==================== apu_pulse
`config.mk`:
```
export PLATFORM = sky130hd
export DESIGN_NAME = apu_pulse
export DESIGN_NICKNAME = d
export VERILOG_FILES = /design/src/rtl/apu_pkg.sv /design/src/rtl/apu_envelope.sv /design/src/rtl/apu_pulse.sv
export SDC_FILE = /design/constraint.sdc
export NUM_CORES = 1
export LEC_CHECK = 0
export ABC_CLOCK_PERIOD_IN_PS = 8200
export CAP_MARGIN = 25
export CORE_ASPECT_RATIO = 0.6
export CORE_MARGIN = 2
export CORE_UTILIZATION = 39
export CTS_CLUSTER_DIAMETER = 30
export DETAILED_ROUTE_END_ITERATION = 10
export MAX_ROUTING_LAYER = met4
export SKIP_LAST_GASP = 1
export SLEW_MARGIN = 0
export SYNTH_ARGS = -nofsm -noshare
export SYNTH_HDL_FRONTEND = slang
export SYNTH_SLANG_ARGS = --single-unit
```
`constraint.sdc`:
```
create_clock -name I_clock -period 8.2 [get_ports I_clock]
set_input_delay 1.64 -clock I_clock [delete_from_list [all_inputs] [get_ports I_clock]]
set_output_delay 1.64 -clock I_clock [all_outputs]
set_load 0.02 [all_outputs]
```
`src/rtl/apu_pkg.sv`:
```
// Shared APU constants, lookup tables and register payload types.
// Used by the pulse, noise and triangle channels.
package apu_pkg;

    localparam int unsigned TIMER_W = 11;
    localparam int unsigned SWEEP_W = 12;
    localparam int unsigned STEP_W  = 3;
    localparam int unsigned ENV_W   = 4;

    localparam logic [7:0] LENGTH_TABLE [32] = '{
        8'd10,  8'd254, 8'd20,  8'd2,   8'd40,  8'd4,   8'd80,  8'd6,
        8'd160, 8'd8,   8'd60,  8'd10,  8'd14,  8'd12,  8'd26,  8'd14,
        8'd12,  8'd16,  8'd24,  8'd18,  8'd48,  8'd20,  8'd96,  8'd22,
        8'd192, 8'd24,  8'd72,  8'd26,  8'd16,  8'd28,  8'd32,  8'd30
    };

    // Bit n of each entry is the waveform level at sequencer step n.
    localparam logic [7:0] DUTY_TABLE [4] = '{
        8'b0000_0010,
        8'b0000_0110,
        8'b0001_1110,
        8'b1111_1001
    };

    typedef struct packed {
        logic [1:0]         duty;
        logic               halt;
        logic               constant;
        logic [ENV_W-1:0]   volume;
        logic               sweep_en;
        logic [2:0]         sweep_period;
        logic               negate;
        logic [2:0]         shift;
        logic [TIMER_W-1:0] period;
    } pulse_regs_t;

endpackage

```
`src/rtl/apu_envelope.sv`:
```
// Volume envelope: restarts at 15 on a start flag, then decays one step
// every (volume+1) quarter frames, optionally looping back to 15.
module apu_envelope
    import apu_pkg::*;
(
    input  logic             I_clock,
    input  logic             I_reset,
    input  logic             I_quarter,
    input  logic             I_start,
    input  logic             I_loop,
    input  logic [ENV_W-1:0] I_volume,
    output logic [ENV_W-1:0] O_decay
);

    logic [ENV_W-1:0] decay_q, decay_d;
    logic [ENV_W-1:0] divider_q, divider_d;

    always_comb begin
        decay_d   = decay_q;
        divider_d = divider_q;
        if (I_quarter) begin
            if (I_start) begin
                decay_d   = ENV_W'(15);
                divider_d = I_volume;
            end else if (divider_q == '0) begin
                divider_d = I_volume;
                if (decay_q != '0) begin
                    decay_d = decay_q - ENV_W'(1);
                end else if (I_loop) begin
                    decay_d = ENV_W'(15);
                end
            end else begin
                divider_d = divider_q - ENV_W'(1);
            end
        end
    end

    always_ff @(posedge I_clock) begin
        if (!I_reset) begin
            decay_q   <= '0;
            divider_q <= '0;
        end else begin
            decay_q   <= decay_d;
            divider_q <= divider_d;
        end
    end

    assign O_decay = decay_q;

endmodule

```
`src/rtl/apu_pulse.sv`:
```
// Pulse (square-wave) channel: register decode, timer/sequencer, sweep,
// length counter and envelope, producing a registered 4-bit sample.
module apu_pulse
    import apu_pkg::*;
#(
    parameter int unsigned P_channel = 0
)
(
    input  logic       I_clock,
    input  logic       I_reset,
    input  logic       I_apu_tick,
    input  logic       I_quarter,
    input  logic       I_half,
    input  logic       I_enable,
    input  logic [1:0] I_host_addr,
    input  logic [7:0] I_host_data,
    input  logic       I_host_wren,
    output logic [3:0] O_sample,
    output logic       O_active
);

    // Pulse 1 negates in ones' complement, pulse 2 in two's complement.
    localparam logic [SWEEP_W-1:0] NEG_BORROW = (P_channel == 0) ? SWEEP_W'(1) : SWEEP_W'(0);

    pulse_regs_t        regs_q, regs_d;
    logic [TIMER_W-1:0] timer_q, timer_d;
    logic [STEP_W-1:0]  step_q, step_d;
    logic [7:0]         length_q, length_d;
    logic               env_start_q, env_start_d;
    logic [2:0]         sweep_div_q, sweep_div_d;
    logic               sweep_reload_q, sweep_reload_d;
    logic [3:0]         sample_q, sample_d;
    logic               active_q, active_d;

    logic               wr0, wr1, wr2, wr3;
    logic [SWEEP_W-1:0] delta, target;
    logic               mute, sweep_hit, duty_bit;
    logic [ENV_W-1:0]   decay;

    assign wr0 = I_host_wren && (I_host_addr == 2'd0);
    assign wr1 = I_host_wren && (I_host_addr == 2'd1);
    assign wr2 = I_host_wren && (I_host_addr == 2'd2);
    assign wr3 = I_host_wren && (I_host_addr == 2'd3);

    // Sweep target and continuous mute evaluation.
    always_comb begin
        delta = SWEEP_W'(regs_q.period >> regs_q.shift);
        if (regs_q.negate) begin
            target = SWEEP_W'(regs_q.period) - delta - NEG_BORROW;
        end else begin
            target = SWEEP_W'(regs_q.period) + delta;
        end
        mute = (regs_q.period < TIMER_W'(8))
            || (!regs_q.negate && (target > SWEEP_W'(12'h7FF)));
        sweep_hit = I_half && (sweep_div_q == 3'd0) && regs_q.sweep_en
            && (regs_q.shift != 3'd0) && !mute;
    end

    always_comb begin
        regs_d         = regs_q;
        timer_d        = timer_q;
        step_d         = step_q;
        length_d       = length_q;
        env_start_d    = env_start_q;
        sweep_div_d    = sweep_div_q;
        sweep_reload_d = sweep_reload_q;

        // Strobe-driven updates first; host writes below override them.
        if (sweep_hit) begin
            regs_d.period = target[TIMER_W-1:0];
        end
        if (I_half) begin
            if ((sweep_div_q == 3'd0) || sweep_reload_q) begin
                sweep_div_d    = regs_q.sweep_period;
                sweep_reload_d = 1'b0;
            end else begin
                sweep_div_d = sweep_div_q - 3'd1;
            end
            if ((length_q != 8'd0) && !regs_q.halt) begin
                length_d = length_q - 8'd1;
            end
        end
        if (I_quarter) begin
            env_start_d = 1'b0;
        end
        if (I_apu_tick) begin
            if (timer_q == '0) begin
                timer_d = regs_q.period;
                step_d  = step_q + STEP_W'(1);
            end else begin
                timer_d = timer_q - TIMER_W'(1);
            end
        end

        if (wr0) begin
            {regs_d.duty, regs_d.halt, regs_d.constant, regs_d.volume} = I_host_data;
        end
        if (wr1) begin
            {regs_d.sweep_en, regs_d.sweep_period, regs_d.negate, regs_d.shift} = I_host_data;
            sweep_reload_d = 1'b1;
        end
        if (wr2) begin
            regs_d.period = {regs_q.period[10:8], I_host_data};
        end
        if (wr3) begin
            regs_d.period = {I_host_data[2:0], regs_q.period[7:0]};
            step_d        = '0;
            env_start_d   = 1'b1;
            length_d      = LENGTH_TABLE[I_host_data[7:3]];
        end
        if (!I_enable) begin
            length_d = 8'd0;
        end
    end

    always_comb begin
        duty_bit = DUTY_TABLE[regs_q.duty][step_q];
        sample_d = 4'd0;
        if ((length_q != 8'd0) && !mute && duty_bit) begin
            sample_d = regs_q.constant ? regs_q.volume : decay;
        end
        active_d = (length_q != 8'd0);
    end

    apu_envelope u_env (
        .I_clock   (I_clock),
        .I_reset   (I_reset),
        .I_quarter (I_quarter),
        .I_start   (env_start_q),
        .I_loop    (regs_q.halt),
        .I_volume  (regs_q.volume),
        .O_decay   (decay)
    );

    always_ff @(posedge I_clock) begin
        if (!I_reset) begin
            regs_q         <= '0;
            timer_q        <= '0;
            step_q         <= '0;
            length_q       <= '0;
            env_start_q    <= 1'b0;
            sweep_div_q    <= '0;
            sweep_reload_q <= 1'b0;
            sample_q       <= '0;
            active_q       <= 1'b0;
        end else begin
            regs_q         <= regs_d;
            timer_q        <= timer_d;
            step_q         <= step_d;
            length_q       <= length_d;
            env_start_q    <= env_start_d;
            sweep_div_q    <= sweep_div_d;
            sweep_reload_q <= sweep_reload_d;
            sample_q       <= sample_d;
            active_q       <= active_d;
        end
    end

    assign O_sample = sample_q;
    assign O_active = active_q;

endmodule

```
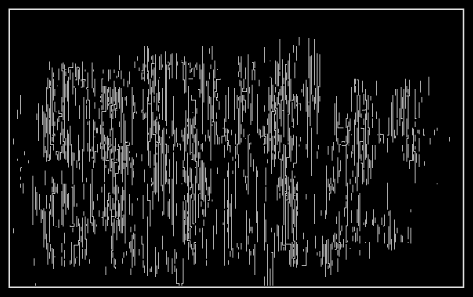
**Above:** apu_pulse (signal wires on met2).
Drawn at 3 px/micron.
share of all routed wire: 39%
nets with wire on the layer: 563
longest straight run: 29.2 microns
wire length on this layer: 5410 microns
main direction: vertical
grt met2 use: 28.30%
vias post-DR: 4697
drt total wl: 14010 microns

==> ci_impl_report.md <==
### Metrics collected by this job

| Metric | Value |
|---|---|
| Max-area cell class | logic gates |
| Static leakage | 0.002272 uW |
| Mapped Nets | 696 |
| Critical path arrival | 3.99 ns |
| Power per cell area | 221.6 mW/mm^2 |
| CP peak stage delay | approximately 0.75 ns |
| Drt first pass iters | 5 |
| Seq cells | 67 |
| Count of tool warnings | 46 |
| Peak fanout along the critical path | 16 |
| Post-route setup slack | 4.401 ns |
| Status | finished clean |
| Part of the power in registers | 34.5% |
| Critical Path End | O_sample[0]$_SDFF_PN0_ |
| Setup TNS | 0 ns |
| GRT met3 Usage | 5.721% |
| Worst Setup Start Kind | register |
| Least-Margin Pin Slew | between 0.7 and 0.8 ns |
| GR peak layer | met1 |
| Met1 Usage GRT | roughly a third |
| Cell family with most CP delay | AND-OR/OR-AND gates |
## cells in the mapped netlist (4+ instances only)
cell / number
a21oi_1: 45
nand2b_1: 19
xnor2_1: 12
nor2_1: 66
clkbuf_1: 22
buf_1: 6
and3_1: 5
o211ai_1: 5
nor4_1: 5
o21ai_0: 33
a211oi_1: 17
or3_1: 7
nor3b_1: 6
inv_1: 39
o21a_1: 5
a31oi_1: 7
dfxtp_1: 67
a311oi_1: 8
nand3_1: 12
a221oi_1: 4
a21o_1: 4
nor2b_1: 11
nor3_1: 29
nand2_1: 47
mux2i_1: 44
ha_1: 40
## cell usage in the layout (no fill, tap or decap), types with 11 or more instances in the layout
cell type        netlist  final
ha_1                  40     40
inv_1                 39     39
nor3_1                29     29
nor2b_1               11     11
clkdlybuf4s50_1        0     21
mux2i_1               44     44
xnor2_1               12     12
nand2b_1              19     19
nand3_1               12     12
dfxtp_1               67     67
nor2_1                66     66
o21ai_0               33     33
nand2_1               47     47
a21oi_1               45     45
a211oi_1              17     17

==================== prog_ctr_fetch
**prog_ctr_fetch: signal wires on met2**

Drawn at 8 px/micron.
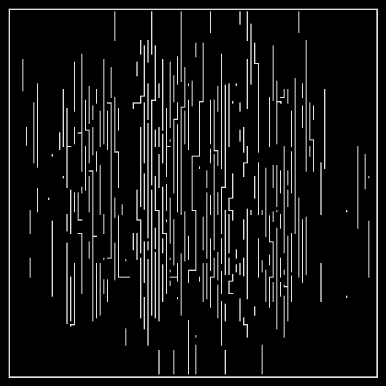
**prog_ctr_fetch: sequential cells grouped by signal name**

Drawn at 8 px/micron. Other sequential cells in the stronger gray, the rest of the logic in the fainter gray.
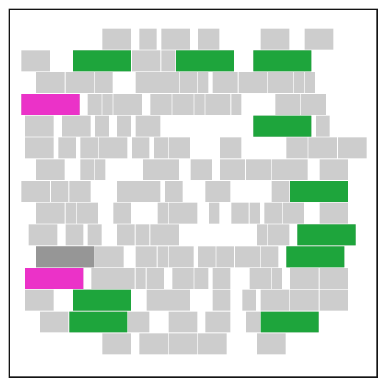
==> config.mk <==
export PLATFORM = sky130hd
export DESIGN_NAME = prog_ctr_fetch
export DESIGN_NICKNAME = d
export VERILOG_FILES = /design/src/rtl/prog_ctr_fetch.sv
export SDC_FILE = /design/constraint.sdc
export NUM_CORES = 1
export LEC_CHECK = 0
export CORE_UTILIZATION = 48
export DETAILED_ROUTE_END_ITERATION = 10
export PLACE_DENSITY = 0.83
export RECOVER_POWER = 25
export SETUP_SLACK_MARGIN = 0.2
export SLEW_MARGIN = 10
export SYNTH_ARGS = -nofsm -noshare
export SYNTH_HDL_FRONTEND = slang
export SYNTH_SLANG_ARGS = --single-unit
==> constraint.sdc <==
create_clock -name clk -period 4.4 [get_ports clk]
set_input_delay 0.88 -clock clk [delete_from_list [all_inputs] [get_ports clk]]
set_output_delay 0.88 -clock clk [all_outputs]
set_load 0.03 [all_outputs]
==> src/rtl/prog_ctr_fetch.sv <==
// Program counter and fetch sequencer for the 8-bit accumulator CPU (IDLE -> RUN -> DONE).
// Optional CYCLE_COUNT_EN adds a saturating 16-bit CycleCount output counting RUN cycles.
module prog_ctr_fetch #(
  parameter int PC_W       = 10,
  parameter int START_ADDR = 0
) (
  input  logic            clk,
  input  logic            reset,
  input  logic            Start,
  input  logic            Halt,
  input  logic            BranchEn,
  input  logic            BranchCond,
  input  logic [PC_W-1:0] Target,
  output logic [PC_W-1:0] ProgCtr,
  output logic            FetchValid,
  output logic            Done,
  output logic            Overflow,
`ifdef CYCLE_COUNT_EN
  output logic [15:0]     CycleCount,
`endif
  output logic [1:0]      state_dbg
);

  typedef enum logic [1:0] {
    IDLE = 2'd0,
    RUN  = 2'd1,
    DONE = 2'd2
  } state_t;

  localparam logic [PC_W-1:0] PC_START = PC_W'(START_ADDR);
  localparam logic [PC_W-1:0] PC_LAST  = '1;

  state_t state;

  // FetchValid has no ready partner: the consumer must take ProgCtr every cycle it is high.
  assign FetchValid = (state == RUN);
  assign Done       = (state == DONE);
  assign state_dbg  = state;

  always_ff @(posedge clk) begin
    if (reset) begin
      state    <= IDLE;
      ProgCtr  <= '0;
      Overflow <= 1'b0;
    end else begin
      unique case (state)
        IDLE, DONE: begin
          if (Start) begin
            state    <= RUN;
            ProgCtr  <= PC_START;
            Overflow <= 1'b0;
          end
        end
        RUN: begin
          if (Halt) begin
            state <= DONE;
          end else if (BranchEn && BranchCond) begin
            ProgCtr <= Target;
          end else if (ProgCtr == PC_LAST) begin
            // Falling off the end of memory stops the run rather than wrapping.
            state    <= DONE;
            Overflow <= 1'b1;
          end else begin
            ProgCtr <= ProgCtr + PC_W'(1);
          end
        end
        default: state <= IDLE;
      endcase
    end
  end

`ifdef CYCLE_COUNT_EN
  always_ff @(posedge clk) begin
    if (reset) begin
      CycleCount <= '0;
    end else if (state != RUN) begin
      if (Start) CycleCount <= '0;
    end else if (CycleCount != 16'hFFFF) begin
      CycleCount <= CycleCount + 16'd1;
    end
  end
`endif

endmodule
==> ci_impl_report.md <==
### Metrics collected by this job

| Metric | Value |
|---|---|
| Rel. slew slack | 17.80% |
| Clk slew on worst S/H paths | 0.09 ns |
| Buffers added on ports | 30 |
| EDFF count, synth | 0 |
| Mapped Nets | 123 |
| Number of max-cap violations | 0 |
| Net Sw Frac | 29.93% |
| Die area | 0.002098 sq mm |
| CTS Buffer Depth | 2 |
| Setup slack, reg-to-reg | 1.92 ns |
| Cell family with most CP delay | simple AND/OR/NAND/NOR gates |
| Async SR Flop Fraction | 0% |
| Post-Layout Inst Area | approximately 0.0012 sq mm |
| Min-delay src | ProgCtr[0]$_SDFFE_PP0P_ |
| Status | finished clean |
| Synth cell types | ~48 |
| CP max-delay cell | nor4b_1 |
| GRT met3 Usage | 3.968% |
| FF+latch count, synth | 13 |
| CLK BUF | 4 |
| Seq cells | 13 |
| Setup TNS | 0 ns |
Notes on 'signal wires on met2' of prog_ctr_fetch above:
nets with wire on the layer: 124
main direction: vertical
longest straight run: 19.4 microns
wire length on this layer: 1180 microns
vias post-DR: 1017
drt total wl: 2577 microns
grt met2 use: 40.29%

Notes on 'sequential cells grouped by signal name' of prog_ctr_fetch above:
| color | name in the netlist | flops |
|---|---|---|
| magenta | state_dbg | 2 |
| green | ProgCtr | 10 |
not colored: 1

[flip-flops by register name (all words and copies together), names as in the netlist]
signal     flops
Overflow       1
ProgCtr       10
state_dbg      2
[cells in the mapped netlist (3+ instances only)]
cell / instances
a32o_1: 3
buf_2: 4
a21oi_1: 3
nor2_1: 4
a22oi_1: 3
a211oi_1: 5
nand2_1: 5
dfxtp_1: 13
nand4_1: 4
nor2b_1: 3
and2_1: 5
inv_1: 5
nor3_1: 6
[through the flow]
step / total power (uW) / hold slack, ns / cells
floorplan: 162.5 / 0.6165 / 106
global placement: 186.1 / 0.5116 / 152
detailed placement: 187.0 / 0.5346 / 152
CTS: 262.4 / 0.5463 / 156
global route: 272.3 / 0.5649 / 156
finish: 262.7 / 0.5489 / 156
[cells by family after synthesis]
family                     count (synthesis)  synth area share [%]
xor gates and xnor gates                   1                0.9513
adders and majority gates                  1                 1.358
DFF                                       13                 28.26
buffers and inverters                     14                 7.201
AOI/OAI and AO/OA                         31                 28.40
muxes                                      3                 3.804
and+or+nand+nor                           43                 30.03

==================== glo_ca_code_gen_flat
**glo_ca_code_gen_flat: routing congestion map**

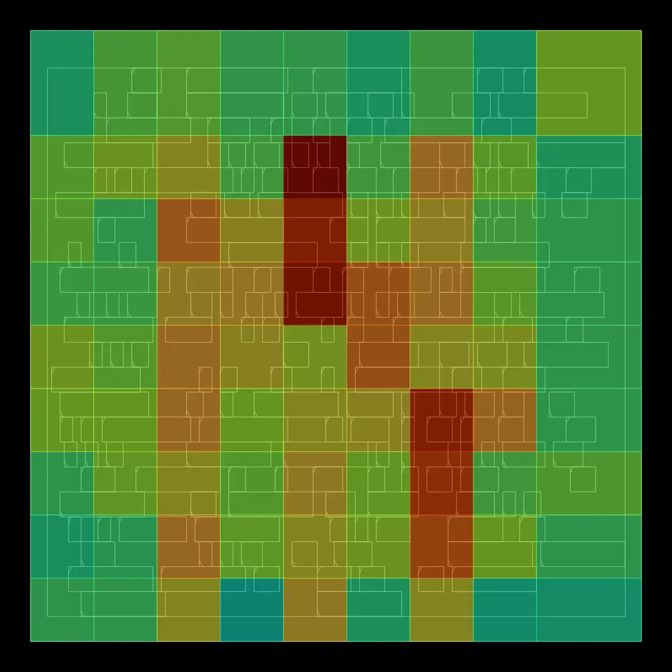
**glo_ca_code_gen_flat: sequential cells grouped by signal name**

Drawn at 6 px/micron. Other sequential cells in the stronger gray, the rest of the logic in the fainter gray.
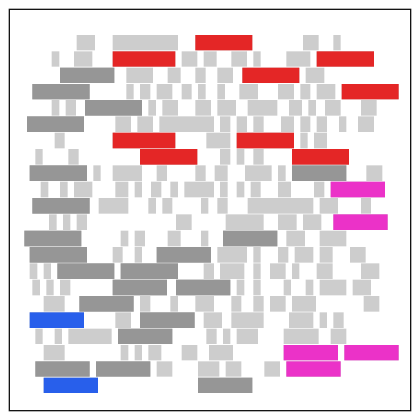
$ cat src/rtl/glo_ca_code_gen_if.sv
// Chip-stream bundle between the GLONASS C/A code generator and its neighbours.
// master: the code generator (consumes clk_511k/nav_bit, drives the chip outputs).
// slave:  the surrounding logic (divider, data source, modulator).
interface glo_ca_code_gen_if;
  logic       clk_511k;
  logic       nav_bit;
  logic       chip_stb;
  logic       code_chip;
  logic [8:0] chip_idx;
  logic       epoch;
  logic       meander;
  logic       data_req;
  logic       sig_out;

  modport master (
    input  clk_511k, nav_bit,
    output chip_stb, code_chip, chip_idx, epoch, meander, data_req, sig_out
  );

  modport slave (
    output clk_511k, nav_bit,
    input  chip_stb, code_chip, chip_idx, epoch, meander, data_req, sig_out
  );
endinterface

$ cat src/rtl/glo_ca_code_gen.sv
// GLONASS C/A ranging code generator.
// Synchronizes the 511 kHz chip clock, turns its rising edges into chip strobes,
// runs the 9-stage LFSR (g(x)=1+x^5+x^9, output stage 7) and derives the 1 ms
// epoch, 10 ms meander and 20 ms data-bit timing. All chip outputs are
// registered and change only in the cycle where chip_stb is high.
module glo_ca_code_gen #(
  parameter logic [8:0] LFSR_INIT          = 9'h1FF,
  parameter int         CODE_LEN           = 511,
  parameter int         EPOCHS_PER_BIT     = 20,
  parameter int         EPOCHS_PER_MEANDER = 10,
  parameter bit         DATA_EN            = 1'b1
) (
  input  logic              clk,
  input  logic              rst,
  glo_ca_code_gen_if.master bus
);

  localparam int         EW       = $clog2(EPOCHS_PER_BIT);
  localparam logic [8:0] LAST_IDX = 9'(CODE_LEN - 1);
  localparam logic [EW-1:0] LAST_EP    = EW'(EPOCHS_PER_BIT - 1);
  localparam logic [EW-1:0] MEANDER_TH = EW'(EPOCHS_PER_MEANDER);

  // synchronizer / edge detect state
  logic          s1_q, s1_d, s2_q, s2_d, s3_q, s3_d;
  logic [1:0]    fill_q, fill_d;
  logic          armed_q, armed_d;
  logic          edge_det;

  // code generator state
  logic          started_q, started_d;
  logic [8:0]    lfsr_q, lfsr_d;
  logic [8:0]    idx_q, idx_d;
  logic [EW-1:0] ep_cnt_q, ep_cnt_d;
  logic          data_bit_q, data_bit_d;
  logic          fb;

  // registered outputs
  logic          chip_stb_q, chip_stb_d;
  logic          code_chip_q, code_chip_d;
  logic          epoch_q, epoch_d;
  logic          meander_q, meander_d;
  logic          data_req_q, data_req_d;
  logic          sig_out_q, sig_out_d;

  // Two-flop synchronizer, edge history and arming.
  // fill_q marks when s2 holds a genuine sample rather than its reset zero, so
  // a chip clock held high across reset release is not mistaken for a low level
  // and cannot produce a strobe.
  always_comb begin
    s1_d     = bus.clk_511k;
    s2_d     = s1_q;
    s3_d     = s2_q;
    fill_d   = {fill_q[0], 1'b1};
    armed_d  = armed_q | (fill_q[1] & ~s2_q);
    edge_det = armed_q & s2_q & ~s3_q;
  end

  // Chip datapath: on each detected edge compute the next chip and all timing outputs.
  always_comb begin
    started_d   = started_q;
    lfsr_d      = lfsr_q;
    idx_d       = idx_q;
    ep_cnt_d    = ep_cnt_q;
    data_bit_d  = data_bit_q;
    chip_stb_d  = edge_det;
    code_chip_d = code_chip_q;
    epoch_d     = 1'b0;
    meander_d   = meander_q;
    data_req_d  = 1'b0;
    sig_out_d   = sig_out_q;
    fb          = lfsr_q[4] ^ lfsr_q[8];
    if (edge_det) begin
      if (!started_q || idx_q == LAST_IDX) begin
        // first chip after reset, or code wrap: restart at chip 0 from the load value
        lfsr_d    = LFSR_INIT;
        idx_d     = 9'd0;
        epoch_d   = 1'b1;
        started_d = 1'b1;
        if (started_q)
          ep_cnt_d = (ep_cnt_q == LAST_EP) ? '0 : ep_cnt_q + EW'(1);
      end else begin
        lfsr_d = {lfsr_q[7:0], fb};
        idx_d  = idx_q + 9'd1;
      end
      code_chip_d = lfsr_d[6];
      meander_d   = (ep_cnt_d >= MEANDER_TH);
      // data-bit boundary: latch the new navigation bit in the same cycle it is used
      if (epoch_d && ep_cnt_d == '0) begin
        data_req_d = 1'b1;
        data_bit_d = bus.nav_bit;
      end
      sig_out_d = DATA_EN ? (code_chip_d ^ data_bit_d ^ meander_d) : code_chip_d;
    end
  end

  // State and output registers, cleared immediately on reset.
  always_ff @(posedge clk or posedge rst) begin
    if (rst) begin
      s1_q        <= 1'b0;
      s2_q        <= 1'b0;
      s3_q        <= 1'b0;
      fill_q      <= 2'b00;
      armed_q     <= 1'b0;
      started_q   <= 1'b0;
      lfsr_q      <= LFSR_INIT;
      idx_q       <= 9'd0;
      ep_cnt_q    <= '0;
      data_bit_q  <= 1'b0;
      chip_stb_q  <= 1'b0;
      code_chip_q <= 1'b0;
      epoch_q     <= 1'b0;
      meander_q   <= 1'b0;
      data_req_q  <= 1'b0;
      sig_out_q   <= 1'b0;
    end else begin
      s1_q        <= s1_d;
      s2_q        <= s2_d;
      s3_q        <= s3_d;
      fill_q      <= fill_d;
      armed_q     <= armed_d;
      started_q   <= started_d;
      lfsr_q      <= lfsr_d;
      idx_q       <= idx_d;
      ep_cnt_q    <= ep_cnt_d;
      data_bit_q  <= data_bit_d;
      chip_stb_q  <= chip_stb_d;
      code_chip_q <= code_chip_d;
      epoch_q     <= epoch_d;
      meander_q   <= meander_d;
      data_req_q  <= data_req_d;
      sig_out_q   <= sig_out_d;
    end
  end

  assign bus.chip_stb  = chip_stb_q;
  assign bus.code_chip = code_chip_q;
  assign bus.chip_idx  = idx_q;
  assign bus.epoch     = epoch_q;
  assign bus.meander   = meander_q;
  assign bus.data_req  = data_req_q;
  assign bus.sig_out   = sig_out_q;

endmodule

$ cat src/flat_wrapper.sv
// flat-port wrapper written by rule: the top's interface ports become plain ports
module glo_ca_code_gen_flat 
#(
  parameter logic [8:0] LFSR_INIT          = 9'h1FF,
  parameter int         CODE_LEN           = 511,
  parameter int         EPOCHS_PER_BIT     = 20,
  parameter int         EPOCHS_PER_MEANDER = 10,
  parameter bit         DATA_EN            = 1'b1
)
  (clk, rst, bus_clk_511k, bus_nav_bit, bus_chip_stb, bus_code_chip, bus_chip_idx, bus_epoch, bus_meander, bus_data_req, bus_sig_out);
  glo_ca_code_gen_if bus_i ();
  input  logic clk;
  input  logic rst;
  input wire logic [$bits(bus_i.clk_511k)-1:0] bus_clk_511k;
  input wire logic [$bits(bus_i.nav_bit)-1:0] bus_nav_bit;
  output wire logic [$bits(bus_i.chip_stb)-1:0] bus_chip_stb;
  output wire logic [$bits(bus_i.code_chip)-1:0] bus_code_chip;
  output wire logic [$bits(bus_i.chip_idx)-1:0] bus_chip_idx;
  output wire logic [$bits(bus_i.epoch)-1:0] bus_epoch;
  output wire logic [$bits(bus_i.meander)-1:0] bus_meander;
  output wire logic [$bits(bus_i.data_req)-1:0] bus_data_req;
  output wire logic [$bits(bus_i.sig_out)-1:0] bus_sig_out;
  assign bus_i.clk_511k = bus_clk_511k;
  assign bus_i.nav_bit = bus_nav_bit;
  assign bus_chip_stb = bus_i.chip_stb;
  assign bus_code_chip = bus_i.code_chip;
  assign bus_chip_idx = bus_i.chip_idx;
  assign bus_epoch = bus_i.epoch;
  assign bus_meander = bus_i.meander;
  assign bus_data_req = bus_i.data_req;
  assign bus_sig_out = bus_i.sig_out;
  glo_ca_code_gen #(.LFSR_INIT(LFSR_INIT), .CODE_LEN(CODE_LEN), .EPOCHS_PER_BIT(EPOCHS_PER_BIT), .EPOCHS_PER_MEANDER(EPOCHS_PER_MEANDER), .DATA_EN(DATA_EN)) u_core (.clk(clk), .rst(rst), .bus(bus_i));
endmodule
$ cat config.mk
export PLATFORM = sky130hd
export DESIGN_NAME = glo_ca_code_gen_flat
export DESIGN_NICKNAME = d
export VERILOG_FILES = /design/src/rtl/glo_ca_code_gen_if.sv /design/src/rtl/glo_ca_code_gen.sv /design/src/flat_wrapper.sv
export SDC_FILE = /design/constraint.sdc
export NUM_CORES = 1
export LEC_CHECK = 0
export CELL_PAD_IN_SITES_DETAIL_PLACEMENT = 1
export CELL_PAD_IN_SITES_GLOBAL_PLACEMENT = 1
export CORE_MARGIN = 1.5
export CORE_UTILIZATION = 43
export CTS_CLUSTER_DIAMETER = 100
export DETAILED_ROUTE_END_ITERATION = 8
export HOLD_SLACK_MARGIN = 0.06
export PLACE_DENSITY_LB_ADDON = 0.12
export SETUP_SLACK_MARGIN = 0.1
export SYNTH_ARGS = -nofsm -noshare
export SYNTH_HDL_FRONTEND = slang
export SYNTH_SLANG_ARGS = --single-unit
export TNS_END_PERCENT = 50
$ cat constraint.sdc
create_clock -name clk -period 2.4 [get_ports clk]
set_input_delay 0.48 -clock clk [delete_from_list [all_inputs] [get_ports clk]]
set_output_delay 0.48 -clock clk [all_outputs]
set_load 0.1 [all_outputs]
==> ci_impl_report.md <==
### Metrics collected by this job

| Metric | Value |
|---|---|
| Status | finished clean |
| Comb_multi_in | 120 |
| Die Span Y | 66.64 microns |
| CP Class | reg2reg |
| RSZ-0062 raised after global routing | true |
| Complex Gates by Area | 12.28% |
| MUX share of area | ~3.4% |
| WL met2 | 2110 microns |
| Setup slack, reg-to-reg | 0.08 ns |
| Cell count along the critical path | 9 |
| Worst setup EP type | register |
| Vias in the first global route | 1358 |
| DRC viols | 0 |
| Synth Area per Inst | 10.31 sq um |
| Largest net degree at the start of global routing | 25 |
| Number of max-cap violations | 0 |
| Drt total wl | 4004 microns |
| Dpl hpwl | 2754 microns |
| Warnings from Yosys | 0 |
| Buffers & Inverters on Critical Path | 2 |
| Leading area contributor after synthesis | dfrtp_1 |
About 'routing congestion map' of glo_ca_code_gen_flat:
Core Util, Final: 56.64%
wire per inst: 16.48 microns
grt met2 use: 35.50%
Total GRT Usage: 20.09%
GRT met3 Usage: 3.716%

About 'sequential cells grouped by signal name' of glo_ca_code_gen_flat:
| color | name in the netlist | flops |
|---|---|---|
| red | u_core.bus.chip_idx | 9 |
| magenta | u_core.ep_cnt_q | 5 |
| blue | u_core.fill_q | 2 |

-- timing repair --
action                                  4_1_cts  5_1_grt
endpoints found under the setup margin        1        3
pin swaps                                     0        5
buffers inserted                              0        3
gates cloned                                  0        0
resized                                       1        4
-- cell usage in the layout (no fill, tap or decap), types with 2 or more instances in the layout --
master	synthesis	layout
a21o_1	2	2
a21oi_1	4	4
and2b_2	2	2
and4_1	2	2
and4_4	2	2
buf_4	0	20
bufinv_16	0	2
clkbuf_8	0	5
clkdlybuf4s50_1	0	3
dfrtp_1	28	19
dfrtp_2	0	7
dfrtp_4	0	2
dfstp_2	9	9
ha_1	3	2
inv_1	5	4
mux2_2	3	3
nand2_1	28	28
nand3_1	8	8
nand4_1	3	3
nor2_1	12	12
nor2b_1	2	2
o21ai_0	18	18
o22a_1	2	2
o31ai_1	2	2
or3_1	2	2
xnor2_1	5	5
xor2_1	3	3
-- worst register-to-register path: stages (launching register included) --
cell and delay, ns:
dfrtp_4 0.51, inv_4 0.07, ha_4 0.12, and4_4 0.26, nand3_4 0.10, buf_4 0.16
o32ai_2 0.30, nand3_1 0.16, nor2_1 0.20, mux2_2 0.35

==================== program_loader_flat
**program_loader_flat: routing congestion map**

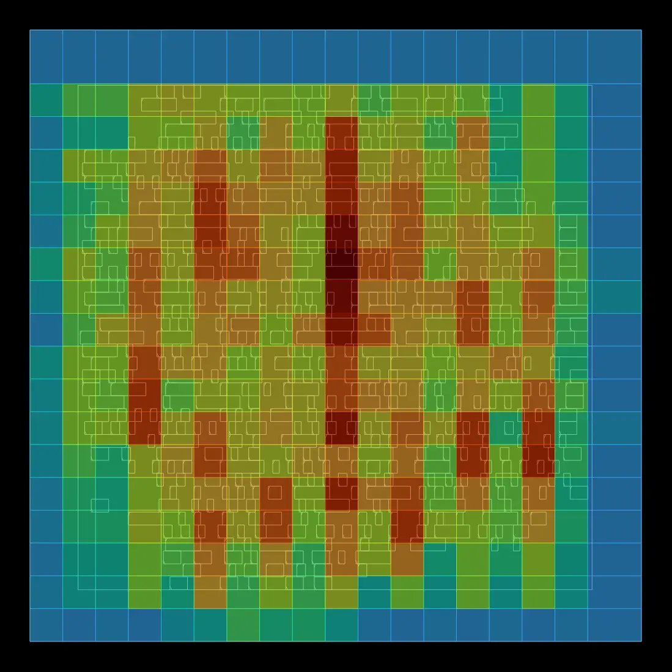
**program_loader_flat: a small window of the routed layout**

Region (52, 52) to (77, 77) microns. Cells in gray, sequential cells in the stronger gray; small squares are vias.
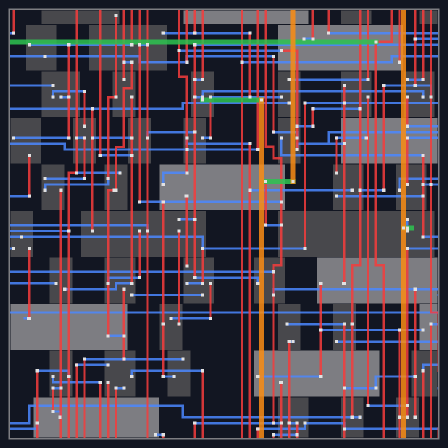
**program_loader_flat: sequential cells grouped by signal name**

Drawn at 3 px/micron. Other sequential cells in the stronger gray, the rest of the logic in the fainter gray.
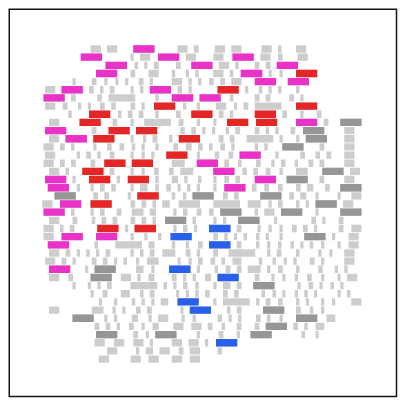
$ cat config.mk
export PLATFORM = sky130hd
export DESIGN_NAME = program_loader_flat
export DESIGN_NICKNAME = d
export VERILOG_FILES = /design/src/rtl/loader_pkg.sv /design/src/rtl/program_loader_if.sv /design/src/rtl/byte_assembler.sv /design/src/rtl/program_loader.sv /design/src/flat_wrapper.sv
export SDC_FILE = /design/constraint.sdc
export NUM_CORES = 1
export LEC_CHECK = 0
export ABC_AREA = 1
export CAP_MARGIN = 20
export CELL_PAD_IN_SITES_DETAIL_PLACEMENT = 2
export CELL_PAD_IN_SITES_GLOBAL_PLACEMENT = 2
export CORE_MARGIN = 10
export CORE_UTILIZATION = 32
export DETAILED_ROUTE_END_ITERATION = 8
export GPL_TIMING_DRIVEN = 0
export PLACE_DENSITY = 0.91
export SYNTH_ARGS = -nofsm -noshare
export SYNTH_HDL_FRONTEND = slang
export SYNTH_SLANG_ARGS = --single-unit
$ cat constraint.sdc
create_clock -name clk -period 3.05 [get_ports clk]
set_input_delay 0.4575 -clock clk [delete_from_list [all_inputs] [get_ports clk]]
set_output_delay 0.4575 -clock clk [all_outputs]
set_load 0.03 [all_outputs]
$ cat src/rtl/loader_pkg.sv
// Shared types and constants for the boot-time program loader.
// Optional feature macro: LOADER_CHECKSUM_EN (adds a trailing XOR checksum byte).
package loader_pkg;

    localparam int BYTES_PER_WORD = 4;
    localparam int LEN_W          = 16;

    typedef enum logic [2:0] {
        IDLE  = 3'd0,
        LEN0  = 3'd1,
        LEN1  = 3'd2,
        DATA  = 3'd3,
        CHK   = 3'd4,
        RUN   = 3'd5,
        ERROR = 3'd6
    } state_t;

    // A load is in progress (and bytes are accepted) in LEN0..CHK.
    function automatic logic is_busy(input state_t s);
        return (s == LEN0) || (s == LEN1) || (s == DATA) || (s == CHK);
    endfunction

endpackage

$ cat src/rtl/program_loader_if.sv
// Byte-stream handshake plus instruction-memory write port of the program loader.
// Handshake: a byte moves on a rising clk edge iff rx_valid && rx_ready; the source
// holds rx_byte stable while rx_valid is high and the loader has not accepted it.
interface program_loader_if #(
    parameter int ADDR_W = 6
);
    logic              rx_valid;
    logic [7:0]        rx_byte;
    logic              rx_ready;
    logic              imem_we;
    logic [ADDR_W-1:0] imem_addr;
    logic [31:0]       imem_wdata;

    // Host side: supplies bytes, observes memory writes.
    modport master (
        output rx_valid, rx_byte,
        input  rx_ready, imem_we, imem_addr, imem_wdata
    );

    // Loader side.
    modport slave (
        input  rx_valid, rx_byte,
        output rx_ready, imem_we, imem_addr, imem_wdata
    );
endinterface

$ cat src/rtl/byte_assembler.sv
// Packs accepted bytes little-endian into 32-bit words; word/word_ready appear the
// cycle after the fourth byte is taken. Clearing drops any partial word.
module byte_assembler
    import loader_pkg::*;
(
    input  logic        clk,
    input  logic        reset,
    input  logic        clear,
    input  logic        take,
    input  logic [7:0]  byte_in,
    output logic        last_byte,
    output logic [31:0] word,
    output logic        word_ready
);

    logic [1:0]  idx;
    logic [23:0] pack;

    assign last_byte = (idx == 2'(BYTES_PER_WORD - 1));

    // Byte index, partial-word packing and the registered completed word.
    always_ff @(posedge clk) begin
        if (reset) begin
            idx        <= 2'd0;
            pack       <= 24'd0;
            word       <= 32'd0;
            word_ready <= 1'b0;
        end else begin
            word_ready <= 1'b0;
            if (clear) begin
                idx  <= 2'd0;
                pack <= 24'd0;
            end else if (take) begin
                if (last_byte) begin
                    word       <= {byte_in, pack};
                    word_ready <= 1'b1;
                    idx        <= 2'd0;
                    pack       <= 24'd0;
                end else begin
                    case (idx)
                        2'd0:    pack[7:0]   <= byte_in;
                        2'd1:    pack[15:8]  <= byte_in;
                        default: pack[23:16] <= byte_in;
                    endcase
                    idx <= idx + 2'd1;
                end
            end
        end
    end

endmodule

$ cat src/rtl/program_loader.sv
// Boot-time program loader: holds the CPU in reset, receives LEN (16-bit word count)
// and LEN*4 data bytes, writes words to instruction memory from address 0, then
// releases the CPU. Optional macro LOADER_CHECKSUM_EN adds a trailing XOR checksum byte.
module program_loader
    import loader_pkg::*;
#(
    parameter int ADDR_W = 6
) (
    input  logic            clk,
    input  logic            reset,
    input  logic            start,
    program_loader_if.slave bus,
    output logic            cpu_reset,
    output logic            busy,
    output logic            done,
    output logic            err,
    output logic [ADDR_W:0] word_count,
    output state_t          state
);

    localparam int               DEPTH     = 2 ** ADDR_W;
    localparam logic [LEN_W-1:0] DEPTH_LEN = LEN_W'(DEPTH);
    localparam logic [ADDR_W:0]  CNT_ONE   = {{ADDR_W{1'b0}}, 1'b1};

    state_t            next_state;
    logic              take;
    logic              start_ok;
    logic              data_take;
    logic              data_last;
    logic              asm_last;
    logic              asm_ready;
    logic [31:0]       asm_word;
    logic [7:0]        len_lo;
    logic [LEN_W-1:0]  len_full;
    logic [ADDR_W:0]   len_q;
    logic [ADDR_W-1:0] addr_q;

    assign bus.rx_ready = is_busy(state);
    assign take         = bus.rx_valid && bus.rx_ready;
    // start is only honoured when no load is running.
    assign start_ok     = start && !is_busy(state);
    assign data_take    = take && (state == DATA);
    // word_count equals the index of the word currently being assembled.
    assign data_last    = data_take && asm_last && (word_count == len_q - CNT_ONE);
    assign len_full     = {bus.rx_byte, len_lo};

    assign busy = is_busy(state);
    assign done = (state == RUN);
    assign err  = (state == ERROR);

    assign bus.imem_we    = asm_ready;
    assign bus.imem_wdata = asm_word;
    assign bus.imem_addr  = addr_q;

    byte_assembler u_asm (
        .clk        (clk),
        .reset      (reset),
        .clear      (start_ok),
        .take       (data_take),
        .byte_in    (bus.rx_byte),
        .last_byte  (asm_last),
        .word       (asm_word),
        .word_ready (asm_ready)
    );

`ifdef LOADER_CHECKSUM_EN
    logic [7:0] csum;

    // Running XOR over data bytes only, restarted with each load.
    always_ff @(posedge clk) begin
        if (reset) begin
            csum <= 8'd0;
        end else if (start_ok) begin
            csum <= 8'd0;
        end else if (data_take) begin
            csum <= csum ^ bus.rx_byte;
        end
    end
`endif

    // State register.
    always_ff @(posedge clk) begin
        if (reset) begin
            state <= IDLE;
        end else begin
            state <= next_state;
        end
    end

    // Next-state logic.
    always_comb begin
        next_state = state;
        case (state)
            IDLE, RUN, ERROR: begin
                if (start) next_state = LEN0;
            end
            LEN0: begin
                if (take) next_state = LEN1;
            end
            LEN1: begin
                if (take) begin
                    if (len_full == '0) begin
`ifdef LOADER_CHECKSUM_EN
                        next_state = CHK;
`else
                        next_state = RUN;
`endif
                    end else if (len_full > DEPTH_LEN) begin
                        next_state = ERROR;
                    end else begin
                        next_state = DATA;
                    end
                end
            end
            DATA: begin
                if (data_last) begin
`ifdef LOADER_CHECKSUM_EN
                    next_state = CHK;
`else
                    next_state = RUN;
`endif
                end
            end
`ifdef LOADER_CHECKSUM_EN
            CHK: begin
                if (take) next_state = (bus.rx_byte == csum) ? RUN : ERROR;
            end
`endif
            default: next_state = IDLE;
        endcase
    end

    // Length capture, word counter and write address. The counter advances when a
    // word completes so it matches imem_we in the following cycle.
    always_ff @(posedge clk) begin
        if (reset) begin
            len_lo     <= 8'd0;
            len_q      <= '0;
            word_count <= '0;
            addr_q     <= '0;
        end else if (start_ok) begin
            word_count <= '0;
        end else begin
            if ((state == LEN0) && take) len_lo <= bus.rx_byte;
            if ((state == LEN1) && take) len_q  <= len_full[ADDR_W:0];
            if (data_take && asm_last) begin
                addr_q     <= word_count[ADDR_W-1:0];
                word_count <= word_count + CNT_ONE;
            end
        end
    end

    // CPU reset is registered from the state so release lands one cycle after the
    // final write; a restart from RUN reasserts it on the very next cycle.
    always_ff @(posedge clk) begin
        if (reset) begin
            cpu_reset <= 1'b1;
        end else begin
            cpu_reset <= !((state == RUN) && !start);
        end
    end

endmodule
$ cat src/flat_wrapper.sv
// flat-port wrapper written by rule: the top's interface ports become plain ports
module program_loader_flat import loader_pkg::*;
#(
    parameter int ADDR_W = 6
)
  (clk, reset, start, cpu_reset, busy, done, err, word_count, state, bus_rx_valid, bus_rx_byte, bus_rx_ready, bus_imem_we, bus_imem_addr, bus_imem_wdata);
  program_loader_if #(.ADDR_W(ADDR_W)) bus_i ();
  input  logic clk;
  input  logic reset;
  input  logic start;
  output logic cpu_reset;
  output logic busy;
  output logic done;
  output logic err;
  output logic [ADDR_W:0] word_count;
  output state_t state;
  input wire logic [$bits(bus_i.rx_valid)-1:0] bus_rx_valid;
  input wire logic [$bits(bus_i.rx_byte)-1:0] bus_rx_byte;
  output wire logic [$bits(bus_i.rx_ready)-1:0] bus_rx_ready;
  output wire logic [$bits(bus_i.imem_we)-1:0] bus_imem_we;
  output wire logic [$bits(bus_i.imem_addr)-1:0] bus_imem_addr;
  output wire logic [$bits(bus_i.imem_wdata)-1:0] bus_imem_wdata;
  assign bus_i.rx_valid = bus_rx_valid;
  assign bus_i.rx_byte = bus_rx_byte;
  assign bus_rx_ready = bus_i.rx_ready;
  assign bus_imem_we = bus_i.imem_we;
  assign bus_imem_addr = bus_i.imem_addr;
  assign bus_imem_wdata = bus_i.imem_wdata;
  program_loader #(.ADDR_W(ADDR_W)) u_core (.clk(clk), .reset(reset), .start(start), .bus(bus_i), .cpu_reset(cpu_reset), .busy(busy), .done(done), .err(err), .word_count(word_count), .state(state));
endmodule
==> ci_impl_report.md <==
### Metrics collected by this job

| Metric | Value |
|---|---|
| Warnings from Yosys | 0 |
| Status | finished clean |
| Dpl hpwl | 10420 microns |
| Comb_multi_in | 356 |
| Fillers | 1343 |
| Most frequent cells in the layout | 106 x nor2_1, 91 x dfxtp_1, 77 x nand2_1 |
| Min-Delay Path Depth | 2 |
| Critical path arrival | slightly above 2 ns |
| Drt first pass iters | 4 |
| Static leakage | approximately 0.0021 uW |
| XOR Share, Synth | 0.4642% |
| Met1 Usage GRT | 20.26% |
| Count of tool warnings | 28 |
| Post-CTS Resized | 0 |
| Die Span Y | 128.6 microns |
| Number of max-cap violations | 0 |
| Rel. slew slack | 65.14% |
| Top cell area share | 48.28% |
| Tap Count | around 140 |
| Complex Gates by Area | 16.84% |
| Post-Syn Area | around 0.0038 sq mm |
| Clk slew on worst S/H paths | 0.07 ns |
| IO Pins | 66 |
| Largest registers | u_core.u_asm.word: 32 flops, u_core.u_asm.pack: 24 flops, u_core.len_lo: 8 flops |
| Initial drt markers | 191 |
| Reg2Reg Depth | 14 |
| Worst Setup Start Kind | register |
| Placed instance area | between 0.004 and 0.005 sq mm |
Notes on 'routing congestion map' of program_loader_flat above:
wire per inst: 19.25 microns
Core Util, Final: 42.49%
GRT met3 Usage: 4.148%
grt met2 use: 31.53%
Total GRT Usage: 17.57%

Notes on 'a small window of the routed layout' of program_loader_flat above:
| color | layer |
|---|---|
| red | metal 2 |
| green | metal 3 |
| orange | metal 4 |
| blue | metal 1 |
netlist names of flops here include: u_core.len_lo (2), u_core.u_asm.idx (2), u_core.u_asm.word (2)
cells with their middle in the window: 40
sequential cells in the window: 7
most frequent: dfxtp_1 (7), nand2_1 (5), a21oi_1 (5)

Notes on 'sequential cells grouped by signal name' of program_loader_flat above:
| color | name in the netlist | flops |
|---|---|---|
| magenta | u_core.u_asm.word | 32 |
| blue | u_core.len_lo | 8 |
| red | u_core.u_asm.pack | 24 |
not colored: 27
fraction of area in registers: 37.39%
Sequential Area: 0.001822 sq mm
total sequential power: 1290 uW

report_power, final:
part	leakage [uW]	total [uW]	internal, uW	switching [uW]
logic	0.00119	823	289	535
registers	0.000734	1290	1240	52.4
clock network	0.000133	1060	556	509
worst max path at each step:
| stage | cells past startpoint | end | from | slack (ns) |
|---|---|---|---|---|
| finish | 6 | busy | u_core.state[1]$_SDFFE_PP0P_ | 0.52 |
| global route | 6 | busy | u_core.state[1]$_SDFFE_PP0P_ | 0.37 |
| CTS | 6 | busy | u_core.state[1]$_SDFFE_PP0P_ | 0.49 |
| detailed placement | 6 | u_core.u_asm.pack[17]$_SDFFE_PP0P_ | reset | 0.83 |
| global placement | 6 | u_core.u_asm.pack[1]$_SDFFE_PP0P_ | reset | 0.87 |
| floorplan | 5 | busy | u_core.state[1]$_SDFFE_PP0P_ | 1.17 |
stage by stage:
| step | hold WS (ns) | util, % |
|---|---|---|
| floorplan | 0.4291 | - |
| CTS | 0.4714 | 42.49 |
| finish | 0.4694 | 42.49 |
| detailed placement | 0.4589 | 40.14 |
| global route | 0.4981 | 42.49 |
| global placement | 0.4470 | 40.14 |

==================== usb_tx_sched
--- config.mk ---
export PLATFORM = sky130hd
export DESIGN_NAME = usb_tx_sched
export DESIGN_NICKNAME = d
export VERILOG_FILES = /design/src/rtl/usb_tx_sched.sv
export SDC_FILE = /design/constraint.sdc
export NUM_CORES = 1
export LEC_CHECK = 0
export CAP_MARGIN = 20
export CORE_UTILIZATION = 53
export CTS_CLUSTER_DIAMETER = 120
export CTS_CLUSTER_SIZE = 25
export DETAILED_ROUTE_END_ITERATION = 10
export PLACE_DENSITY = 0.77
export SYNTH_ARGS = -nofsm -noshare
export SYNTH_HDL_FRONTEND = slang
export SYNTH_SLANG_ARGS = --single-unit
export TNS_END_PERCENT = 10
--- constraint.sdc ---
create_clock -name clk -period 2.1 [get_ports clk]
set_input_delay 0.42 -clock clk [delete_from_list [all_inputs] [get_ports clk]]
set_output_delay 0.42 -clock clk [all_outputs]
set_load 0.02 [all_outputs]
--- src/rtl/usb_tx_sched.sv ---
`default_nettype none
// ============================================================================
// Module      : usb_tx_sched
// Description : USB transmit scheduler; arbitrates handshake vs data packets,
//               drives the transmit controller, enforces IPG and a watchdog.
//               Optional build macro: USB_TX_SCHED_RETRY_EN (one data retry).
// Revision    : 1.0 - initial release
// ============================================================================
module usb_tx_sched #(
    parameter int IPG_CYCLES     = 8,
    parameter int TIMEOUT_CYCLES = 2048
) (
    input  logic       clk,
    input  logic       rst,
    input  logic       hs_req_i,
    input  logic [1:0] hs_type_i,
    input  logic       data_req_i,
    input  logic       tx_complete_i,
    output logic       tx_ena_o,
    output logic       ack_prep_o,
    output logic       tx_ack_o,
    output logic       tx_nack_o,
    output logic       stall_o,
    output logic       hs_grant_o,
    output logic       data_grant_o,
    output logic       hs_done_o,
    output logic       data_done_o,
    output logic       tx_busy_o,
    output logic       timeout_err_o
);

    localparam int c_GAP_W = (IPG_CYCLES > 1) ? $clog2(IPG_CYCLES + 1) : 1;
    localparam int c_WD_W  = $clog2(TIMEOUT_CYCLES + 1);

    localparam logic [c_GAP_W-1:0] c_GAP_LOAD = c_GAP_W'(IPG_CYCLES);
    localparam logic [c_GAP_W-1:0] c_GAP_ONE  = c_GAP_W'(1);
    localparam logic [c_WD_W-1:0]  c_WD_LAST  = c_WD_W'(TIMEOUT_CYCLES - 1);
    localparam logic [c_WD_W-1:0]  c_WD_ONE   = c_WD_W'(1);

    localparam logic [1:0] c_HS_ACK   = 2'b01;
    localparam logic [1:0] c_HS_NAK   = 2'b10;
    localparam logic [1:0] c_HS_STALL = 2'b11;

    typedef enum logic [2:0] {
        S_IDLE       = 3'd0,
        S_ISSUE_HS   = 3'd1,
        S_WAIT_HS    = 3'd2,
        S_ISSUE_DATA = 3'd3,
        S_WAIT_DATA  = 3'd4,
        S_GAP        = 3'd5
    } state_t;

    state_t               state_q, state_d;
    logic [c_GAP_W-1:0]   gap_q, gap_d;
    logic [c_WD_W-1:0]    wd_q, wd_d;
    logic                 retry_used_q, retry_used_d;
    logic                 retry_pend_q, retry_pend_d;

    logic tx_ena_q, tx_ena_d;
    logic ack_prep_q, ack_prep_d;
    logic tx_ack_q, tx_ack_d;
    logic tx_nack_q, tx_nack_d;
    logic stall_q, stall_d;
    logic hs_grant_q, hs_grant_d;
    logic data_grant_q, data_grant_d;
    logic hs_done_q, hs_done_d;
    logic data_done_q, data_done_d;
    logic tx_busy_q, tx_busy_d;
    logic timeout_err_q, timeout_err_d;

    logic hs_live;
    logic wait_exit;

    // A request whose grant is already showing is not re-arbitrated.
    assign hs_live = hs_req_i && !hs_grant_q;

    always_comb begin
        state_d       = state_q;
        gap_d         = gap_q;
        wd_d          = wd_q;
        retry_used_d  = retry_used_q;
        retry_pend_d  = retry_pend_q;
        tx_ena_d      = 1'b0;
        hs_grant_d    = 1'b0;
        data_grant_d  = 1'b0;
        hs_done_d     = 1'b0;
        data_done_d   = 1'b0;
        timeout_err_d = 1'b0;
        ack_prep_d    = ack_prep_q;
        tx_ack_d      = tx_ack_q;
        tx_nack_d     = tx_nack_q;
        stall_d       = stall_q;
        wait_exit     = 1'b0;

        case (state_q)
            S_IDLE: begin
                if (hs_live) begin
                    hs_grant_d = 1'b1;
                    // The select registers double as the latched handshake type.
                    if (hs_type_i != 2'b00) begin
                        state_d    = S_ISSUE_HS;
                        ack_prep_d = 1'b1;
                        tx_ack_d   = (hs_type_i == c_HS_ACK);
                        tx_nack_d  = (hs_type_i == c_HS_NAK);
                        stall_d    = (hs_type_i == c_HS_STALL);
                    end
                end else if (data_req_i) begin
                    state_d      = S_ISSUE_DATA;
                    tx_ena_d     = 1'b1;
                    data_grant_d = 1'b1;
                    retry_used_d = 1'b0;
                end
            end
            S_ISSUE_HS: begin
                state_d = S_WAIT_HS;
                wd_d    = '0;
            end
            S_ISSUE_DATA: begin
                state_d = S_WAIT_DATA;
                wd_d    = '0;
            end
            S_WAIT_HS, S_WAIT_DATA: begin
                wd_d = wd_q + c_WD_ONE;
                if (tx_complete_i) begin
                    wait_exit   = 1'b1;
                    hs_done_d   = (state_q == S_WAIT_HS);
                    data_done_d = (state_q == S_WAIT_DATA);
                end else if (wd_q == c_WD_LAST) begin
                    wait_exit     = 1'b1;
                    timeout_err_d = 1'b1;
`ifdef USB_TX_SCHED_RETRY_EN
                    if (state_q == S_WAIT_DATA && !retry_used_q) begin
                        retry_used_d = 1'b1;
                        retry_pend_d = 1'b1;
                    end
`endif
                end
                if (wait_exit) begin
                    ack_prep_d = 1'b0;
                    tx_ack_d   = 1'b0;
                    tx_nack_d  = 1'b0;
                    stall_d    = 1'b0;
                end
            end
            S_GAP: begin
                if (gap_q <= c_GAP_ONE) begin
                    if (retry_pend_q) begin
                        state_d      = S_ISSUE_DATA;
                        tx_ena_d     = 1'b1;
                        retry_pend_d = 1'b0;
                    end else begin
                        state_d = S_IDLE;
                    end
                end else begin
                    gap_d = gap_q - c_GAP_ONE;
                end
            end
            default: begin
                state_d = S_IDLE;
            end
        endcase

        // Leaving WAIT: through the gap, or straight on when no gap is configured.
        if (wait_exit) begin
            if (IPG_CYCLES == 0) begin
                if (retry_pend_d) begin
                    state_d      = S_ISSUE_DATA;
                    tx_ena_d     = 1'b1;
                    retry_pend_d = 1'b0;
                end else begin
                    state_d = S_IDLE;
                end
            end else begin
                state_d = S_GAP;
                gap_d   = c_GAP_LOAD;
            end
        end

        tx_busy_d = (state_d != S_IDLE);
    end

    always_ff @(posedge clk) begin
        if (rst) begin
            state_q       <= S_IDLE;
            gap_q         <= '0;
            wd_q          <= '0;
            retry_used_q  <= 1'b0;
            retry_pend_q  <= 1'b0;
            tx_ena_q      <= 1'b0;
            ack_prep_q    <= 1'b0;
            tx_ack_q      <= 1'b0;
            tx_nack_q     <= 1'b0;
            stall_q       <= 1'b0;
            hs_grant_q    <= 1'b0;
            data_grant_q  <= 1'b0;
            hs_done_q     <= 1'b0;
            data_done_q   <= 1'b0;
            tx_busy_q     <= 1'b0;
            timeout_err_q <= 1'b0;
        end else begin
            state_q       <= state_d;
            gap_q         <= gap_d;
            wd_q          <= wd_d;
            retry_used_q  <= retry_used_d;
            retry_pend_q  <= retry_pend_d;
            tx_ena_q      <= tx_ena_d;
            ack_prep_q    <= ack_prep_d;
            tx_ack_q      <= tx_ack_d;
            tx_nack_q     <= tx_nack_d;
            stall_q       <= stall_d;
            hs_grant_q    <= hs_grant_d;
            data_grant_q  <= data_grant_d;
            hs_done_q     <= hs_done_d;
            data_done_q   <= data_done_d;
            tx_busy_q     <= tx_busy_d;
            timeout_err_q <= timeout_err_d;
        end
    end

    assign tx_ena_o      = tx_ena_q;
    assign ack_prep_o    = ack_prep_q;
    assign tx_ack_o      = tx_ack_q;
    assign tx_nack_o     = tx_nack_q;
    assign stall_o       = stall_q;
    assign hs_grant_o    = hs_grant_q;
    assign data_grant_o  = data_grant_q;
    assign hs_done_o     = hs_done_q;
    assign data_done_o   = data_done_q;
    assign tx_busy_o     = tx_busy_q;
    assign timeout_err_o = timeout_err_q;

endmodule
`default_nettype wire
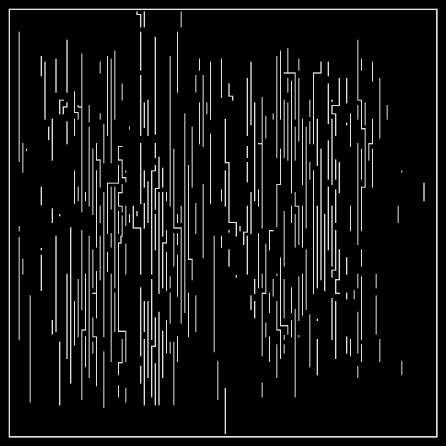
**Above:** usb_tx_sched (signal wires on met2).
Drawn at 8 px/micron.
share of all routed wire: 49%
main direction: vertical
nets with wire on the layer: 169
longest straight run: 24.8 microns
wire length on this layer: 1490 microns
vias post-DR: 1289
drt total wl: 3032 microns
grt met2 use: 42.08%

==> ci_impl_report.md <==
### Metrics collected by this job

| Metric | Value |
|---|---|
| Status | finished clean |
| Largest registers | wd_q: 12 flops, gap_q: 4 flops, state_q: 3 flops |
| Total GRT Usage | between 20% and 30% |
| Starting Density | 56.21% |
| Post-Layout Inst Area | 0.001652 sq mm |
| Initial drt markers | 39 |
| Critical path arrival | 2.06 ns |
| Peak supply drop | about 630 uV |
| First-pass GRT wire length | 5119 microns |
| Post-CTS Resized | 0 |
| Vias/cell | 5.968 |
| Cell count along the critical path | 6 |
| CTS root buffer | clkbuf_4 |
| Net Sw Frac | a little under two fifths |
| EDFF count, synth | 0 |
| Leading area contributor after synthesis | dfxtp_1 |
| Clk Latency, worst-skew pair | 0.33 ns |
| Worst EP required | 2.32 ns |
| Count leader, synth | dfxtp_1 |
| Min-Delay Path Depth | 1 |
| Vias in the first global route | between 1k and 1.5k |
cell type report:
| class | instances | area (sq um) |
|---|---|---|
| fill | 215 | 825.8 |
| multi-input combinational | 119 | 747.0 |
| sequential | 29 | 580.6 |
| timing repair buffer | 22 | 207.7 |
| clock buffer | 8 | 48.80 |
| tap | 30 | 37.54 |
| inverter | 8 | 30.03 |
cell usage in the layout (no fill, tap or decap), types with 6 or more instances in the layout:
cell,count
dfxtp_1,29
a31oi_1,6
nand2_1,12
nor2_1,18
o21ai_0,6
inv_1,8
a21oi_1,6
clkdlybuf4s50_1,17
logic make-up after synthesis:
| group | share of synthesized area (%) |
|---|---|
| simple gates | 25.70 |
| mux | 2.246 |
| compound gates | 20.49 |
| buf+inv | 4.672 |
| flops | 41.69 |
| fa+ha+maj | 2.696 |
| xor+xnor | 2.515 |
power groups by stage:
stage | Combinational [uW] | Clock (uW) | Sequential, uW
4_1_cts | 647 | 338 | 714
3_3_place_gp | 636 | 0 | 722
6_report | 645 | 323 | 714
3_5_place_dp | 645 | 0 | 726
5_1_grt | 717 | 359 | 726
2_1_floorplan | 414 | 0 | 737

==================== cache_ctrl_assoc_flat
[config.mk]
export PLATFORM = sky130hd
export DESIGN_NAME = cache_ctrl_assoc_flat
export DESIGN_NICKNAME = d
export VERILOG_FILES = /design/src/rtl/cache_ctrl_assoc_pkg.sv /design/src/rtl/cache_ctrl_assoc_if.sv /design/src/rtl/cache_lru_set.sv /design/src/rtl/cache_ctrl_assoc.sv /design/src/flat_wrapper.sv
export SDC_FILE = /design/constraint.sdc
export NUM_CORES = 1
export LEC_CHECK = 0
export CAP_MARGIN = 5
export CORE_ASPECT_RATIO = 0.7
export CORE_MARGIN = 10
export CORE_UTILIZATION = 60
export DETAILED_ROUTE_END_ITERATION = 12
export GPL_TIMING_DRIVEN = 0
export PLACE_DENSITY = 0.9
export RECOVER_POWER = 50
export REMOVE_ABC_BUFFERS = 1
export SLEW_MARGIN = 20
export SYNTH_ARGS = -nofsm -noshare
export SYNTH_HDL_FRONTEND = slang
export SYNTH_HIERARCHICAL = 1
export SYNTH_SLANG_ARGS = --single-unit
[constraint.sdc]
create_clock -name clk -period 12.7 [get_ports clk]
set_input_delay 2.54 -clock clk [delete_from_list [all_inputs] [get_ports clk]]
set_output_delay 2.54 -clock clk [all_outputs]
set_load 0.02 [all_outputs]
[src/rtl/cache_ctrl_assoc_pkg.sv]
// Shared types and address helpers for the set-associative read-only cache controller.
// Default-geometry field widths live here; modules derive their own from their parameters.
package cache_pkg;

   localparam int ADDR_W_DEF     = 32;
   localparam int WORD_W_DEF     = 32;
   localparam int LINE_WORDS_DEF = 2;
   localparam int SETS_DEF       = 4;
   localparam int WAYS_DEF       = 2;

   typedef enum logic [2:0] {
      S_IDLE      = 3'd0,
      S_LOOKUP    = 3'd1,
      S_MISS_REQ  = 3'd2,
      S_MISS_WAIT = 3'd3,
      S_FILL      = 3'd4
   } cache_state_e;

   // Ceiling log2 with log2c(1) == 0, usable in constant expressions.
   function automatic int log2c(input int n);
      int r;
      r = 0;
      for (int i = 0; i < 31; i++) begin
         if ((1 << i) < n) r = i + 1;
      end
      return r;
   endfunction

   localparam int OFF_W  = log2c(WORD_W_DEF / 8);
   localparam int WSEL_W = log2c(LINE_WORDS_DEF);
   localparam int IDX_W  = log2c(SETS_DEF);
   localparam int AGE_W  = log2c(WAYS_DEF);
   localparam int TAG_W  = ADDR_W_DEF - OFF_W - WSEL_W - IDX_W;

   // Extract 'width' bits starting at 'lsb'; a zero-width field reads as 0.
   function automatic logic [63:0] addr_field(input logic [63:0] addr, input int lsb,
                                              input int width);
      logic [63:0] mask;
      mask = (width == 0) ? 64'd0 : ((64'd1 << width) - 64'd1);
      return (addr >> lsb) & mask;
   endfunction

   function automatic logic [63:0] line_mask(input int lsb);
      return ~((64'd1 << lsb) - 64'd1);
   endfunction

endpackage

[src/rtl/cache_ctrl_assoc_if.sv]
// CPU load port and memory line-fill bus of the cache controller, bundled with
// a slave view (the controller) and a master view (CPU plus memory model).
interface cache_ctrl_assoc_if #(
   parameter int ADDR_W     = 32,
   parameter int WORD_W     = 32,
   parameter int LINE_WORDS = 2
);
   // A transfer happens on a rising edge where valid and ready are both high;
   // once raised, valid and its payload stay stable until that edge.
   // resp_valid and mem_rvalid are single-cycle pulses with no backpressure.
   logic                         req_valid;
   logic                         req_ready;
   logic [ADDR_W-1:0]            req_addr;
   logic                         resp_valid;
   logic [WORD_W-1:0]            resp_data;
   logic                         inv;
   logic                         mem_arvalid;
   logic                         mem_arready;
   logic [ADDR_W-1:0]            mem_araddr;
   logic                         mem_rvalid;
   logic [WORD_W*LINE_WORDS-1:0] mem_rdata;

   modport slave (
      input  req_valid, req_addr, inv, mem_arready, mem_rvalid, mem_rdata,
      output req_ready, resp_valid, resp_data, mem_arvalid, mem_araddr
   );

   modport master (
      output req_valid, req_addr, inv, mem_arready, mem_rvalid, mem_rdata,
      input  req_ready, resp_valid, resp_data, mem_arvalid, mem_araddr
   );
endinterface

[src/rtl/cache_lru_set.sv]
// True-LRU bookkeeping for one set: age update for an accessed way and victim choice
// (lowest invalid way first, otherwise the way whose age is WAYS-1).
module cache_lru_set #(
   parameter int WAYS  = 2,
   parameter int AGE_W = 1
) (
   input  logic [WAYS-1:0][AGE_W-1:0] ages_in,
   input  logic [WAYS-1:0]            valid_in,
   input  logic [AGE_W-1:0]           acc_way,
   output logic [WAYS-1:0][AGE_W-1:0] ages_out,
   output logic [AGE_W-1:0]           victim
);

   if (WAYS == 1) begin : g_direct
      logic unused_in;
      assign unused_in = ^{ages_in, valid_in, acc_way};
      assign ages_out  = '0;
      assign victim    = '0;
   end else begin : g_lru
      always_comb begin
         logic found;
         victim = '0;
         found  = 1'b0;
         for (int w = 0; w < WAYS; w++) begin
            if (!found && !valid_in[w]) begin
               victim = AGE_W'(w);
               found  = 1'b1;
            end
         end
         if (!found) begin
            for (int w = 0; w < WAYS; w++) begin
               if (ages_in[w] == AGE_W'(WAYS - 1)) victim = AGE_W'(w);
            end
         end
      end

      // Younger-than-accessed ways age by one; the accessed way becomes MRU.
      always_comb begin
         ages_out = ages_in;
         for (int w = 0; w < WAYS; w++) begin
            if (w == int'(acc_way)) ages_out[w] = '0;
            else if (ages_in[w] < ages_in[acc_way]) ages_out[w] = ages_in[w] + AGE_W'(1);
         end
      end
   end

endmodule

[src/rtl/cache_ctrl_assoc.sv]
// Parametrised read-only set-associative cache controller with a miss FSM and invalidate.
// Build option CACHE_STATS_EN adds saturating hit/miss counters on hit_cnt/miss_cnt.
module cache_ctrl_assoc
   import cache_pkg::*;
#(
   parameter int ADDR_W     = 32,
   parameter int WORD_W     = 32,
   parameter int LINE_WORDS = 2,
   parameter int SETS       = 4,
   parameter int WAYS       = 2
) (
   input  logic                 clk,
   input  logic                 rst,
   cache_ctrl_assoc_if.slave    bus,
`ifdef CACHE_STATS_EN
   output logic [31:0]          hit_cnt,
   output logic [31:0]          miss_cnt,
`endif
   output cache_state_e         dbg_state
);

   localparam int OFF_BITS  = log2c(WORD_W / 8);
   localparam int WSEL_BITS = log2c(LINE_WORDS);
   localparam int IDX_BITS  = log2c(SETS);
   localparam int AGE_BITS  = log2c(WAYS);
   localparam int TAG_BITS  = ADDR_W - OFF_BITS - WSEL_BITS - IDX_BITS;
   localparam int WSEL_S    = (WSEL_BITS > 0) ? WSEL_BITS : 1;
   localparam int IDX_S     = (IDX_BITS > 0) ? IDX_BITS : 1;
   localparam int AGE_S     = (AGE_BITS > 0) ? AGE_BITS : 1;
   localparam int LINE_W    = WORD_W * LINE_WORDS;

   cache_state_e                    state_q, state_d;
   logic [ADDR_W-1:0]               addr_q;
   logic [LINE_W-1:0]               fill_q;
   logic                            resp_valid_q;
   logic [WORD_W-1:0]               resp_data_q;
   logic [SETS-1:0][WAYS-1:0]       valid_q;
   logic [SETS-1:0][WAYS-1:0][AGE_S-1:0] age_q;
   logic [TAG_BITS-1:0]             tag_mem  [SETS][WAYS];
   logic [LINE_W-1:0]               data_mem [SETS][WAYS];

   logic [IDX_S-1:0]                idx;
   logic [WSEL_S-1:0]               wsel;
   logic [TAG_BITS-1:0]             tag;
   logic                            hit;
   logic [AGE_S-1:0]                hit_way, victim, acc_way;
   logic [WAYS-1:0][AGE_S-1:0]      ages_out;
   logic                            req_ready_c, arvalid_c;

   assign idx  = IDX_S'(addr_field(64'(addr_q), OFF_BITS + WSEL_BITS, IDX_BITS));
   assign wsel = WSEL_S'(addr_field(64'(addr_q), OFF_BITS, WSEL_BITS));
   assign tag  = TAG_BITS'(addr_field(64'(addr_q), OFF_BITS + WSEL_BITS + IDX_BITS, TAG_BITS));

   always_comb begin
      hit     = 1'b0;
      hit_way = '0;
      for (int w = 0; w < WAYS; w++) begin
         if (valid_q[idx][w] && (tag_mem[idx][w] == tag)) begin
            hit     = 1'b1;
            hit_way = AGE_S'(w);
         end
      end
   end

   // The victim never depends on acc_way, so this mux closes no loop.
   assign acc_way = (state_q == S_FILL) ? victim : hit_way;

   cache_lru_set #(.WAYS(WAYS), .AGE_W(AGE_S)) u_lru (
      .ages_in  (age_q[idx]),
      .valid_in (valid_q[idx]),
      .acc_way  (acc_way),
      .ages_out (ages_out),
      .victim   (victim)
   );

   always_comb begin
      state_d     = state_q;
      req_ready_c = 1'b0;
      arvalid_c   = 1'b0;
      case (state_q)
         S_IDLE: begin
            req_ready_c = !bus.inv;
            if (!bus.inv && bus.req_valid) state_d = S_LOOKUP;
         end
         S_LOOKUP:    state_d = hit ? S_IDLE : S_MISS_REQ;
         S_MISS_REQ: begin
            arvalid_c = 1'b1;
            if (bus.mem_arready) state_d = S_MISS_WAIT;
         end
         S_MISS_WAIT: if (bus.mem_rvalid) state_d = S_FILL;
         S_FILL:      state_d = S_IDLE;
         default:     state_d = S_IDLE;
      endcase
   end

   always_ff @(posedge clk) begin
      if (rst) begin
         state_q      <= S_IDLE;
         addr_q       <= '0;
         fill_q       <= '0;
         resp_valid_q <= 1'b0;
         resp_data_q  <= '0;
         valid_q      <= '0;
         for (int s = 0; s < SETS; s++)
            for (int w = 0; w < WAYS; w++) age_q[s][w] <= AGE_S'(w);
      end else begin
         state_q      <= state_d;
         resp_valid_q <= 1'b0;
         case (state_q)
            S_IDLE: begin
               if (bus.inv) begin
                  valid_q <= '0;
                  for (int s = 0; s < SETS; s++)
                     for (int w = 0; w < WAYS; w++) age_q[s][w] <= AGE_S'(w);
               end else if (bus.req_valid) begin
                  addr_q <= bus.req_addr;
               end
            end
            S_LOOKUP: begin
               if (hit) begin
                  resp_valid_q <= 1'b1;
                  resp_data_q  <= data_mem[idx][hit_way][int'(wsel) * WORD_W +: WORD_W];
                  age_q[idx]   <= ages_out;
               end
            end
            S_MISS_WAIT: if (bus.mem_rvalid) fill_q <= bus.mem_rdata;
            S_FILL: begin
               valid_q[idx][victim] <= 1'b1;
               age_q[idx]           <= ages_out;
               resp_valid_q         <= 1'b1;
               resp_data_q          <= fill_q[int'(wsel) * WORD_W +: WORD_W];
            end
            default: ;
         endcase
      end
   end

   // Tag/data arrays carry no reset; the valid bits gate every use.
   always_ff @(posedge clk) begin
      if (!rst && state_q == S_FILL) begin
         tag_mem[idx][victim]  <= tag;
         data_mem[idx][victim] <= fill_q;
      end
   end

`ifdef CACHE_STATS_EN
   always_ff @(posedge clk) begin
      if (rst) begin
         hit_cnt  <= '0;
         miss_cnt <= '0;
      end else if (state_q == S_LOOKUP) begin
         if (hit) hit_cnt <= (&hit_cnt) ? hit_cnt : hit_cnt + 32'd1;
         else     miss_cnt <= (&miss_cnt) ? miss_cnt : miss_cnt + 32'd1;
      end
   end
`endif

   assign bus.req_ready   = req_ready_c;
   assign bus.resp_valid  = resp_valid_q;
   assign bus.resp_data   = resp_data_q;
   assign bus.mem_arvalid = arvalid_c;
   assign bus.mem_araddr  = addr_q & ADDR_W'(line_mask(OFF_BITS + WSEL_BITS));
   assign dbg_state       = state_q;

endmodule

[src/flat_wrapper.sv]
// flat-port wrapper written by rule: the top's interface ports become plain ports
module cache_ctrl_assoc_flat import cache_pkg::*;
#(
   parameter int ADDR_W     = 32,
   parameter int WORD_W     = 32,
   parameter int LINE_WORDS = 2,
   parameter int SETS       = 4,
   parameter int WAYS       = 2
)
  (clk, rst, dbg_state, bus_req_valid, bus_req_addr, bus_inv, bus_mem_arready, bus_mem_rvalid, bus_mem_rdata, bus_req_ready, bus_resp_valid, bus_resp_data, bus_mem_arvalid, bus_mem_araddr);
  cache_ctrl_assoc_if #(.ADDR_W(ADDR_W), .WORD_W(WORD_W), .LINE_WORDS(LINE_WORDS)) bus_i ();
  input  logic clk;
  input  logic rst;
  output cache_state_e dbg_state;
  input wire logic [$bits(bus_i.req_valid)-1:0] bus_req_valid;
  input wire logic [$bits(bus_i.req_addr)-1:0] bus_req_addr;
  input wire logic [$bits(bus_i.inv)-1:0] bus_inv;
  input wire logic [$bits(bus_i.mem_arready)-1:0] bus_mem_arready;
  input wire logic [$bits(bus_i.mem_rvalid)-1:0] bus_mem_rvalid;
  input wire logic [$bits(bus_i.mem_rdata)-1:0] bus_mem_rdata;
  output wire logic [$bits(bus_i.req_ready)-1:0] bus_req_ready;
  output wire logic [$bits(bus_i.resp_valid)-1:0] bus_resp_valid;
  output wire logic [$bits(bus_i.resp_data)-1:0] bus_resp_data;
  output wire logic [$bits(bus_i.mem_arvalid)-1:0] bus_mem_arvalid;
  output wire logic [$bits(bus_i.mem_araddr)-1:0] bus_mem_araddr;
  assign bus_i.req_valid = bus_req_valid;
  assign bus_i.req_addr = bus_req_addr;
  assign bus_i.inv = bus_inv;
  assign bus_i.mem_arready = bus_mem_arready;
  assign bus_i.mem_rvalid = bus_mem_rvalid;
  assign bus_i.mem_rdata = bus_mem_rdata;
  assign bus_req_ready = bus_i.req_ready;
  assign bus_resp_valid = bus_i.resp_valid;
  assign bus_resp_data = bus_i.resp_data;
  assign bus_mem_arvalid = bus_i.mem_arvalid;
  assign bus_mem_araddr = bus_i.mem_araddr;
  cache_ctrl_assoc #(.ADDR_W(ADDR_W), .WORD_W(WORD_W), .LINE_WORDS(LINE_WORDS), .SETS(SETS), .WAYS(WAYS)) u_core (.clk(clk), .rst(rst), .bus(bus_i), .dbg_state(dbg_state));
endmodule
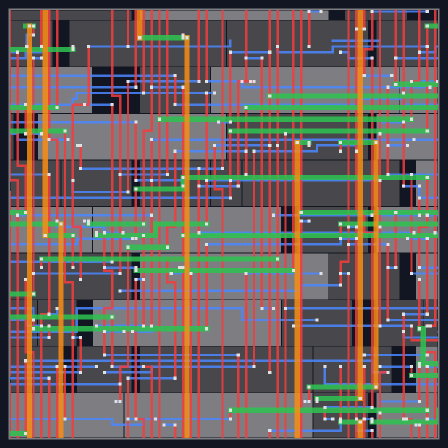
**Above:** cache_ctrl_assoc_flat (a small window of the routed layout).
Region (141, 98) to (166, 123) microns. Cells in gray, sequential cells in the stronger gray; small squares are vias.
| color | layer |
|---|---|
| red | metal 2 |
| blue | metal 1 |
| orange | metal 4 |
| green | metal 3 |
netlist names of flops here include: u_core/data_mem (5), u_core/tag_mem (2)
sequential cells in the window: 7
most frequent: edfxtp_1 (7), buf_6 (5), mux4_2 (3)
cells with their middle in the window: 26

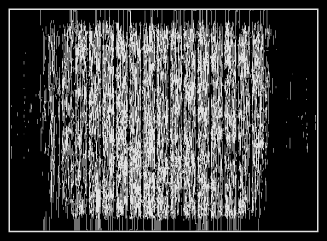
**Above:** cache_ctrl_assoc_flat (signal wires on met2).
Drawn at 1 px/micron.
main direction: vertical
longest straight run: 67.7 microns
nets with wire on the layer: 2153

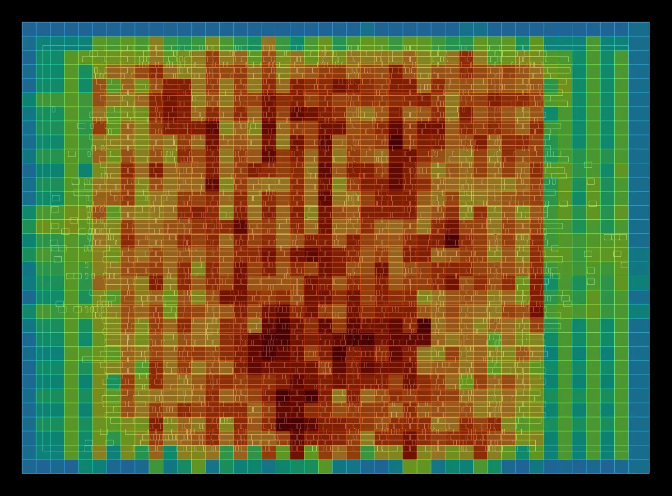
**Above:** cache_ctrl_assoc_flat (routing congestion map).
GR peak layer: met2
Total GRT Usage: 29.49%

==> ci_impl_report.md <==
### Metrics collected by this job

| Metric | Value |
|---|---|
| Status | finished with violations |
| Worst Setup Start Kind | primary input |
| GRT met3 Usage | 8.175% |
| Final Hold Fails | 0 |
| Buffers added on ports | 166 |
| Clk pwr | roughly 2500 uW |
| Number of max-cap violations | 5 |
| Buffers, non-clock | 250 |
| Top cell area share | roughly 63% |
| Clock skew | 0.02459 ns |
| Failing checks | max-capacitance violations, max-slew violations |
| Setup TNS | 0 ns |
| Post-Syn Instances | 2008 |
| Net load switching power | 1239 uW |
| FP Rows | roughly 73 |
| Die width | 306.9 microns |
| Clk slew on worst S/H paths | 0.06 ns |
| Comb/total area | 21.87% |
| Pins Over Slew Limit | 155 |
| CP max-delay cell | clkbuf_1 |
## worst min-delay path, cell delays in order, from the launching register on
cell and delay [ns]:
dfxtp_1 0.31, inv_1 0.06, o211ai_1 0.08
## synth_stat cells (2+ instances only)
cell	instances
o2bb2ai_1	3
a2111oi_0	2
a22oi_1	3
a211oi_1	2
mux4_2	167
nand2b_1	39
a221oi_1	2
mux2_2	40
mux2i_1	63
and3_1	4
nor4_1	5
inv_1	46
buf_2	21
o32a_1	4
o32ai_1	6
a32oi_1	3
o211ai_2	25
xnor2_1	46
nand2_1	204
or3_1	3
a222oi_1	2
buf_4	39
and2_1	4
a211o_1	33
nor2b_1	4
nor3_1	13
buf_1	6
and3b_1	2
dfxtp_1	148
clkbuf_1	72
o22ai_1	5
nor2_1	63
nand4_1	9
a22o_1	2
o211ai_1	40
mux2_1	3
edfxtp_1	728
nand3_1	2
a21oi_1	106
buf_6	7
or2_2	5
o221ai_1	3
## state kept, by name, indices dropped and copies added, names as in the netlist, 3 cells and up, named ones only
register / cells
u_core/tag_mem: 216
u_core/bus.resp_data: 32
u_core/valid_q: 8
u_core/data_mem: 512
u_core/age_q: 8
u_core/addr_q: 30
u_core/dbg_state: 3
u_core/fill_q: 64

==================== hex_display_arbiter
**hex_display_arbiter: routing congestion map**

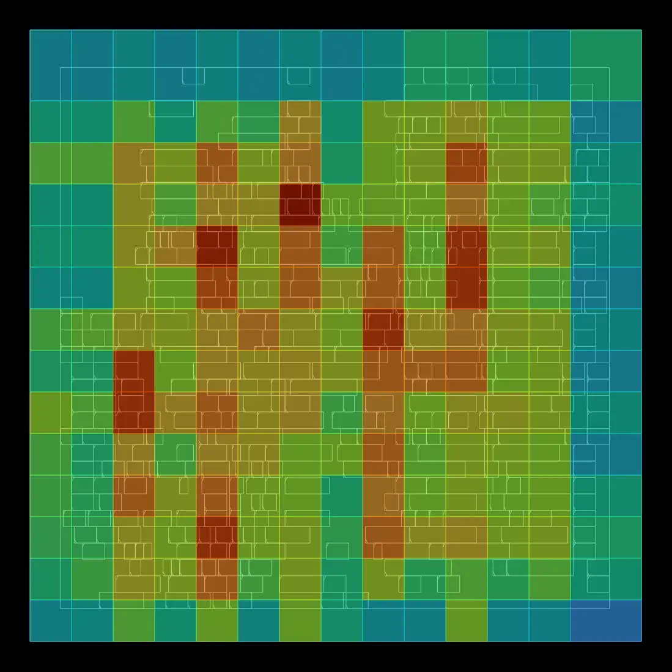
[config.mk]
export PLATFORM = sky130hd
export DESIGN_NAME = hex_display_arbiter
export DESIGN_NICKNAME = d
export VERILOG_FILES = /design/src/rtl/hex_display_arbiter.sv
export SDC_FILE = /design/constraint.sdc
export NUM_CORES = 1
export LEC_CHECK = 0
export CORE_MARGIN = 5
export CORE_UTILIZATION = 46
export CTS_CLUSTER_DIAMETER = 200
export DETAILED_ROUTE_END_ITERATION = 16
export GPL_ROUTABILITY_DRIVEN = 1
export PLACE_DENSITY = 0.79
export SLEW_MARGIN = 0
export SYNTH_ARGS = -nofsm -noshare
export SYNTH_HDL_FRONTEND = slang
export SYNTH_SLANG_ARGS = --single-unit
[constraint.sdc]
create_clock -name clock -period 5.1 [get_ports clock]
set_clock_uncertainty 0.1 [all_clocks]
set_input_delay 1.275 -clock clock [delete_from_list [all_inputs] [get_ports clock]]
set_output_delay 1.275 -clock clock [all_outputs]
set_load 0.02 [all_outputs]
[src/rtl/hex_display_arbiter.sv]
`default_nettype none
// ============================================================================
// Module   : hex_display_arbiter
// Brief    : Round-robin nibble writes into a digit register file, with a
//            refresh scanner that time-shares one external 7-segment decoder.
//            Optional macro HEX_LEADING_ZERO_BLANK_EN blanks leading zeros.
// Revision : 1.0 - initial release
// ============================================================================
module hex_display_arbiter #(
    parameter int NUM_REQ     = 4,
    parameter int NUM_DIGITS  = 6,
    parameter int REFRESH_DIV = 4
) (
    input  logic                    clock,
    input  logic                    reset,
    input  logic [NUM_REQ-1:0]      req,
    input  logic [3*NUM_REQ-1:0]    wr_digit,
    input  logic [4*NUM_REQ-1:0]    wr_data,
    output logic [NUM_REQ-1:0]      grant,
    output logic                    wr_err,
    output logic [3:0]              dec_data,
    input  logic [6:0]              dec_seg,
    output logic [7*NUM_DIGITS-1:0] hex_out,
    output logic                    frame_done
);

    localparam int c_REQ_W = $clog2(NUM_REQ);
    localparam int c_DIG_W = (NUM_DIGITS > 1) ? $clog2(NUM_DIGITS) : 1;
    localparam int c_DIV_W = $clog2(REFRESH_DIV + 1);

    logic [3:0]         r_digit [NUM_DIGITS];
    logic [6:0]         r_seg   [NUM_DIGITS];
    logic [c_REQ_W-1:0] r_rr_ptr;
    logic [c_DIG_W-1:0] r_scan_idx;
    logic [c_DIV_W-1:0] r_div_cnt;

    logic [2:0]         w_req_digit [NUM_REQ];
    logic [3:0]         w_req_data  [NUM_REQ];
    logic [c_REQ_W-1:0] w_idx       [NUM_REQ];
    logic [c_REQ_W-1:0] w_win;
    logic               w_any;
    logic [2:0]         w_win_digit;
    logic [3:0]         w_win_data;
    logic               w_oor;
    logic               w_cap;
    logic               w_last;
    logic [6:0]         w_cap_seg;

    // w_idx[k] is the requester examined k-th in priority order from r_rr_ptr
    generate
        for (genvar g = 0; g < NUM_REQ; g++) begin : g_req
            logic [c_REQ_W:0] w_sum;
            assign w_req_digit[g] = wr_digit[3*g +: 3];
            assign w_req_data[g]  = wr_data[4*g +: 4];
            assign w_sum          = {1'b0, r_rr_ptr} + (c_REQ_W+1)'(g);
            assign w_idx[g]       = (w_sum >= (c_REQ_W+1)'(NUM_REQ)) ?
                                    c_REQ_W'(w_sum - (c_REQ_W+1)'(NUM_REQ)) :
                                    w_sum[c_REQ_W-1:0];
        end
    endgenerate

    always_comb begin
        w_win = '0;
        w_any = 1'b0;
        for (int k = NUM_REQ - 1; k >= 0; k--) begin
            if (req[w_idx[k]]) begin
                w_win = w_idx[k];
                w_any = 1'b1;
            end
        end
    end

    assign w_win_digit = w_req_digit[w_win];
    assign w_win_data  = w_req_data[w_win];
    assign w_oor       = ({1'b0, w_win_digit} >= 4'(NUM_DIGITS));

    assign dec_data = r_digit[r_scan_idx];
    assign w_cap    = (r_div_cnt == c_DIV_W'(REFRESH_DIV - 1));
    assign w_last   = (r_scan_idx == c_DIG_W'(NUM_DIGITS - 1));

`ifdef HEX_LEADING_ZERO_BLANK_EN
    logic [c_DIG_W-1:0] w_hi_nz;

    always_comb begin
        w_hi_nz = '0;
        for (int d = 0; d < NUM_DIGITS; d++) begin
            if (r_digit[d] != 4'd0) w_hi_nz = c_DIG_W'(d);
        end
    end

    // Digit 0 is never above w_hi_nz, so an all-zero value still shows "0"
    assign w_cap_seg = (r_scan_idx > w_hi_nz) ? 7'h7F : dec_seg;
`else
    assign w_cap_seg = dec_seg;
`endif

    always_ff @(posedge clock) begin
        if (reset) begin
            r_rr_ptr <= '0;
            grant    <= '0;
            wr_err   <= 1'b0;
            for (int d = 0; d < NUM_DIGITS; d++) r_digit[d] <= 4'd0;
        end else begin
            grant  <= '0;
            wr_err <= 1'b0;
            if (w_any) begin
                grant[w_win] <= 1'b1;
                wr_err       <= w_oor;
                r_rr_ptr     <= (w_win == c_REQ_W'(NUM_REQ - 1)) ? '0 : w_win + 1'b1;
                for (int d = 0; d < NUM_DIGITS; d++) begin
                    if (!w_oor && w_win_digit == 3'(d)) r_digit[d] <= w_win_data;
                end
            end
        end
    end

    // Capture reads dec_seg from pre-edge registers, so a colliding write shows next pass
    always_ff @(posedge clock) begin
        if (reset) begin
            r_scan_idx <= '0;
            r_div_cnt  <= '0;
            frame_done <= 1'b0;
            for (int d = 0; d < NUM_DIGITS; d++) r_seg[d] <= 7'h7F;
        end else begin
            frame_done <= w_cap && w_last;
            if (w_cap) begin
                r_div_cnt  <= '0;
                r_scan_idx <= w_last ? '0 : r_scan_idx + 1'b1;
                for (int d = 0; d < NUM_DIGITS; d++) begin
                    if (r_scan_idx == c_DIG_W'(d)) r_seg[d] <= w_cap_seg;
                end
            end else begin
                r_div_cnt <= r_div_cnt + 1'b1;
            end
        end
    end

    generate
        for (genvar g = 0; g < NUM_DIGITS; g++) begin : g_hex
            assign hex_out[7*g +: 7] = r_seg[g];
        end
    endgenerate

endmodule
`default_nettype wire

==> ci_impl_report.md <==
### Metrics collected by this job

| Metric | Value |
|---|---|
| Combinational fraction of design power | 20.5% |
| Mapped Nets | 335 |
| Rel. slew slack | 16.55% |
| Net load switching power | 455.6 uW |
| Clk slew on worst S/H paths | approximately 0.08 ns |
| Total sequential power | 790 uW |
| Max reg flops | 42 |
| Placed instance area | 0.004862 sq mm |
| Critical Path End | r_digit[5][1]$_SDFFCE_PN0P_ |
| Simple-Gate Fraction of Synth Area | 20.72% |
| IO Pins | roughly 93 |
| Hold bufs inserted after CTS | 0 |
| Die width | just over 100 microns |
| Status | finished clean |
| CP Class | in2reg |
| H-Tree Level Count | 3 |
| Post-Syn Instances | 287 |
| Largest net degree at the start of global routing | 24 |
| Area of the core | 0.008175 sq mm |
| Max-area cell class | sequential cells |
| Buffers added on ports | 92 |
| Post-Layout Inst Area | between 0.005 and 0.006 sq mm |
| RePlAce Congestion | 0.8574 |
| Post-route setup slack | 0.9768 ns |
| MUX share of area | 9.398% |
Notes on 'routing congestion map' of hex_display_arbiter above:
Total GRT Usage: 15.95%
GRT met3 Usage: 4.201%
GR peak layer: met2
grt met2 use: 28.72%
met1 Usage GRT: 18.53%

synthesized netlist by cell type (all sizes together):
master | instances | area share, %
a22o | 1 | 0.23
nor2b | 4 | 0.65
a31o | 4 | 0.91
clkbuf | 6 | 0.59
ha | 7 | 2.3
inv | 5 | 0.49
or4 | 2 | 0.39
a21o | 4 | 0.78
mux2i | 20 | 5.3
or2 | 30 | 4.9
nand2b | 11 | 1.8
edfxtp | 66 | 52
nor4 | 26 | 6.0
o21ba | 1 | 0.26
a41o | 2 | 0.52
or3 | 7 | 1.1
nand3 | 3 | 0.39
xnor2 | 1 | 0.23
o21ai | 3 | 0.39
nand3b | 1 | 0.20
o21bai | 1 | 0.20
nor3 | 5 | 0.94
nor2 | 17 | 1.9
mux4 | 4 | 2.3
and2 | 7 | 1.3
mux2 | 6 | 1.8
o211a | 1 | 0.26
nor3b | 1 | 0.20
and3 | 2 | 0.46
dfxtp | 17 | 8.8
nand2 | 6 | 0.59
o211ai | 1 | 0.20
buf | 7 | 1.2
a21oi | 8 | 1.0
critical path, stage by stage:
cell and delay [ns]:
clkdlybuf4s50_1 0.50, nand2b_1 0.21, o211a_2 0.28, nor2_4 0.25
mux2i_1 0.18, mux2i_2 0.97, a41o_1 0.41

==================== uart_rx_fifo
`config.mk`:
```
export PLATFORM = sky130hd
export DESIGN_NAME = uart_rx_fifo
export DESIGN_NICKNAME = d
export VERILOG_FILES = /design/src/rtl/uart_rx_fifo.sv
export SDC_FILE = /design/constraint.sdc
export NUM_CORES = 1
export LEC_CHECK = 0
export CAP_MARGIN = 20
export CORE_MARGIN = 4
export CORE_UTILIZATION = 53
export DETAILED_ROUTE_END_ITERATION = 16
export PLACE_DENSITY = 0.75
export SYNTH_ARGS = -nofsm -noshare
export SYNTH_HDL_FRONTEND = slang
export SYNTH_SLANG_ARGS = --single-unit
```
`constraint.sdc`:
```
create_clock -name clk -period 2.5 [get_ports clk]
set_clock_uncertainty 0.1 [all_clocks]
set_input_delay 0.5 -clock clk [delete_from_list [all_inputs] [get_ports clk]]
set_output_delay 0.5 -clock clk [all_outputs]
set_load 0.05 [all_outputs]
```
`src/rtl/uart_rx_fifo.sv`:
```
// uart_rx_fifo: 8N1 UART receiver feeding a first-word-fall-through receive FIFO
//   clk       system clock
//   reset     asynchronous active-low reset
//   rxd       serial input, idle high
//   rd_en     pop FIFO head (ignored when empty)
//   err_clr   clear sticky overrun/frame_err
//   rd_data   FIFO head byte, 8'h00 when empty
//   rx_valid  FIFO not empty
//   rx_full   FIFO holds FIFO_DEPTH entries
//   overrun   sticky: byte dropped on full FIFO
//   frame_err sticky: stop bit sampled low
//   busy      receiver not idle
module uart_rx_fifo #(
   parameter int CLKS_PER_BIT = 868,
   parameter int FIFO_DEPTH   = 4
) (
   input  logic       clk,
   input  logic       reset,
   input  logic       rxd,
   input  logic       rd_en,
   input  logic       err_clr,
   output logic [7:0] rd_data,
   output logic       rx_valid,
   output logic       rx_full,
   output logic       overrun,
   output logic       frame_err,
   output logic       busy
);
   localparam int AW = $clog2(FIFO_DEPTH);
   localparam int CW = $clog2(CLKS_PER_BIT);
   localparam logic [CW-1:0] bit_last  = CW'(CLKS_PER_BIT - 1);
   localparam logic [CW-1:0] half_last = CW'(CLKS_PER_BIT / 2 - 1);
   typedef enum logic [2:0] {IDLE, START, DATA, STOP, BREAK} state_t;
   state_t state, nstate;
   logic rx_meta, rxs;
   logic [CW-1:0] cnt;
   logic [2:0] idx;
   logic [7:0] shreg;
   logic tick, push, ferr_set;
   logic [7:0] mem [FIFO_DEPTH];
   logic [AW-1:0] wptr, rptr;
   logic [AW:0] count;
   logic pop, wr, ovr_set;
   always_ff @(posedge clk or negedge reset)
      if (!reset) begin
         rx_meta <= 1'b1;
         rxs     <= 1'b1;
      end else begin
         rx_meta <= rxd;
         rxs     <= rx_meta;
      end
   // sample point: mid start bit in START, mid bit in DATA/STOP
   assign tick = (state == START && cnt == half_last) ||
                 ((state == DATA || state == STOP) && cnt == bit_last);
   always_ff @(posedge clk or negedge reset)
      if (!reset) state <= IDLE;
      else        state <= nstate;
   always_comb begin
      nstate = state;
      case (state)
         IDLE:    if (!rxs) nstate = START;
         START:   if (tick) nstate = rxs ? IDLE : DATA;
         DATA:    if (tick && idx == 3'd7) nstate = STOP;
         STOP:    if (tick) nstate = rxs ? IDLE : BREAK;
         BREAK:   if (rxs) nstate = IDLE;
         default: nstate = IDLE;
      endcase
   end
   always_comb begin
      busy     = state != IDLE;
      push     = state == STOP && tick && rxs;
      ferr_set = state == STOP && tick && !rxs;
   end
   always_ff @(posedge clk or negedge reset)
      if (!reset) begin
         cnt   <= '0;
         idx   <= '0;
         shreg <= '0;
      end else begin
         cnt <= (state == IDLE || state == BREAK || tick) ? '0 : cnt + CW'(1);
         if (state == START) idx <= '0;
         else if (state == DATA && tick) idx <= idx + 3'd1;
         if (state == DATA && tick) shreg <= {rxs, shreg[7:1]};
      end
   assign rx_valid = count != '0;
   assign rx_full  = count == (AW+1)'(FIFO_DEPTH);
   assign pop      = rd_en && rx_valid;
   // a pop in the same cycle frees the slot, so a full FIFO still accepts the byte
   assign wr       = push && (!rx_full || pop);
   assign ovr_set  = push && rx_full && !pop;
   assign rd_data  = rx_valid ? mem[rptr] : 8'h00;
   always_ff @(posedge clk)
      if (wr) mem[wptr] <= shreg;
   always_ff @(posedge clk or negedge reset)
      if (!reset) begin
         wptr      <= '0;
         rptr      <= '0;
         count     <= '0;
         overrun   <= 1'b0;
         frame_err <= 1'b0;
      end else begin
         wptr      <= wptr + AW'(wr);
         rptr      <= rptr + AW'(pop);
         count     <= count + (AW+1)'(wr) - (AW+1)'(pop);
         overrun   <= ovr_set | (overrun & ~err_clr);
         frame_err <= ferr_set | (frame_err & ~err_clr);
      end
endmodule

```
==> ci_impl_report.md <==
### Metrics collected by this job

| Metric | Value |
|---|---|
| Status | finished with violations |
| Failing checks | negative setup slack |
| Post-route setup slack | -0.07057 ns |
| Min-delay src | rx_meta$_DFF_PN1_ |
| Fraction of layout cells with a size suffix above 1 | between 30% and 40% |
| Peak fanout along the critical path | 3 |
| Largest registers | mem: 32 flops, cnt: 10 flops, shreg: 8 flops |
| Vias post-DR | 1688 |
| MUX share of area | roughly a tenth |
| Die area | 0.006874 sq mm |
| Worst setup EP type | register |
| Max reg flops | 32 |
| Top cell area share | 32.31% |
| Synth Area per Inst | 15.25 sq um |
| Vias/cell | 5.210 |
| Final setup violation count | 1 |
| CP Class | reg2reg |
| Placed instance area | around 0.0034 sq mm |
| Hold bufs inserted after CTS | 0 |
| CTS tree | built |
| Synth cell types | approximately 45 |
-- per-layer routing --
layer  track usage [%]  share of wire [%]  wire (microns)  vias up
li1                  -                  -               -      821
met1             20.53                 43            2193      833
met2             27.77                 53            2694       30
met3             4.167                3.0             155        4
met4             6.686               0.83              42        0
met5                 0                  0               0        -
-- report_power, final --
part | total [uW] | switching [uW] | internal (uW)
clock network | 833 | 381 | 452
registers | 1270 | 73.8 | 1200
logic | 366 | 187 | 179
-- cell type report --
cell class | instances | area share (%)
Clock buffer | 10 | 3.516
Timing Repair Buffer | 46 | 10.03
Multi-Input combinational cell | 113 | 30.71
Sequential cell | 67 | 50.67
Clock inverter | 6 | 1.551
Inverter | 10 | 1.034
Tap cell | 72 | 2.482
-- Yosys cell counts, types with 2 or more instances --
cell type  count
and3_1         2
mux2_4         5
nor3b_1        3
and4_1         3
nand2_1        3
nand3_1        6
buf_2          2
nor2_1        14
nand2b_1       3
dfrtp_1       33
mux4_2         8
xnor2_1        5
nor3b_2        3
ha_1           8
mux2_2         4
o21ai_0        5
xor2_1         7
dfstp_2        2
buf_6          2
inv_1         10
nor2b_1       10
edfxtp_1      32
nor3_1         3
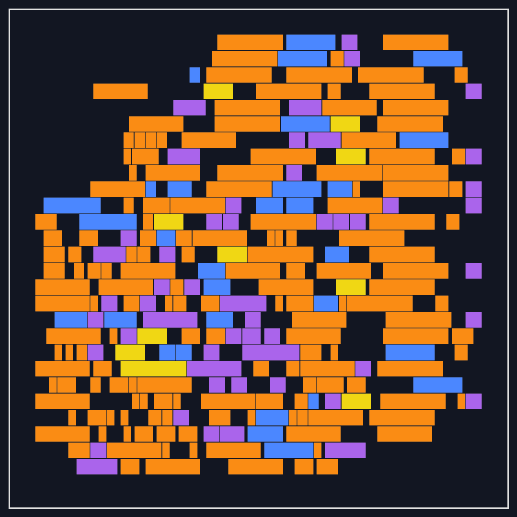
**Above:** uart_rx_fifo (drive-strength map).
Drawn at 6 px/micron.
| color | size | cells | share |
|---|---|---|---|
| blue | _2 cells | 30 | 12% |
| orange | _0 and _1 cells | 160 | 63% |
| yellow | _6 and larger | 10 | 4.0% |
| purple | _3 and _4 cells | 52 | 21% |
post-route setup slack: -0.07057 ns
Post-Layout Inst Area: 0.003630 sq mm

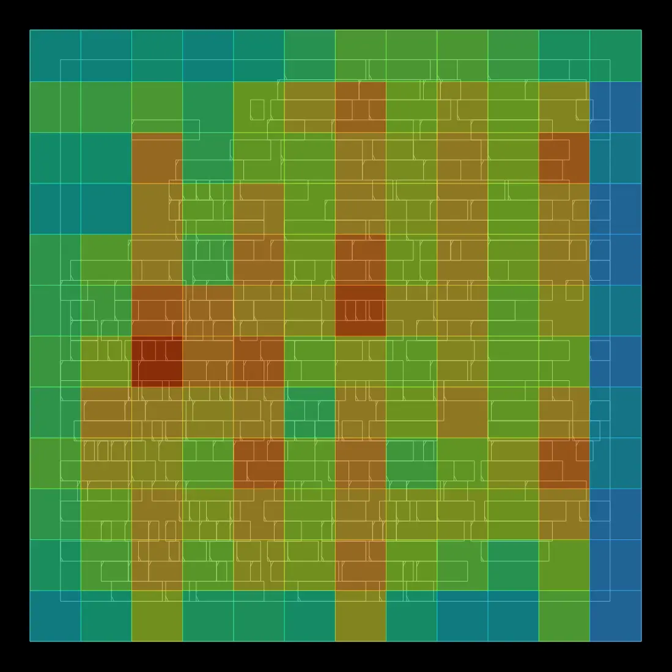
**Above:** uart_rx_fifo (routing congestion map).
GR peak layer: met2
met1 Usage GRT: 20.53%
GRT met3 Usage: 4.167%


==================== dw_dbp_apb_auth_gate
==> src/rtl/dw_dbp_pkg.sv <==
// Shared definitions for the debug-APB authentication gate: FSM encoding,
// status counter width and the read data returned for a denied transfer.
package dw_dbp_pkg;

   localparam logic [2:0] ST_IDLE   = 3'd0;
   localparam logic [2:0] ST_FSETUP = 3'd1;
   localparam logic [2:0] ST_FACC   = 3'd2;
   localparam logic [2:0] ST_RESP   = 3'd3;
   localparam logic [2:0] ST_DENY   = 3'd4;

   typedef enum logic [2:0] {
      S_IDLE   = ST_IDLE,
      S_FSETUP = ST_FSETUP,
      S_FACC   = ST_FACC,
      S_RESP   = ST_RESP,
      S_DENY   = ST_DENY
   } state_e;

   localparam int          DENY_CNT_W = 8;
   localparam logic [31:0] DENY_RDATA = 32'h0000_0000;

endpackage

==> src/rtl/dw_dbp_sync2.sv <==
// Two-flop synchroniser for a level signal crossing into clk; resets to 0.
module dw_dbp_sync2
   import dw_dbp_pkg::*;
(
   input  logic clk,
   input  logic rst_n,
   input  logic d,
   output logic q
);

   logic [1:0] sync_d;
   logic [1:0] sync_q;

   // shift the asynchronous level through two stages
   always_comb begin
      sync_d = {sync_q[0], d};
   end

   // synchroniser flops
   always_ff @(posedge clk or negedge rst_n) begin
      if (!rst_n) begin
         sync_q <= 2'b00;
      end else begin
         sync_q <= sync_d;
      end
   end

   assign q = sync_q[1];

endmodule

==> src/rtl/dw_dbp_apb_auth_gate.sv <==
// Debug-APB authentication gate: forwards permitted transfers to the debug
// target, answers denied ones locally with PSLVERR, and bounds a hung target.
module dw_dbp_apb_auth_gate
   import dw_dbp_pkg::*;
#(
   parameter int            AW        = 12,
   parameter logic [AW-1:0] INV_MASK  = 12'hF00,
   parameter logic [AW-1:0] INV_MATCH = 12'h000,
   parameter int            TIMEOUT   = 255
) (
   input  logic                  clk,
   input  logic                  dbg_apb_presetn,
   input  logic                  dbg_apb_dbgen,
   input  logic                  dbg_apb_niden,
   input  logic                  s_psel,
   input  logic                  s_penable,
   input  logic                  s_pwrite,
   input  logic [AW-1:0]         s_paddr,
   input  logic [31:0]           s_pwdata,
   output logic [31:0]           s_prdata,
   output logic                  s_pready,
   output logic                  s_pslverr,
   output logic                  m_psel,
   output logic                  m_penable,
   output logic                  m_pwrite,
   output logic [AW-1:0]         m_paddr,
   output logic [31:0]           m_pwdata,
   input  logic [31:0]           m_prdata,
   input  logic                  m_pready,
   input  logic                  m_pslverr,
   output logic [DENY_CNT_W-1:0] deny_cnt,
   output logic                  auth_err,
   output logic                  timeout_err,
   input  logic                  err_clr
);

   localparam logic [7:0]            TIMEOUT_L = 8'(TIMEOUT);
   localparam logic [DENY_CNT_W-1:0] CNT_MAX   = {DENY_CNT_W{1'b1}};

   logic dbgen_s;
   logic niden_s;
   logic setup_s;
   logic invasive_s;
   logic allow_s;

   state_e                state_d, state_q;
   logic [7:0]            tmo_d, tmo_q;
   logic                  req_write_d, req_write_q;
   logic [AW-1:0]         req_addr_d, req_addr_q;
   logic [31:0]           req_wdata_d, req_wdata_q;
   logic                  m_psel_d, m_psel_q;
   logic                  m_penable_d, m_penable_q;
   logic                  m_pwrite_d, m_pwrite_q;
   logic [AW-1:0]         m_paddr_d, m_paddr_q;
   logic [31:0]           m_pwdata_d, m_pwdata_q;
   logic                  s_pready_d, s_pready_q;
   logic                  s_pslverr_d, s_pslverr_q;
   logic [31:0]           s_prdata_d, s_prdata_q;
   logic [DENY_CNT_W-1:0] deny_cnt_d, deny_cnt_q;
   logic                  auth_err_d, auth_err_q;
   logic                  timeout_err_d, timeout_err_q;

   dw_dbp_sync2 u_sync_dbgen (.clk(clk), .rst_n(dbg_apb_presetn), .d(dbg_apb_dbgen), .q(dbgen_s));
   dw_dbp_sync2 u_sync_niden (.clk(clk), .rst_n(dbg_apb_presetn), .d(dbg_apb_niden), .q(niden_s));

   assign setup_s    = s_psel & ~s_penable;
   assign invasive_s = s_pwrite | ((s_paddr & INV_MASK) == INV_MATCH);
   assign allow_s    = invasive_s ? dbgen_s : (dbgen_s | niden_s);

   // next state and the registered response/forwarding values; outputs are
   // computed one cycle ahead so every port comes straight from a flop
   always_comb begin
      state_d       = state_q;
      tmo_d         = 8'd0;
      req_write_d   = req_write_q;
      req_addr_d    = req_addr_q;
      req_wdata_d   = req_wdata_q;
      m_psel_d      = 1'b0;
      m_penable_d   = 1'b0;
      s_pready_d    = 1'b0;
      s_pslverr_d   = 1'b0;
      s_prdata_d    = 32'h0000_0000;
      deny_cnt_d    = deny_cnt_q;
      auth_err_d    = auth_err_q;
      timeout_err_d = timeout_err_q;

      unique case (state_q)
         S_IDLE: begin
            if (setup_s) begin
               req_write_d = s_pwrite;
               req_addr_d  = s_paddr;
               req_wdata_d = s_pwdata;
               if (allow_s) begin
                  state_d  = S_FSETUP;
                  m_psel_d = 1'b1;
               end else begin
                  state_d     = S_DENY;
                  s_pready_d  = 1'b1;
                  s_pslverr_d = 1'b1;
                  s_prdata_d  = DENY_RDATA;
                  auth_err_d  = 1'b1;
                  if (deny_cnt_q != CNT_MAX) begin
                     deny_cnt_d = deny_cnt_q + {{(DENY_CNT_W-1){1'b0}}, 1'b1};
                  end else begin
                     deny_cnt_d = deny_cnt_q;
                  end
               end
            end else begin
               state_d = S_IDLE;
            end
         end
         S_FSETUP: begin
            state_d     = S_FACC;
            m_psel_d    = 1'b1;
            m_penable_d = 1'b1;
         end
         S_FACC: begin
            tmo_d = tmo_q + 8'd1;
            // once the budget is spent the bus is already released, so a
            // late m_pready is not trusted
            if (tmo_q == TIMEOUT_L) begin
               state_d       = S_RESP;
               tmo_d         = 8'd0;
               s_pready_d    = 1'b1;
               s_pslverr_d   = 1'b1;
               timeout_err_d = 1'b1;
            end else if (m_pready) begin
               state_d     = S_RESP;
               tmo_d       = 8'd0;
               s_pready_d  = 1'b1;
               s_pslverr_d = m_pslverr;
               s_prdata_d  = req_write_q ? 32'h0000_0000 : m_prdata;
            end else if (tmo_d == TIMEOUT_L) begin
               state_d = S_FACC;
            end else begin
               m_psel_d    = 1'b1;
               m_penable_d = 1'b1;
            end
         end
         S_RESP:  state_d = S_IDLE;
         S_DENY:  state_d = S_IDLE;
         default: state_d = S_IDLE;
      endcase

      if (err_clr) begin
         deny_cnt_d    = {DENY_CNT_W{1'b0}};
         auth_err_d    = 1'b0;
         timeout_err_d = 1'b0;
      end else begin
         deny_cnt_d    = deny_cnt_d;
      end

      m_pwrite_d = m_psel_d ? req_write_d : 1'b0;
      m_paddr_d  = m_psel_d ? req_addr_d  : {AW{1'b0}};
      m_pwdata_d = m_psel_d ? req_wdata_d : 32'h0000_0000;
   end

   // state, capture, status and output registers
   always_ff @(posedge clk or negedge dbg_apb_presetn) begin
      if (!dbg_apb_presetn) begin
         state_q       <= S_IDLE;
         tmo_q         <= 8'd0;
         req_write_q   <= 1'b0;
         req_addr_q    <= {AW{1'b0}};
         req_wdata_q   <= 32'h0000_0000;
         m_psel_q      <= 1'b0;
         m_penable_q   <= 1'b0;
         m_pwrite_q    <= 1'b0;
         m_paddr_q     <= {AW{1'b0}};
         m_pwdata_q    <= 32'h0000_0000;
         s_pready_q    <= 1'b0;
         s_pslverr_q   <= 1'b0;
         s_prdata_q    <= 32'h0000_0000;
         deny_cnt_q    <= {DENY_CNT_W{1'b0}};
         auth_err_q    <= 1'b0;
         timeout_err_q <= 1'b0;
      end else begin
         state_q       <= state_d;
         tmo_q         <= tmo_d;
         req_write_q   <= req_write_d;
         req_addr_q    <= req_addr_d;
         req_wdata_q   <= req_wdata_d;
         m_psel_q      <= m_psel_d;
         m_penable_q   <= m_penable_d;
         m_pwrite_q    <= m_pwrite_d;
         m_paddr_q     <= m_paddr_d;
         m_pwdata_q    <= m_pwdata_d;
         s_pready_q    <= s_pready_d;
         s_pslverr_q   <= s_pslverr_d;
         s_prdata_q    <= s_prdata_d;
         deny_cnt_q    <= deny_cnt_d;
         auth_err_q    <= auth_err_d;
         timeout_err_q <= timeout_err_d;
      end
   end

   assign m_psel      = m_psel_q;
   assign m_penable   = m_penable_q;
   assign m_pwrite    = m_pwrite_q;
   assign m_paddr     = m_paddr_q;
   assign m_pwdata    = m_pwdata_q;
   assign s_pready    = s_pready_q;
   assign s_pslverr   = s_pslverr_q;
   assign s_prdata    = s_prdata_q;
   assign deny_cnt    = deny_cnt_q;
   assign auth_err    = auth_err_q;
   assign timeout_err = timeout_err_q;

endmodule

==> config.mk <==
export PLATFORM = sky130hd
export DESIGN_NAME = dw_dbp_apb_auth_gate
export DESIGN_NICKNAME = d
export VERILOG_FILES = /design/src/rtl/dw_dbp_pkg.sv /design/src/rtl/dw_dbp_sync2.sv /design/src/rtl/dw_dbp_apb_auth_gate.sv
export SDC_FILE = /design/constraint.sdc
export NUM_CORES = 1
export LEC_CHECK = 0
export CAP_MARGIN = 15
export CELL_PAD_IN_SITES_DETAIL_PLACEMENT = 1
export CELL_PAD_IN_SITES_GLOBAL_PLACEMENT = 1
export CORE_MARGIN = 3
export CORE_UTILIZATION = 39
export DETAILED_ROUTE_END_ITERATION = 12
export PLACE_DENSITY = 0.89
export SYNTH_ARGS = -nofsm -noshare
export SYNTH_HDL_FRONTEND = slang
export SYNTH_SLANG_ARGS = --single-unit
==> constraint.sdc <==
create_clock -name clk -period 6.5 [get_ports clk]
set_clock_uncertainty 0.05 [all_clocks]
set_input_delay 1.3 -clock clk [delete_from_list [all_inputs] [get_ports clk]]
set_output_delay 1.3 -clock clk [all_outputs]
set_load 0.05 [all_outputs]
==> ci_impl_report.md <==
### Metrics collected by this job

| Metric | Value |
|---|---|
| Buffers, non-clock | 181 |
| Pre-CTS WS | 2.233 ns |
| Signal buf overhead | 22.33% |
| EDFF count, synth | 0 |
| Max-area cell class | sequential cells |
| Static leakage | 0.003524 uW |
| Hold bufs inserted after CTS | 0 |
| CLK BUF | 24 |
| FP Rows | 42 |
| Status | finished clean |
| GR peak layer | met2 |
| Worst Setup Start Kind | primary input |
| Met3 WL | 1012 microns |
| Power Total | 3736 uW |
| Count leader, synth | dfrtp_1 |
| WL met2 | 7120 microns |
| Min-Delay Path Depth | 0 |
| Leading area contributor after synthesis | dfrtp_1 |
| Fraction of layout cells with a size suffix above 1 | 15.41% |
| Min-delay src | u_sync_dbgen.sync_q[0]$_DFF_PN0_ |
| Post-Syn Instances | 391 |
| Max Clk Rate | 267.6 MHz |
| RSZ-0062 raised after global routing | false |
| Final Hold Fails | 0 |
| Comb. cell area | roughly 0.0017 sq mm |
| Die area | 0.01560 sq mm |
| Critical Path End | m_pwdata[13]$_DFF_PN0_ |
| ANT nets after route | 0 |
| # diodes | 0 |
| Initial antenna violation count | 0 |
[kinds of logic (layout without fill, tap and decap cells)]
family / Yosys count / after routing / share of synthesized area (%)
flip-flops: 151 / 151 / 68.56
adder cells (fa/ha/maj): 3 / 3 / 0.6811
AND-OR/OR-AND: 64 / 64 / 8.399
buffers and inverters: 25 / 218 / 2.020
multiplexers: 46 / 46 / 9.376
XOR/XNOR: 10 / 10 / 1.589
AND/OR/NAND/NOR: 92 / 92 / 9.376
[per-stage QoR]
step                      utilization, %  cell area [sq um]  cells  hold WS [ns]
final                              60.11               8118    760        0.2995
after floorplan                        -               5512    391        0.2812
after global routing               60.11               8118    760        0.3158
after CTS                          59.96               8098    759        0.3014
after detailed placement           55.32               7471    728        0.2879
after global placement             55.32               7471    728        0.2893
[worst max-delay path, stage by stage]
cell	delay, ns
clkdlybuf4s50_1	0.45
or4b_1	0.50
nor2_4	0.76
buf_4	0.39
mux2_2	0.38
a21boi_0	0.14
[power by group]
group	switching, uW	internal (uW)
sequential	100	1240
clock	365	662
combinational	859	513
total	1320	2410
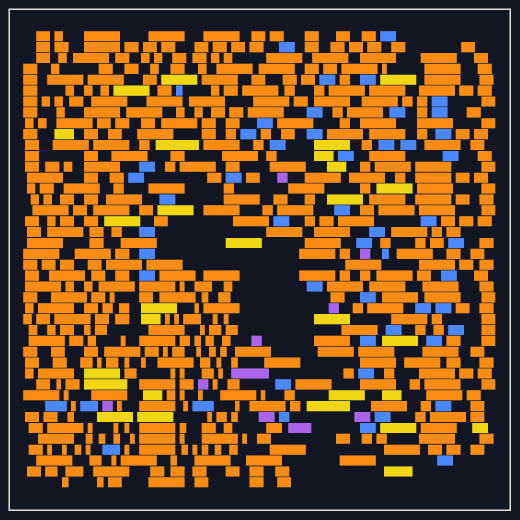
**Above:** dw_dbp_apb_auth_gate (drive-strength map).
Drawn at 4 px/micron.
| color | size | cells | share |
|---|---|---|---|
| orange | _0 and _1 cells | 494 | 85% |
| blue | _2 cells | 52 | 8.9% |
| purple | _3 and _4 cells | 10 | 1.7% |
| yellow | _6 and larger | 28 | 4.8% |
post-route setup slack: 2.762 ns
Post-Layout Inst Area: 0.008118 sq mm
synthesis-to-finish area growth: 47.29%

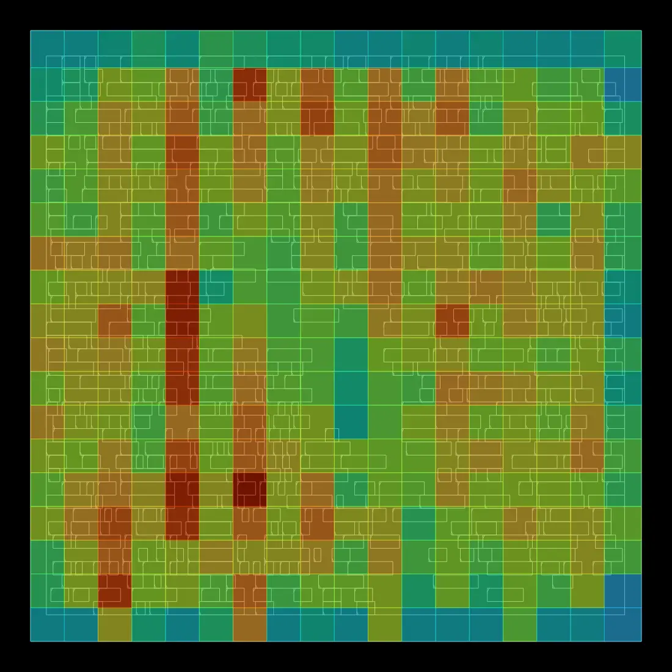
**Above:** dw_dbp_apb_auth_gate (routing congestion map).
Core Util, Final: 60.11%
GRT met3 Usage: 6.861%
wire per inst: 18.84 microns


==================== stall_bubble_controller
**stall_bubble_controller: routing congestion map**

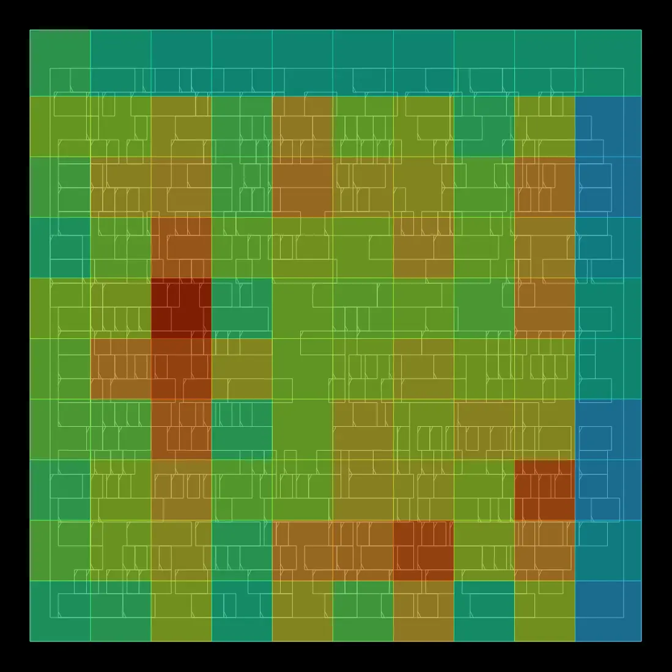
**stall_bubble_controller: signal wires on met2**

Drawn at 6 px/micron.
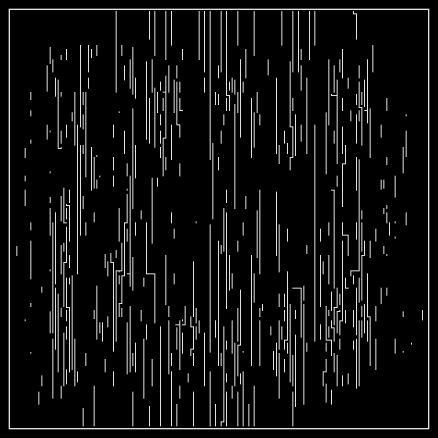
[src/rtl/stall_bubble_controller.sv]
// stall_bubble_controller: sequences load-use stalls, WB forwarding, memory freezes and branch flushes.
// Optional macro STALL_COUNTER_EN adds a 32-bit stall_cycles output counting cycles with the PC frozen.
module stall_bubble_controller #(
    parameter int DATA_WIDTH = 32
) (
    input  logic                  clk,
    input  logic                  reset,
    input  logic                  enable_bubble,
    input  logic                  enable_rs1_forward_from_wb,
    input  logic                  enable_rs2_forward_from_wb,
    input  logic                  data_mem_busy,
    input  logic                  branch_taken,
    input  logic [DATA_WIDTH-1:0] wb_write_data,
    output logic                  pc_write_en,
    output logic                  ifid_write_en,
    output logic                  pipe_hold,
    output logic                  ifid_flush,
    output logic                  idex_bubble,
    output logic                  rs1_fwd_sel,
    output logic                  rs2_fwd_sel,
    output logic [DATA_WIDTH-1:0] fwd_data
`ifdef STALL_COUNTER_EN
    ,
    output logic [31:0]           stall_cycles
`endif
);
    localparam logic [2:0] RUN        = 3'd0;
    localparam logic [2:0] LOAD_STALL = 3'd1;
    localparam logic [2:0] FWD        = 3'd2;
    localparam logic [2:0] MEM_WAIT   = 3'd3;
    localparam logic [2:0] FLUSH      = 3'd4;
    logic [2:0]            state_q, state_d, ret_q, ret_d;
    logic                  rs1_q, rs1_d, rs2_q, rs2_d;
    logic [DATA_WIDTH-1:0] fwd_q, fwd_d;
    // Next state with busy > branch > bubble; MEM_WAIT remembers which state it interrupted
    always_comb begin
        state_d = RUN;
        ret_d   = ret_q;
        rs1_d   = rs1_q;
        rs2_d   = rs2_q;
        fwd_d   = fwd_q;
        case (state_q)
            MEM_WAIT: state_d = data_mem_busy ? MEM_WAIT : ret_q;
            LOAD_STALL: begin
                state_d = data_mem_busy ? MEM_WAIT : FWD;
                ret_d   = LOAD_STALL;
                fwd_d   = data_mem_busy ? fwd_q : wb_write_data;
            end
            RUN, FWD, FLUSH: begin
                ret_d = (state_q == FWD) ? FWD : RUN;
                if (data_mem_busy) state_d = MEM_WAIT;
                else if (branch_taken) state_d = FLUSH;
                else if (enable_bubble) begin
                    state_d = LOAD_STALL;
                    rs1_d   = enable_rs1_forward_from_wb;
                    rs2_d   = enable_rs2_forward_from_wb;
                end
            end
            default: state_d = RUN;
        endcase
    end
    // State, resume target, latched forward requests and captured WB data
    always_ff @(posedge clk) begin
        if (reset) begin
            state_q <= RUN;
            ret_q   <= RUN;
            rs1_q   <= 1'b0;
            rs2_q   <= 1'b0;
            fwd_q   <= '0;
        end else begin
            state_q <= state_d;
            ret_q   <= ret_d;
            rs1_q   <= rs1_d;
            rs2_q   <= rs2_d;
            fwd_q   <= fwd_d;
        end
    end
    assign pc_write_en   = !(state_q == LOAD_STALL || state_q == MEM_WAIT);
    assign ifid_write_en = pc_write_en;
    assign pipe_hold     = state_q == MEM_WAIT;
    assign ifid_flush    = state_q == FLUSH;
    assign idex_bubble   = state_q == LOAD_STALL || state_q == FLUSH;
    assign rs1_fwd_sel   = state_q == FWD && rs1_q;
    assign rs2_fwd_sel   = state_q == FWD && rs2_q;
    assign fwd_data      = fwd_q;
`ifdef STALL_COUNTER_EN
    logic [31:0] stall_cnt_q;
    // Count every cycle the PC is frozen; wraps naturally at 2^32
    always_ff @(posedge clk) begin
        if (reset) stall_cnt_q <= '0;
        else if (!pc_write_en) stall_cnt_q <= stall_cnt_q + 32'd1;
    end
    assign stall_cycles = stall_cnt_q;
`endif
endmodule

[config.mk]
export PLATFORM = sky130hd
export DESIGN_NAME = stall_bubble_controller
export DESIGN_NICKNAME = d
export VERILOG_FILES = /design/src/rtl/stall_bubble_controller.sv
export SDC_FILE = /design/constraint.sdc
export NUM_CORES = 1
export LEC_CHECK = 0
export ABC_AREA = 1
export CORE_MARGIN = 2
export CORE_UTILIZATION = 41
export DETAILED_ROUTE_END_ITERATION = 12
export GPL_TIMING_DRIVEN = 1
export PLACE_DENSITY_LB_ADDON = 0.15
export REMOVE_ABC_BUFFERS = 1
export SLEW_MARGIN = 0
export SYNTH_ARGS = -nofsm -noshare
export SYNTH_HDL_FRONTEND = slang
export SYNTH_SLANG_ARGS = --single-unit
[constraint.sdc]
create_clock -name clk -period 1.5 [get_ports clk]
set_input_delay 0.15 -clock clk [delete_from_list [all_inputs] [get_ports clk]]
set_output_delay 0.15 -clock clk [all_outputs]
set_load 0.01 [all_outputs]
==> ci_impl_report.md <==
### Metrics collected by this job

| Metric | Value |
|---|---|
| Status | finished clean |
| Uppermost layer routed | met4 |
| Highest-power group | registers |
| Hold bufs inserted after CTS | 0 |
| Num CTS Buffers | 5 |
| Drt first pass iters | 4 |
| Clk pwr | between 600 and 700 uW |
| CTS tree | built |
| Cell family with most CP delay | buffers and inverters |
| GRT overflow | 0 |
| Worst EP required | between 1 and 1.5 ns |
| Max reg flops | 32 |
| Tmin final | approximately 1.4 ns |
| Sequential Area | 783.3 sq um |
| Nets | 386 |
| Max Clk Rate | 727.3 MHz |
| Clock skew | 0.007716 ns |
| Clock net sink count | 39 |
| Synth Seq Share | between 40% and 50% |
| Reg-to-Reg Start | state_q[0]$_SDFF_PP0_ |
| Simple-Gate Fraction of Synth Area | between 40% and 50% |
About 'routing congestion map' of stall_bubble_controller:
GRT met3 Usage: 6.686%
Core Util, Final: 66.26%
GR peak layer: met2
wire per inst: 10.38 microns

About 'signal wires on met2' of stall_bubble_controller:
share of all routed wire: 48%
nets with wire on the layer: 285
grt met2 use: 31.73%
drt total wl: 4133 microns
vias post-DR: 1805

[metrics by stage]
stage                     utilization [%]  setup slack, ns  total power [uW]
after global routing                66.26          0.03493              2521
after global placement              64.15          0.08475              1720
final                               66.26           0.1250              2384
after CTS                           66.44         0.008292              2421
after floorplan                         -          -0.2030              1404
after detailed placement            64.15          0.06299              1726
[area by class of cell]
cell class	count	area share, %
Multi-Input combinational cell	169	27.22
Inverter	44	6.100
Tap cell	50	2.311
Timing Repair Buffer	88	32.30
Sequential cell	39	28.93
Clock inverter	2	0.4621
Clock buffer	6	2.680
[cells in the mapped netlist]
cell type  number
nand3_1        37
dfxtp_1        39
nand2_1        48
nor2_4          1
o21ai_0         1
nor2_1         73
nor3_2          1
nor2_8          1
inv_2           2
nor4_1          1
buf_4           4
nand2_4         1
buf_6           3
buf_2           3
or2_2           1
a21oi_1         3
clkinv_1        1
clkbuf_1        2
nand4_1         1
buf_1           1
inv_1          41
[worst reg2reg max path, delay by kind of cell, from the launching register on]
family	cells	cell delay [ns]
simple gates	5	0.45
buf+inv	3	0.42
flops	1	0.35
[timing repair]
| item | CTS | global route |
|---|---|---|
| gates resized | 10 | 4 |
| buffers inserted | 2 | 0 |
| setup endpoints to repair | 7 | 2 |

==================== bcd_updown_counter
[config.mk]
export PLATFORM = sky130hd
export DESIGN_NAME = bcd_updown_counter
export DESIGN_NICKNAME = d
export VERILOG_FILES = /design/src/rtl/bcd_updown_counter.sv
export SDC_FILE = /design/constraint.sdc
export NUM_CORES = 1
export LEC_CHECK = 0
export ABC_CLOCK_PERIOD_IN_PS = 2800
export CAP_MARGIN = 10
export CORE_ASPECT_RATIO = 1.5
export CORE_MARGIN = 8
export CORE_UTILIZATION = 45
export DETAILED_ROUTE_END_ITERATION = 8
export PLACE_DENSITY = 0.78
export REMOVE_ABC_BUFFERS = 1
export SKIP_CTS_REPAIR_TIMING = 1
export SYNTH_ARGS = -nofsm -noshare
export SYNTH_HDL_FRONTEND = slang
export SYNTH_SLANG_ARGS = --single-unit
[constraint.sdc]
create_clock -name clock -period 2.8 [get_ports clock]
set_input_delay 0.28 -clock clock [delete_from_list [all_inputs] [get_ports clock]]
set_output_delay 0.28 -clock clock [all_outputs]
set_load 0.01 [all_outputs]
[src/rtl/bcd_updown_counter.sv]
// bcd_updown_counter: prescaled multi-digit BCD up/down counter with load, wrap/saturate, tc pulse and 7-seg outputs
module bcd_updown_counter #(
    parameter int DIGITS   = 2,
    parameter int PRESCALE = 1,
    parameter bit SATURATE = 1'b0
) (
    input  logic                  clock,
    input  logic                  clear,
    input  logic                  enable,
    input  logic                  up,
    input  logic                  load,
    input  logic [4*DIGITS-1:0]   load_value,
    output logic [4*DIGITS-1:0]   count,
    output logic                  tc,
    output logic [7*DIGITS-1:0]   hex
);
    localparam int W  = 4 * DIGITS;
    localparam int PW = PRESCALE > 1 ? $clog2(PRESCALE) : 1;

    logic [PW-1:0] psc;
    logic [W-1:0]  stepped;
    logic [W-1:0]  clamped;
    logic [3:0]    d;
    logic          carry;
    logic          boundary;
    logic          last;

    assign last = psc == PW'(PRESCALE - 1);

    // ripple the carry/borrow through the digits; surviving carry means we stepped from the boundary
    always_comb begin
        stepped = count;
        carry = 1'b1;
        d = 4'd0;
        for (int k = 0; k < DIGITS; k++) begin
            d = count[4*k +: 4];
            if (carry) stepped[4*k +: 4] = up ? (d == 4'd9 ? 4'd0 : d + 4'd1) : (d == 4'd0 ? 4'd9 : d - 4'd1);
            carry = carry & (up ? d == 4'd9 : d == 4'd0);
        end
        boundary = carry;
    end

    // non-BCD load digits are clamped to 9 so count never holds an illegal code
    always_comb begin
        clamped = load_value;
        for (int k = 0; k < DIGITS; k++)
            clamped[4*k +: 4] = load_value[4*k +: 4] > 4'd9 ? 4'd9 : load_value[4*k +: 4];
    end

    // count, prescaler phase and terminal-count pulse; load beats step
    always_ff @(posedge clock or negedge clear) begin
        if (!clear) begin
            count <= '0;
            psc   <= '0;
            tc    <= 1'b0;
        end else if (load) begin
            count <= clamped;
            psc   <= '0;
            tc    <= 1'b0;
        end else begin
            tc <= enable && last && boundary;
            if (enable) begin
                psc <= last ? '0 : psc + 1'b1;
                if (last) count <= (SATURATE && boundary) ? count : stepped;
            end
        end
    end

    function automatic logic [6:0] seg7(input logic [3:0] v);
        case (v)
            4'd0:    seg7 = 7'h40;
            4'd1:    seg7 = 7'h79;
            4'd2:    seg7 = 7'h24;
            4'd3:    seg7 = 7'h30;
            4'd4:    seg7 = 7'h19;
            4'd5:    seg7 = 7'h12;
            4'd6:    seg7 = 7'h02;
            4'd7:    seg7 = 7'h78;
            4'd8:    seg7 = 7'h00;
            4'd9:    seg7 = 7'h10;
            default: seg7 = 7'h7F;
        endcase
    endfunction

    for (genvar g = 0; g < DIGITS; g++) begin : g_seg
        assign hex[7*g +: 7] = seg7(count[4*g +: 4]);
    end
endmodule

==> ci_impl_report.md <==
### Metrics collected by this job

| Metric | Value |
|---|---|
| RSZ-0062 raised after global routing | false |
| Power per cell area | 505.3 mW/mm^2 |
| Rel. slew slack | 62.83% |
| Status | finished clean |
| Worst Setup Start Kind | register |
| Post-route setup slack | about 0.24 ns |
| Worst setup EP type | output port |
| Placed insts | 205 |
| Pins Over Slew Limit | 0 |
| Initial drt markers | 32 |
| Min-delay worst type | in2async |
| CP Class | reg2out |
| ANT nets after route | 0 |
| Clk slew on worst S/H paths | 0.07 ns |
| Final Hold Fails | 0 |
| Pre-CTS WS | 0.5430 ns |
| Final setup violation count | 0 |
| Commonest flop | dfrtp_1 |
| FP Rows | 22 |
| Clk Latency, worst-skew pair | ~0.27 ns |
| Number of max-cap violations | 0 |
| Reg2Reg Depth | 6 |
| Count of tool warnings | 33 |
| Biggest area cells | dfrtp_1 19%, ha_1 13%, a21oi_1 6.0% |
| MUX share of area | roughly 3.4% |
| Drt first pass iters | 4 |
| Largest net degree at the start of global routing | 21 |
cells by family after synthesis:
family / after synthesis
DFF: 9
and+or+nand+nor: 57
adders and majority gates: 12
xor gates and xnor gates: 1
muxes: 4
AOI/OAI and AO/OA: 50
buffers and inverters: 20
final cells by class:
type	count	area (sq um)
flip-flops and latches	9	225.2
inverters	10	37.54
clock buffers	3	22.52
multi-input cells	124	857.1
repair buffers	38	372.9
well taps	24	30.03
clock inverters	1	5.005
fillers	214	899.6
power by group:
part / leakage (uW) / internal (uW) / switching, uW
combinational: 0.000518 / 247 / 240
sequential: 0.000111 / 146 / 47.1
clock: 0.0000177 / 52.9 / 50.7
routing by layer:
metal / global-route usage, % / routed length (microns) / vias to the layer above
met2: 31.03 / 1913 / 63
met1: 14.50 / 1347 / 602
met5: 0 / 0 / -
met3: 3.100 / 278 / 12
met4: 8.564 / 127 / 0
li1: - / - / 621
state kept, by name, summed over array words and instances, names as in the netlist:
register  flops
count         8
tc            1
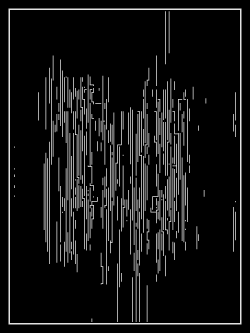
**Above:** bcd_updown_counter (signal wires on met2).
Drawn at 4 px/micron.
share of all routed wire: 52%
longest straight run: 30.4 microns
wire length on this layer: 1910 microns
nets with wire on the layer: 176

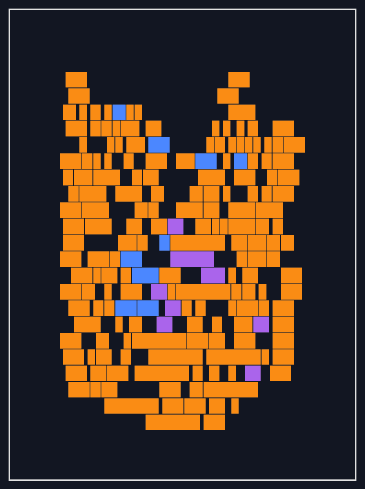
**Above:** bcd_updown_counter (drive-strength map).
Drawn at 6 px/micron.
| color | size | cells | share |
|---|---|---|---|
| blue | _2 cells | 9 | 4.9% |
| purple | _3 and _4 cells | 8 | 4.3% |
| orange | _0 and _1 cells | 168 | 91% |



==> notes/layouts.md <==
Pictures saved along the way, in no particular order.

Drive-strength map.
picture 1
Drawn at 6 px/micron.
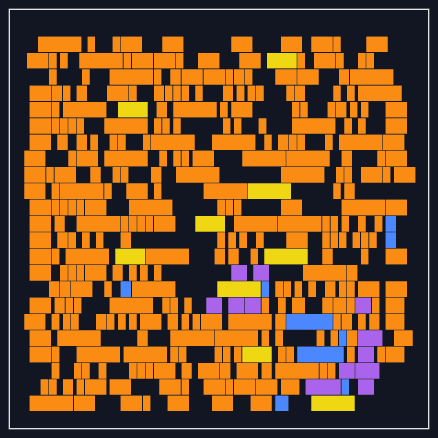
picture 2
Drawn at 4 px/micron.
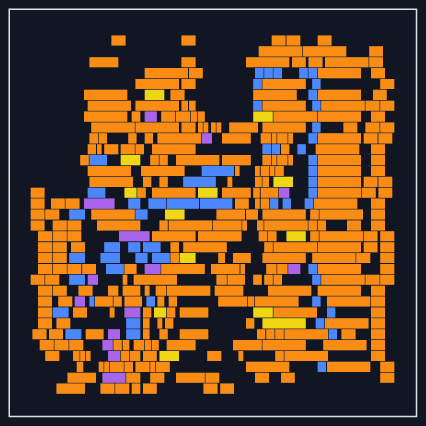
picture 3
Drawn at 4 px/micron.
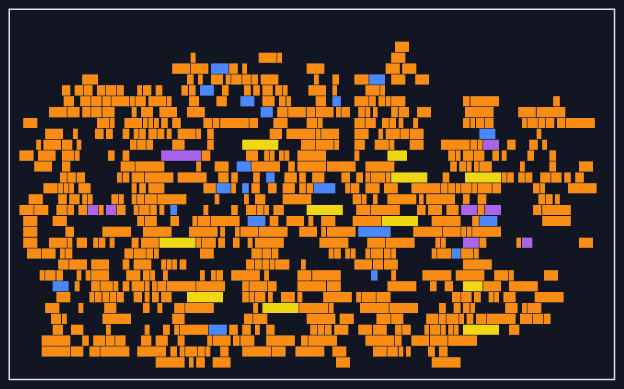
picture 4
Drawn at 10 px/micron.
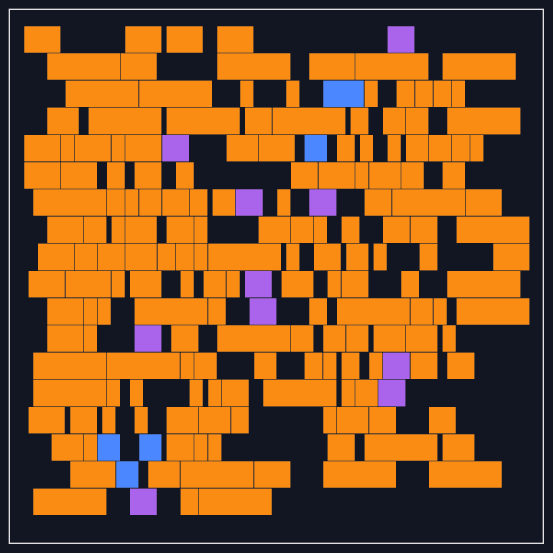
picture 5
Drawn at 8 px/micron.
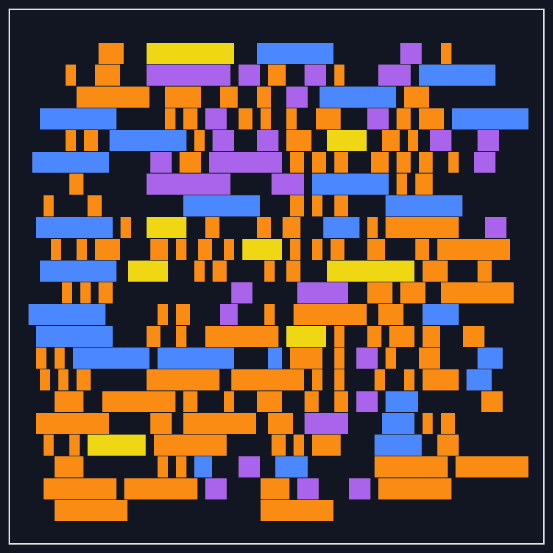
picture 6
Drawn at 4 px/micron.
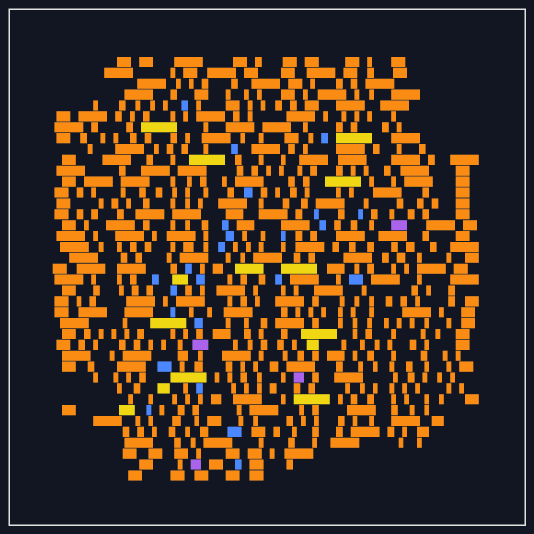
Of these, smallest die: picture 4
glo_ca_code_gen_flat -> picture 5
hex_display_arbiter -> picture 2
stall_bubble_controller -> picture 1
program_loader_flat -> picture 6
apu_pulse -> picture 3
usb_tx_sched -> picture 4

Key to picture 4:
| color | size | cells | share |
|---|---|---|---|
| orange | _0 and _1 cells | 171 | 92% |
| purple | _3 and _4 cells | 10 | 5.4% |
| blue | _2 cells | 5 | 2.7% |


==> notes/layouts.md <==
Pictures saved along the way, in no particular order.

Routing congestion map.
panel A
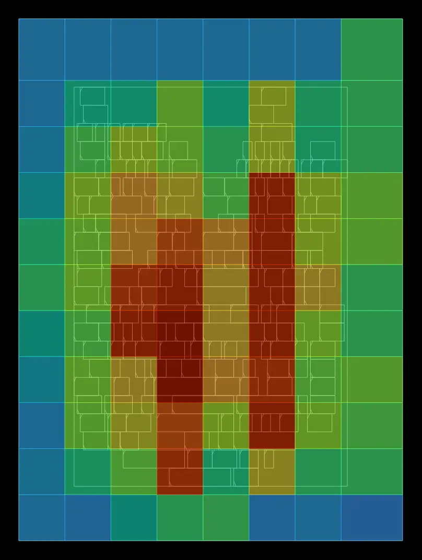
panel B
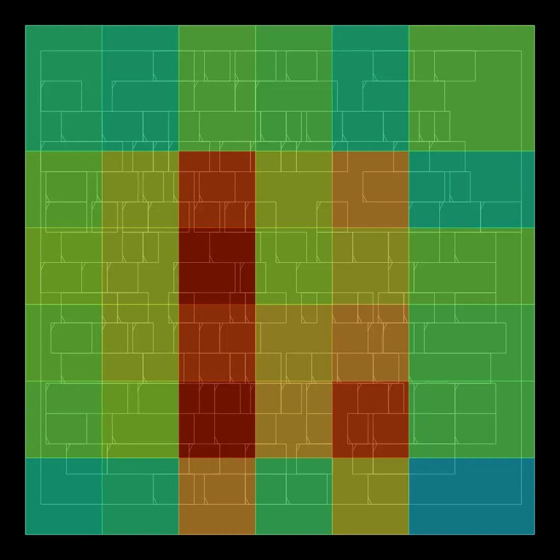
panel C
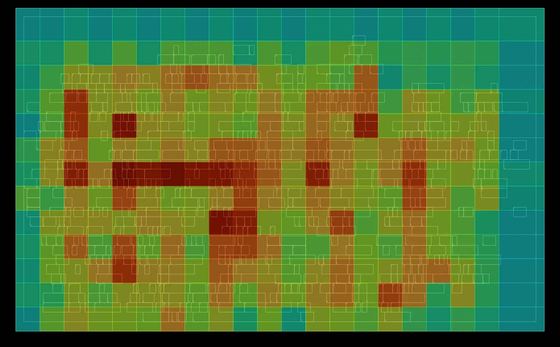
panel D
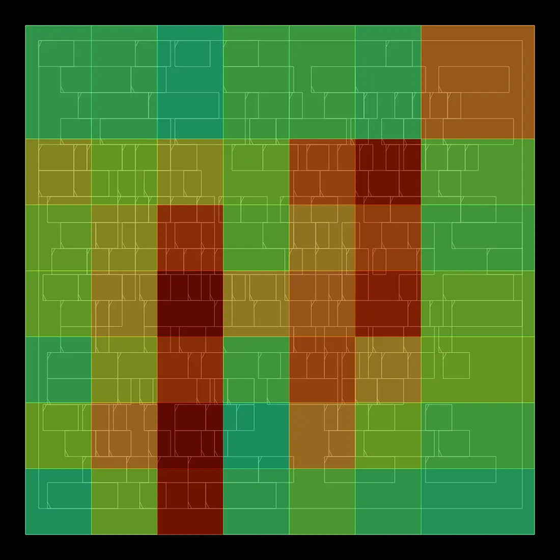
Panel C comes from apu_pulse.
Panel D comes from usb_tx_sched.
Panel A comes from bcd_updown_counter.
Panel B comes from prog_ctr_fetch.
The one with the lowest utilization is panel C.
The one with the lowest track usage is panel A.

Power is estimated from default activity; no workload was simulated.
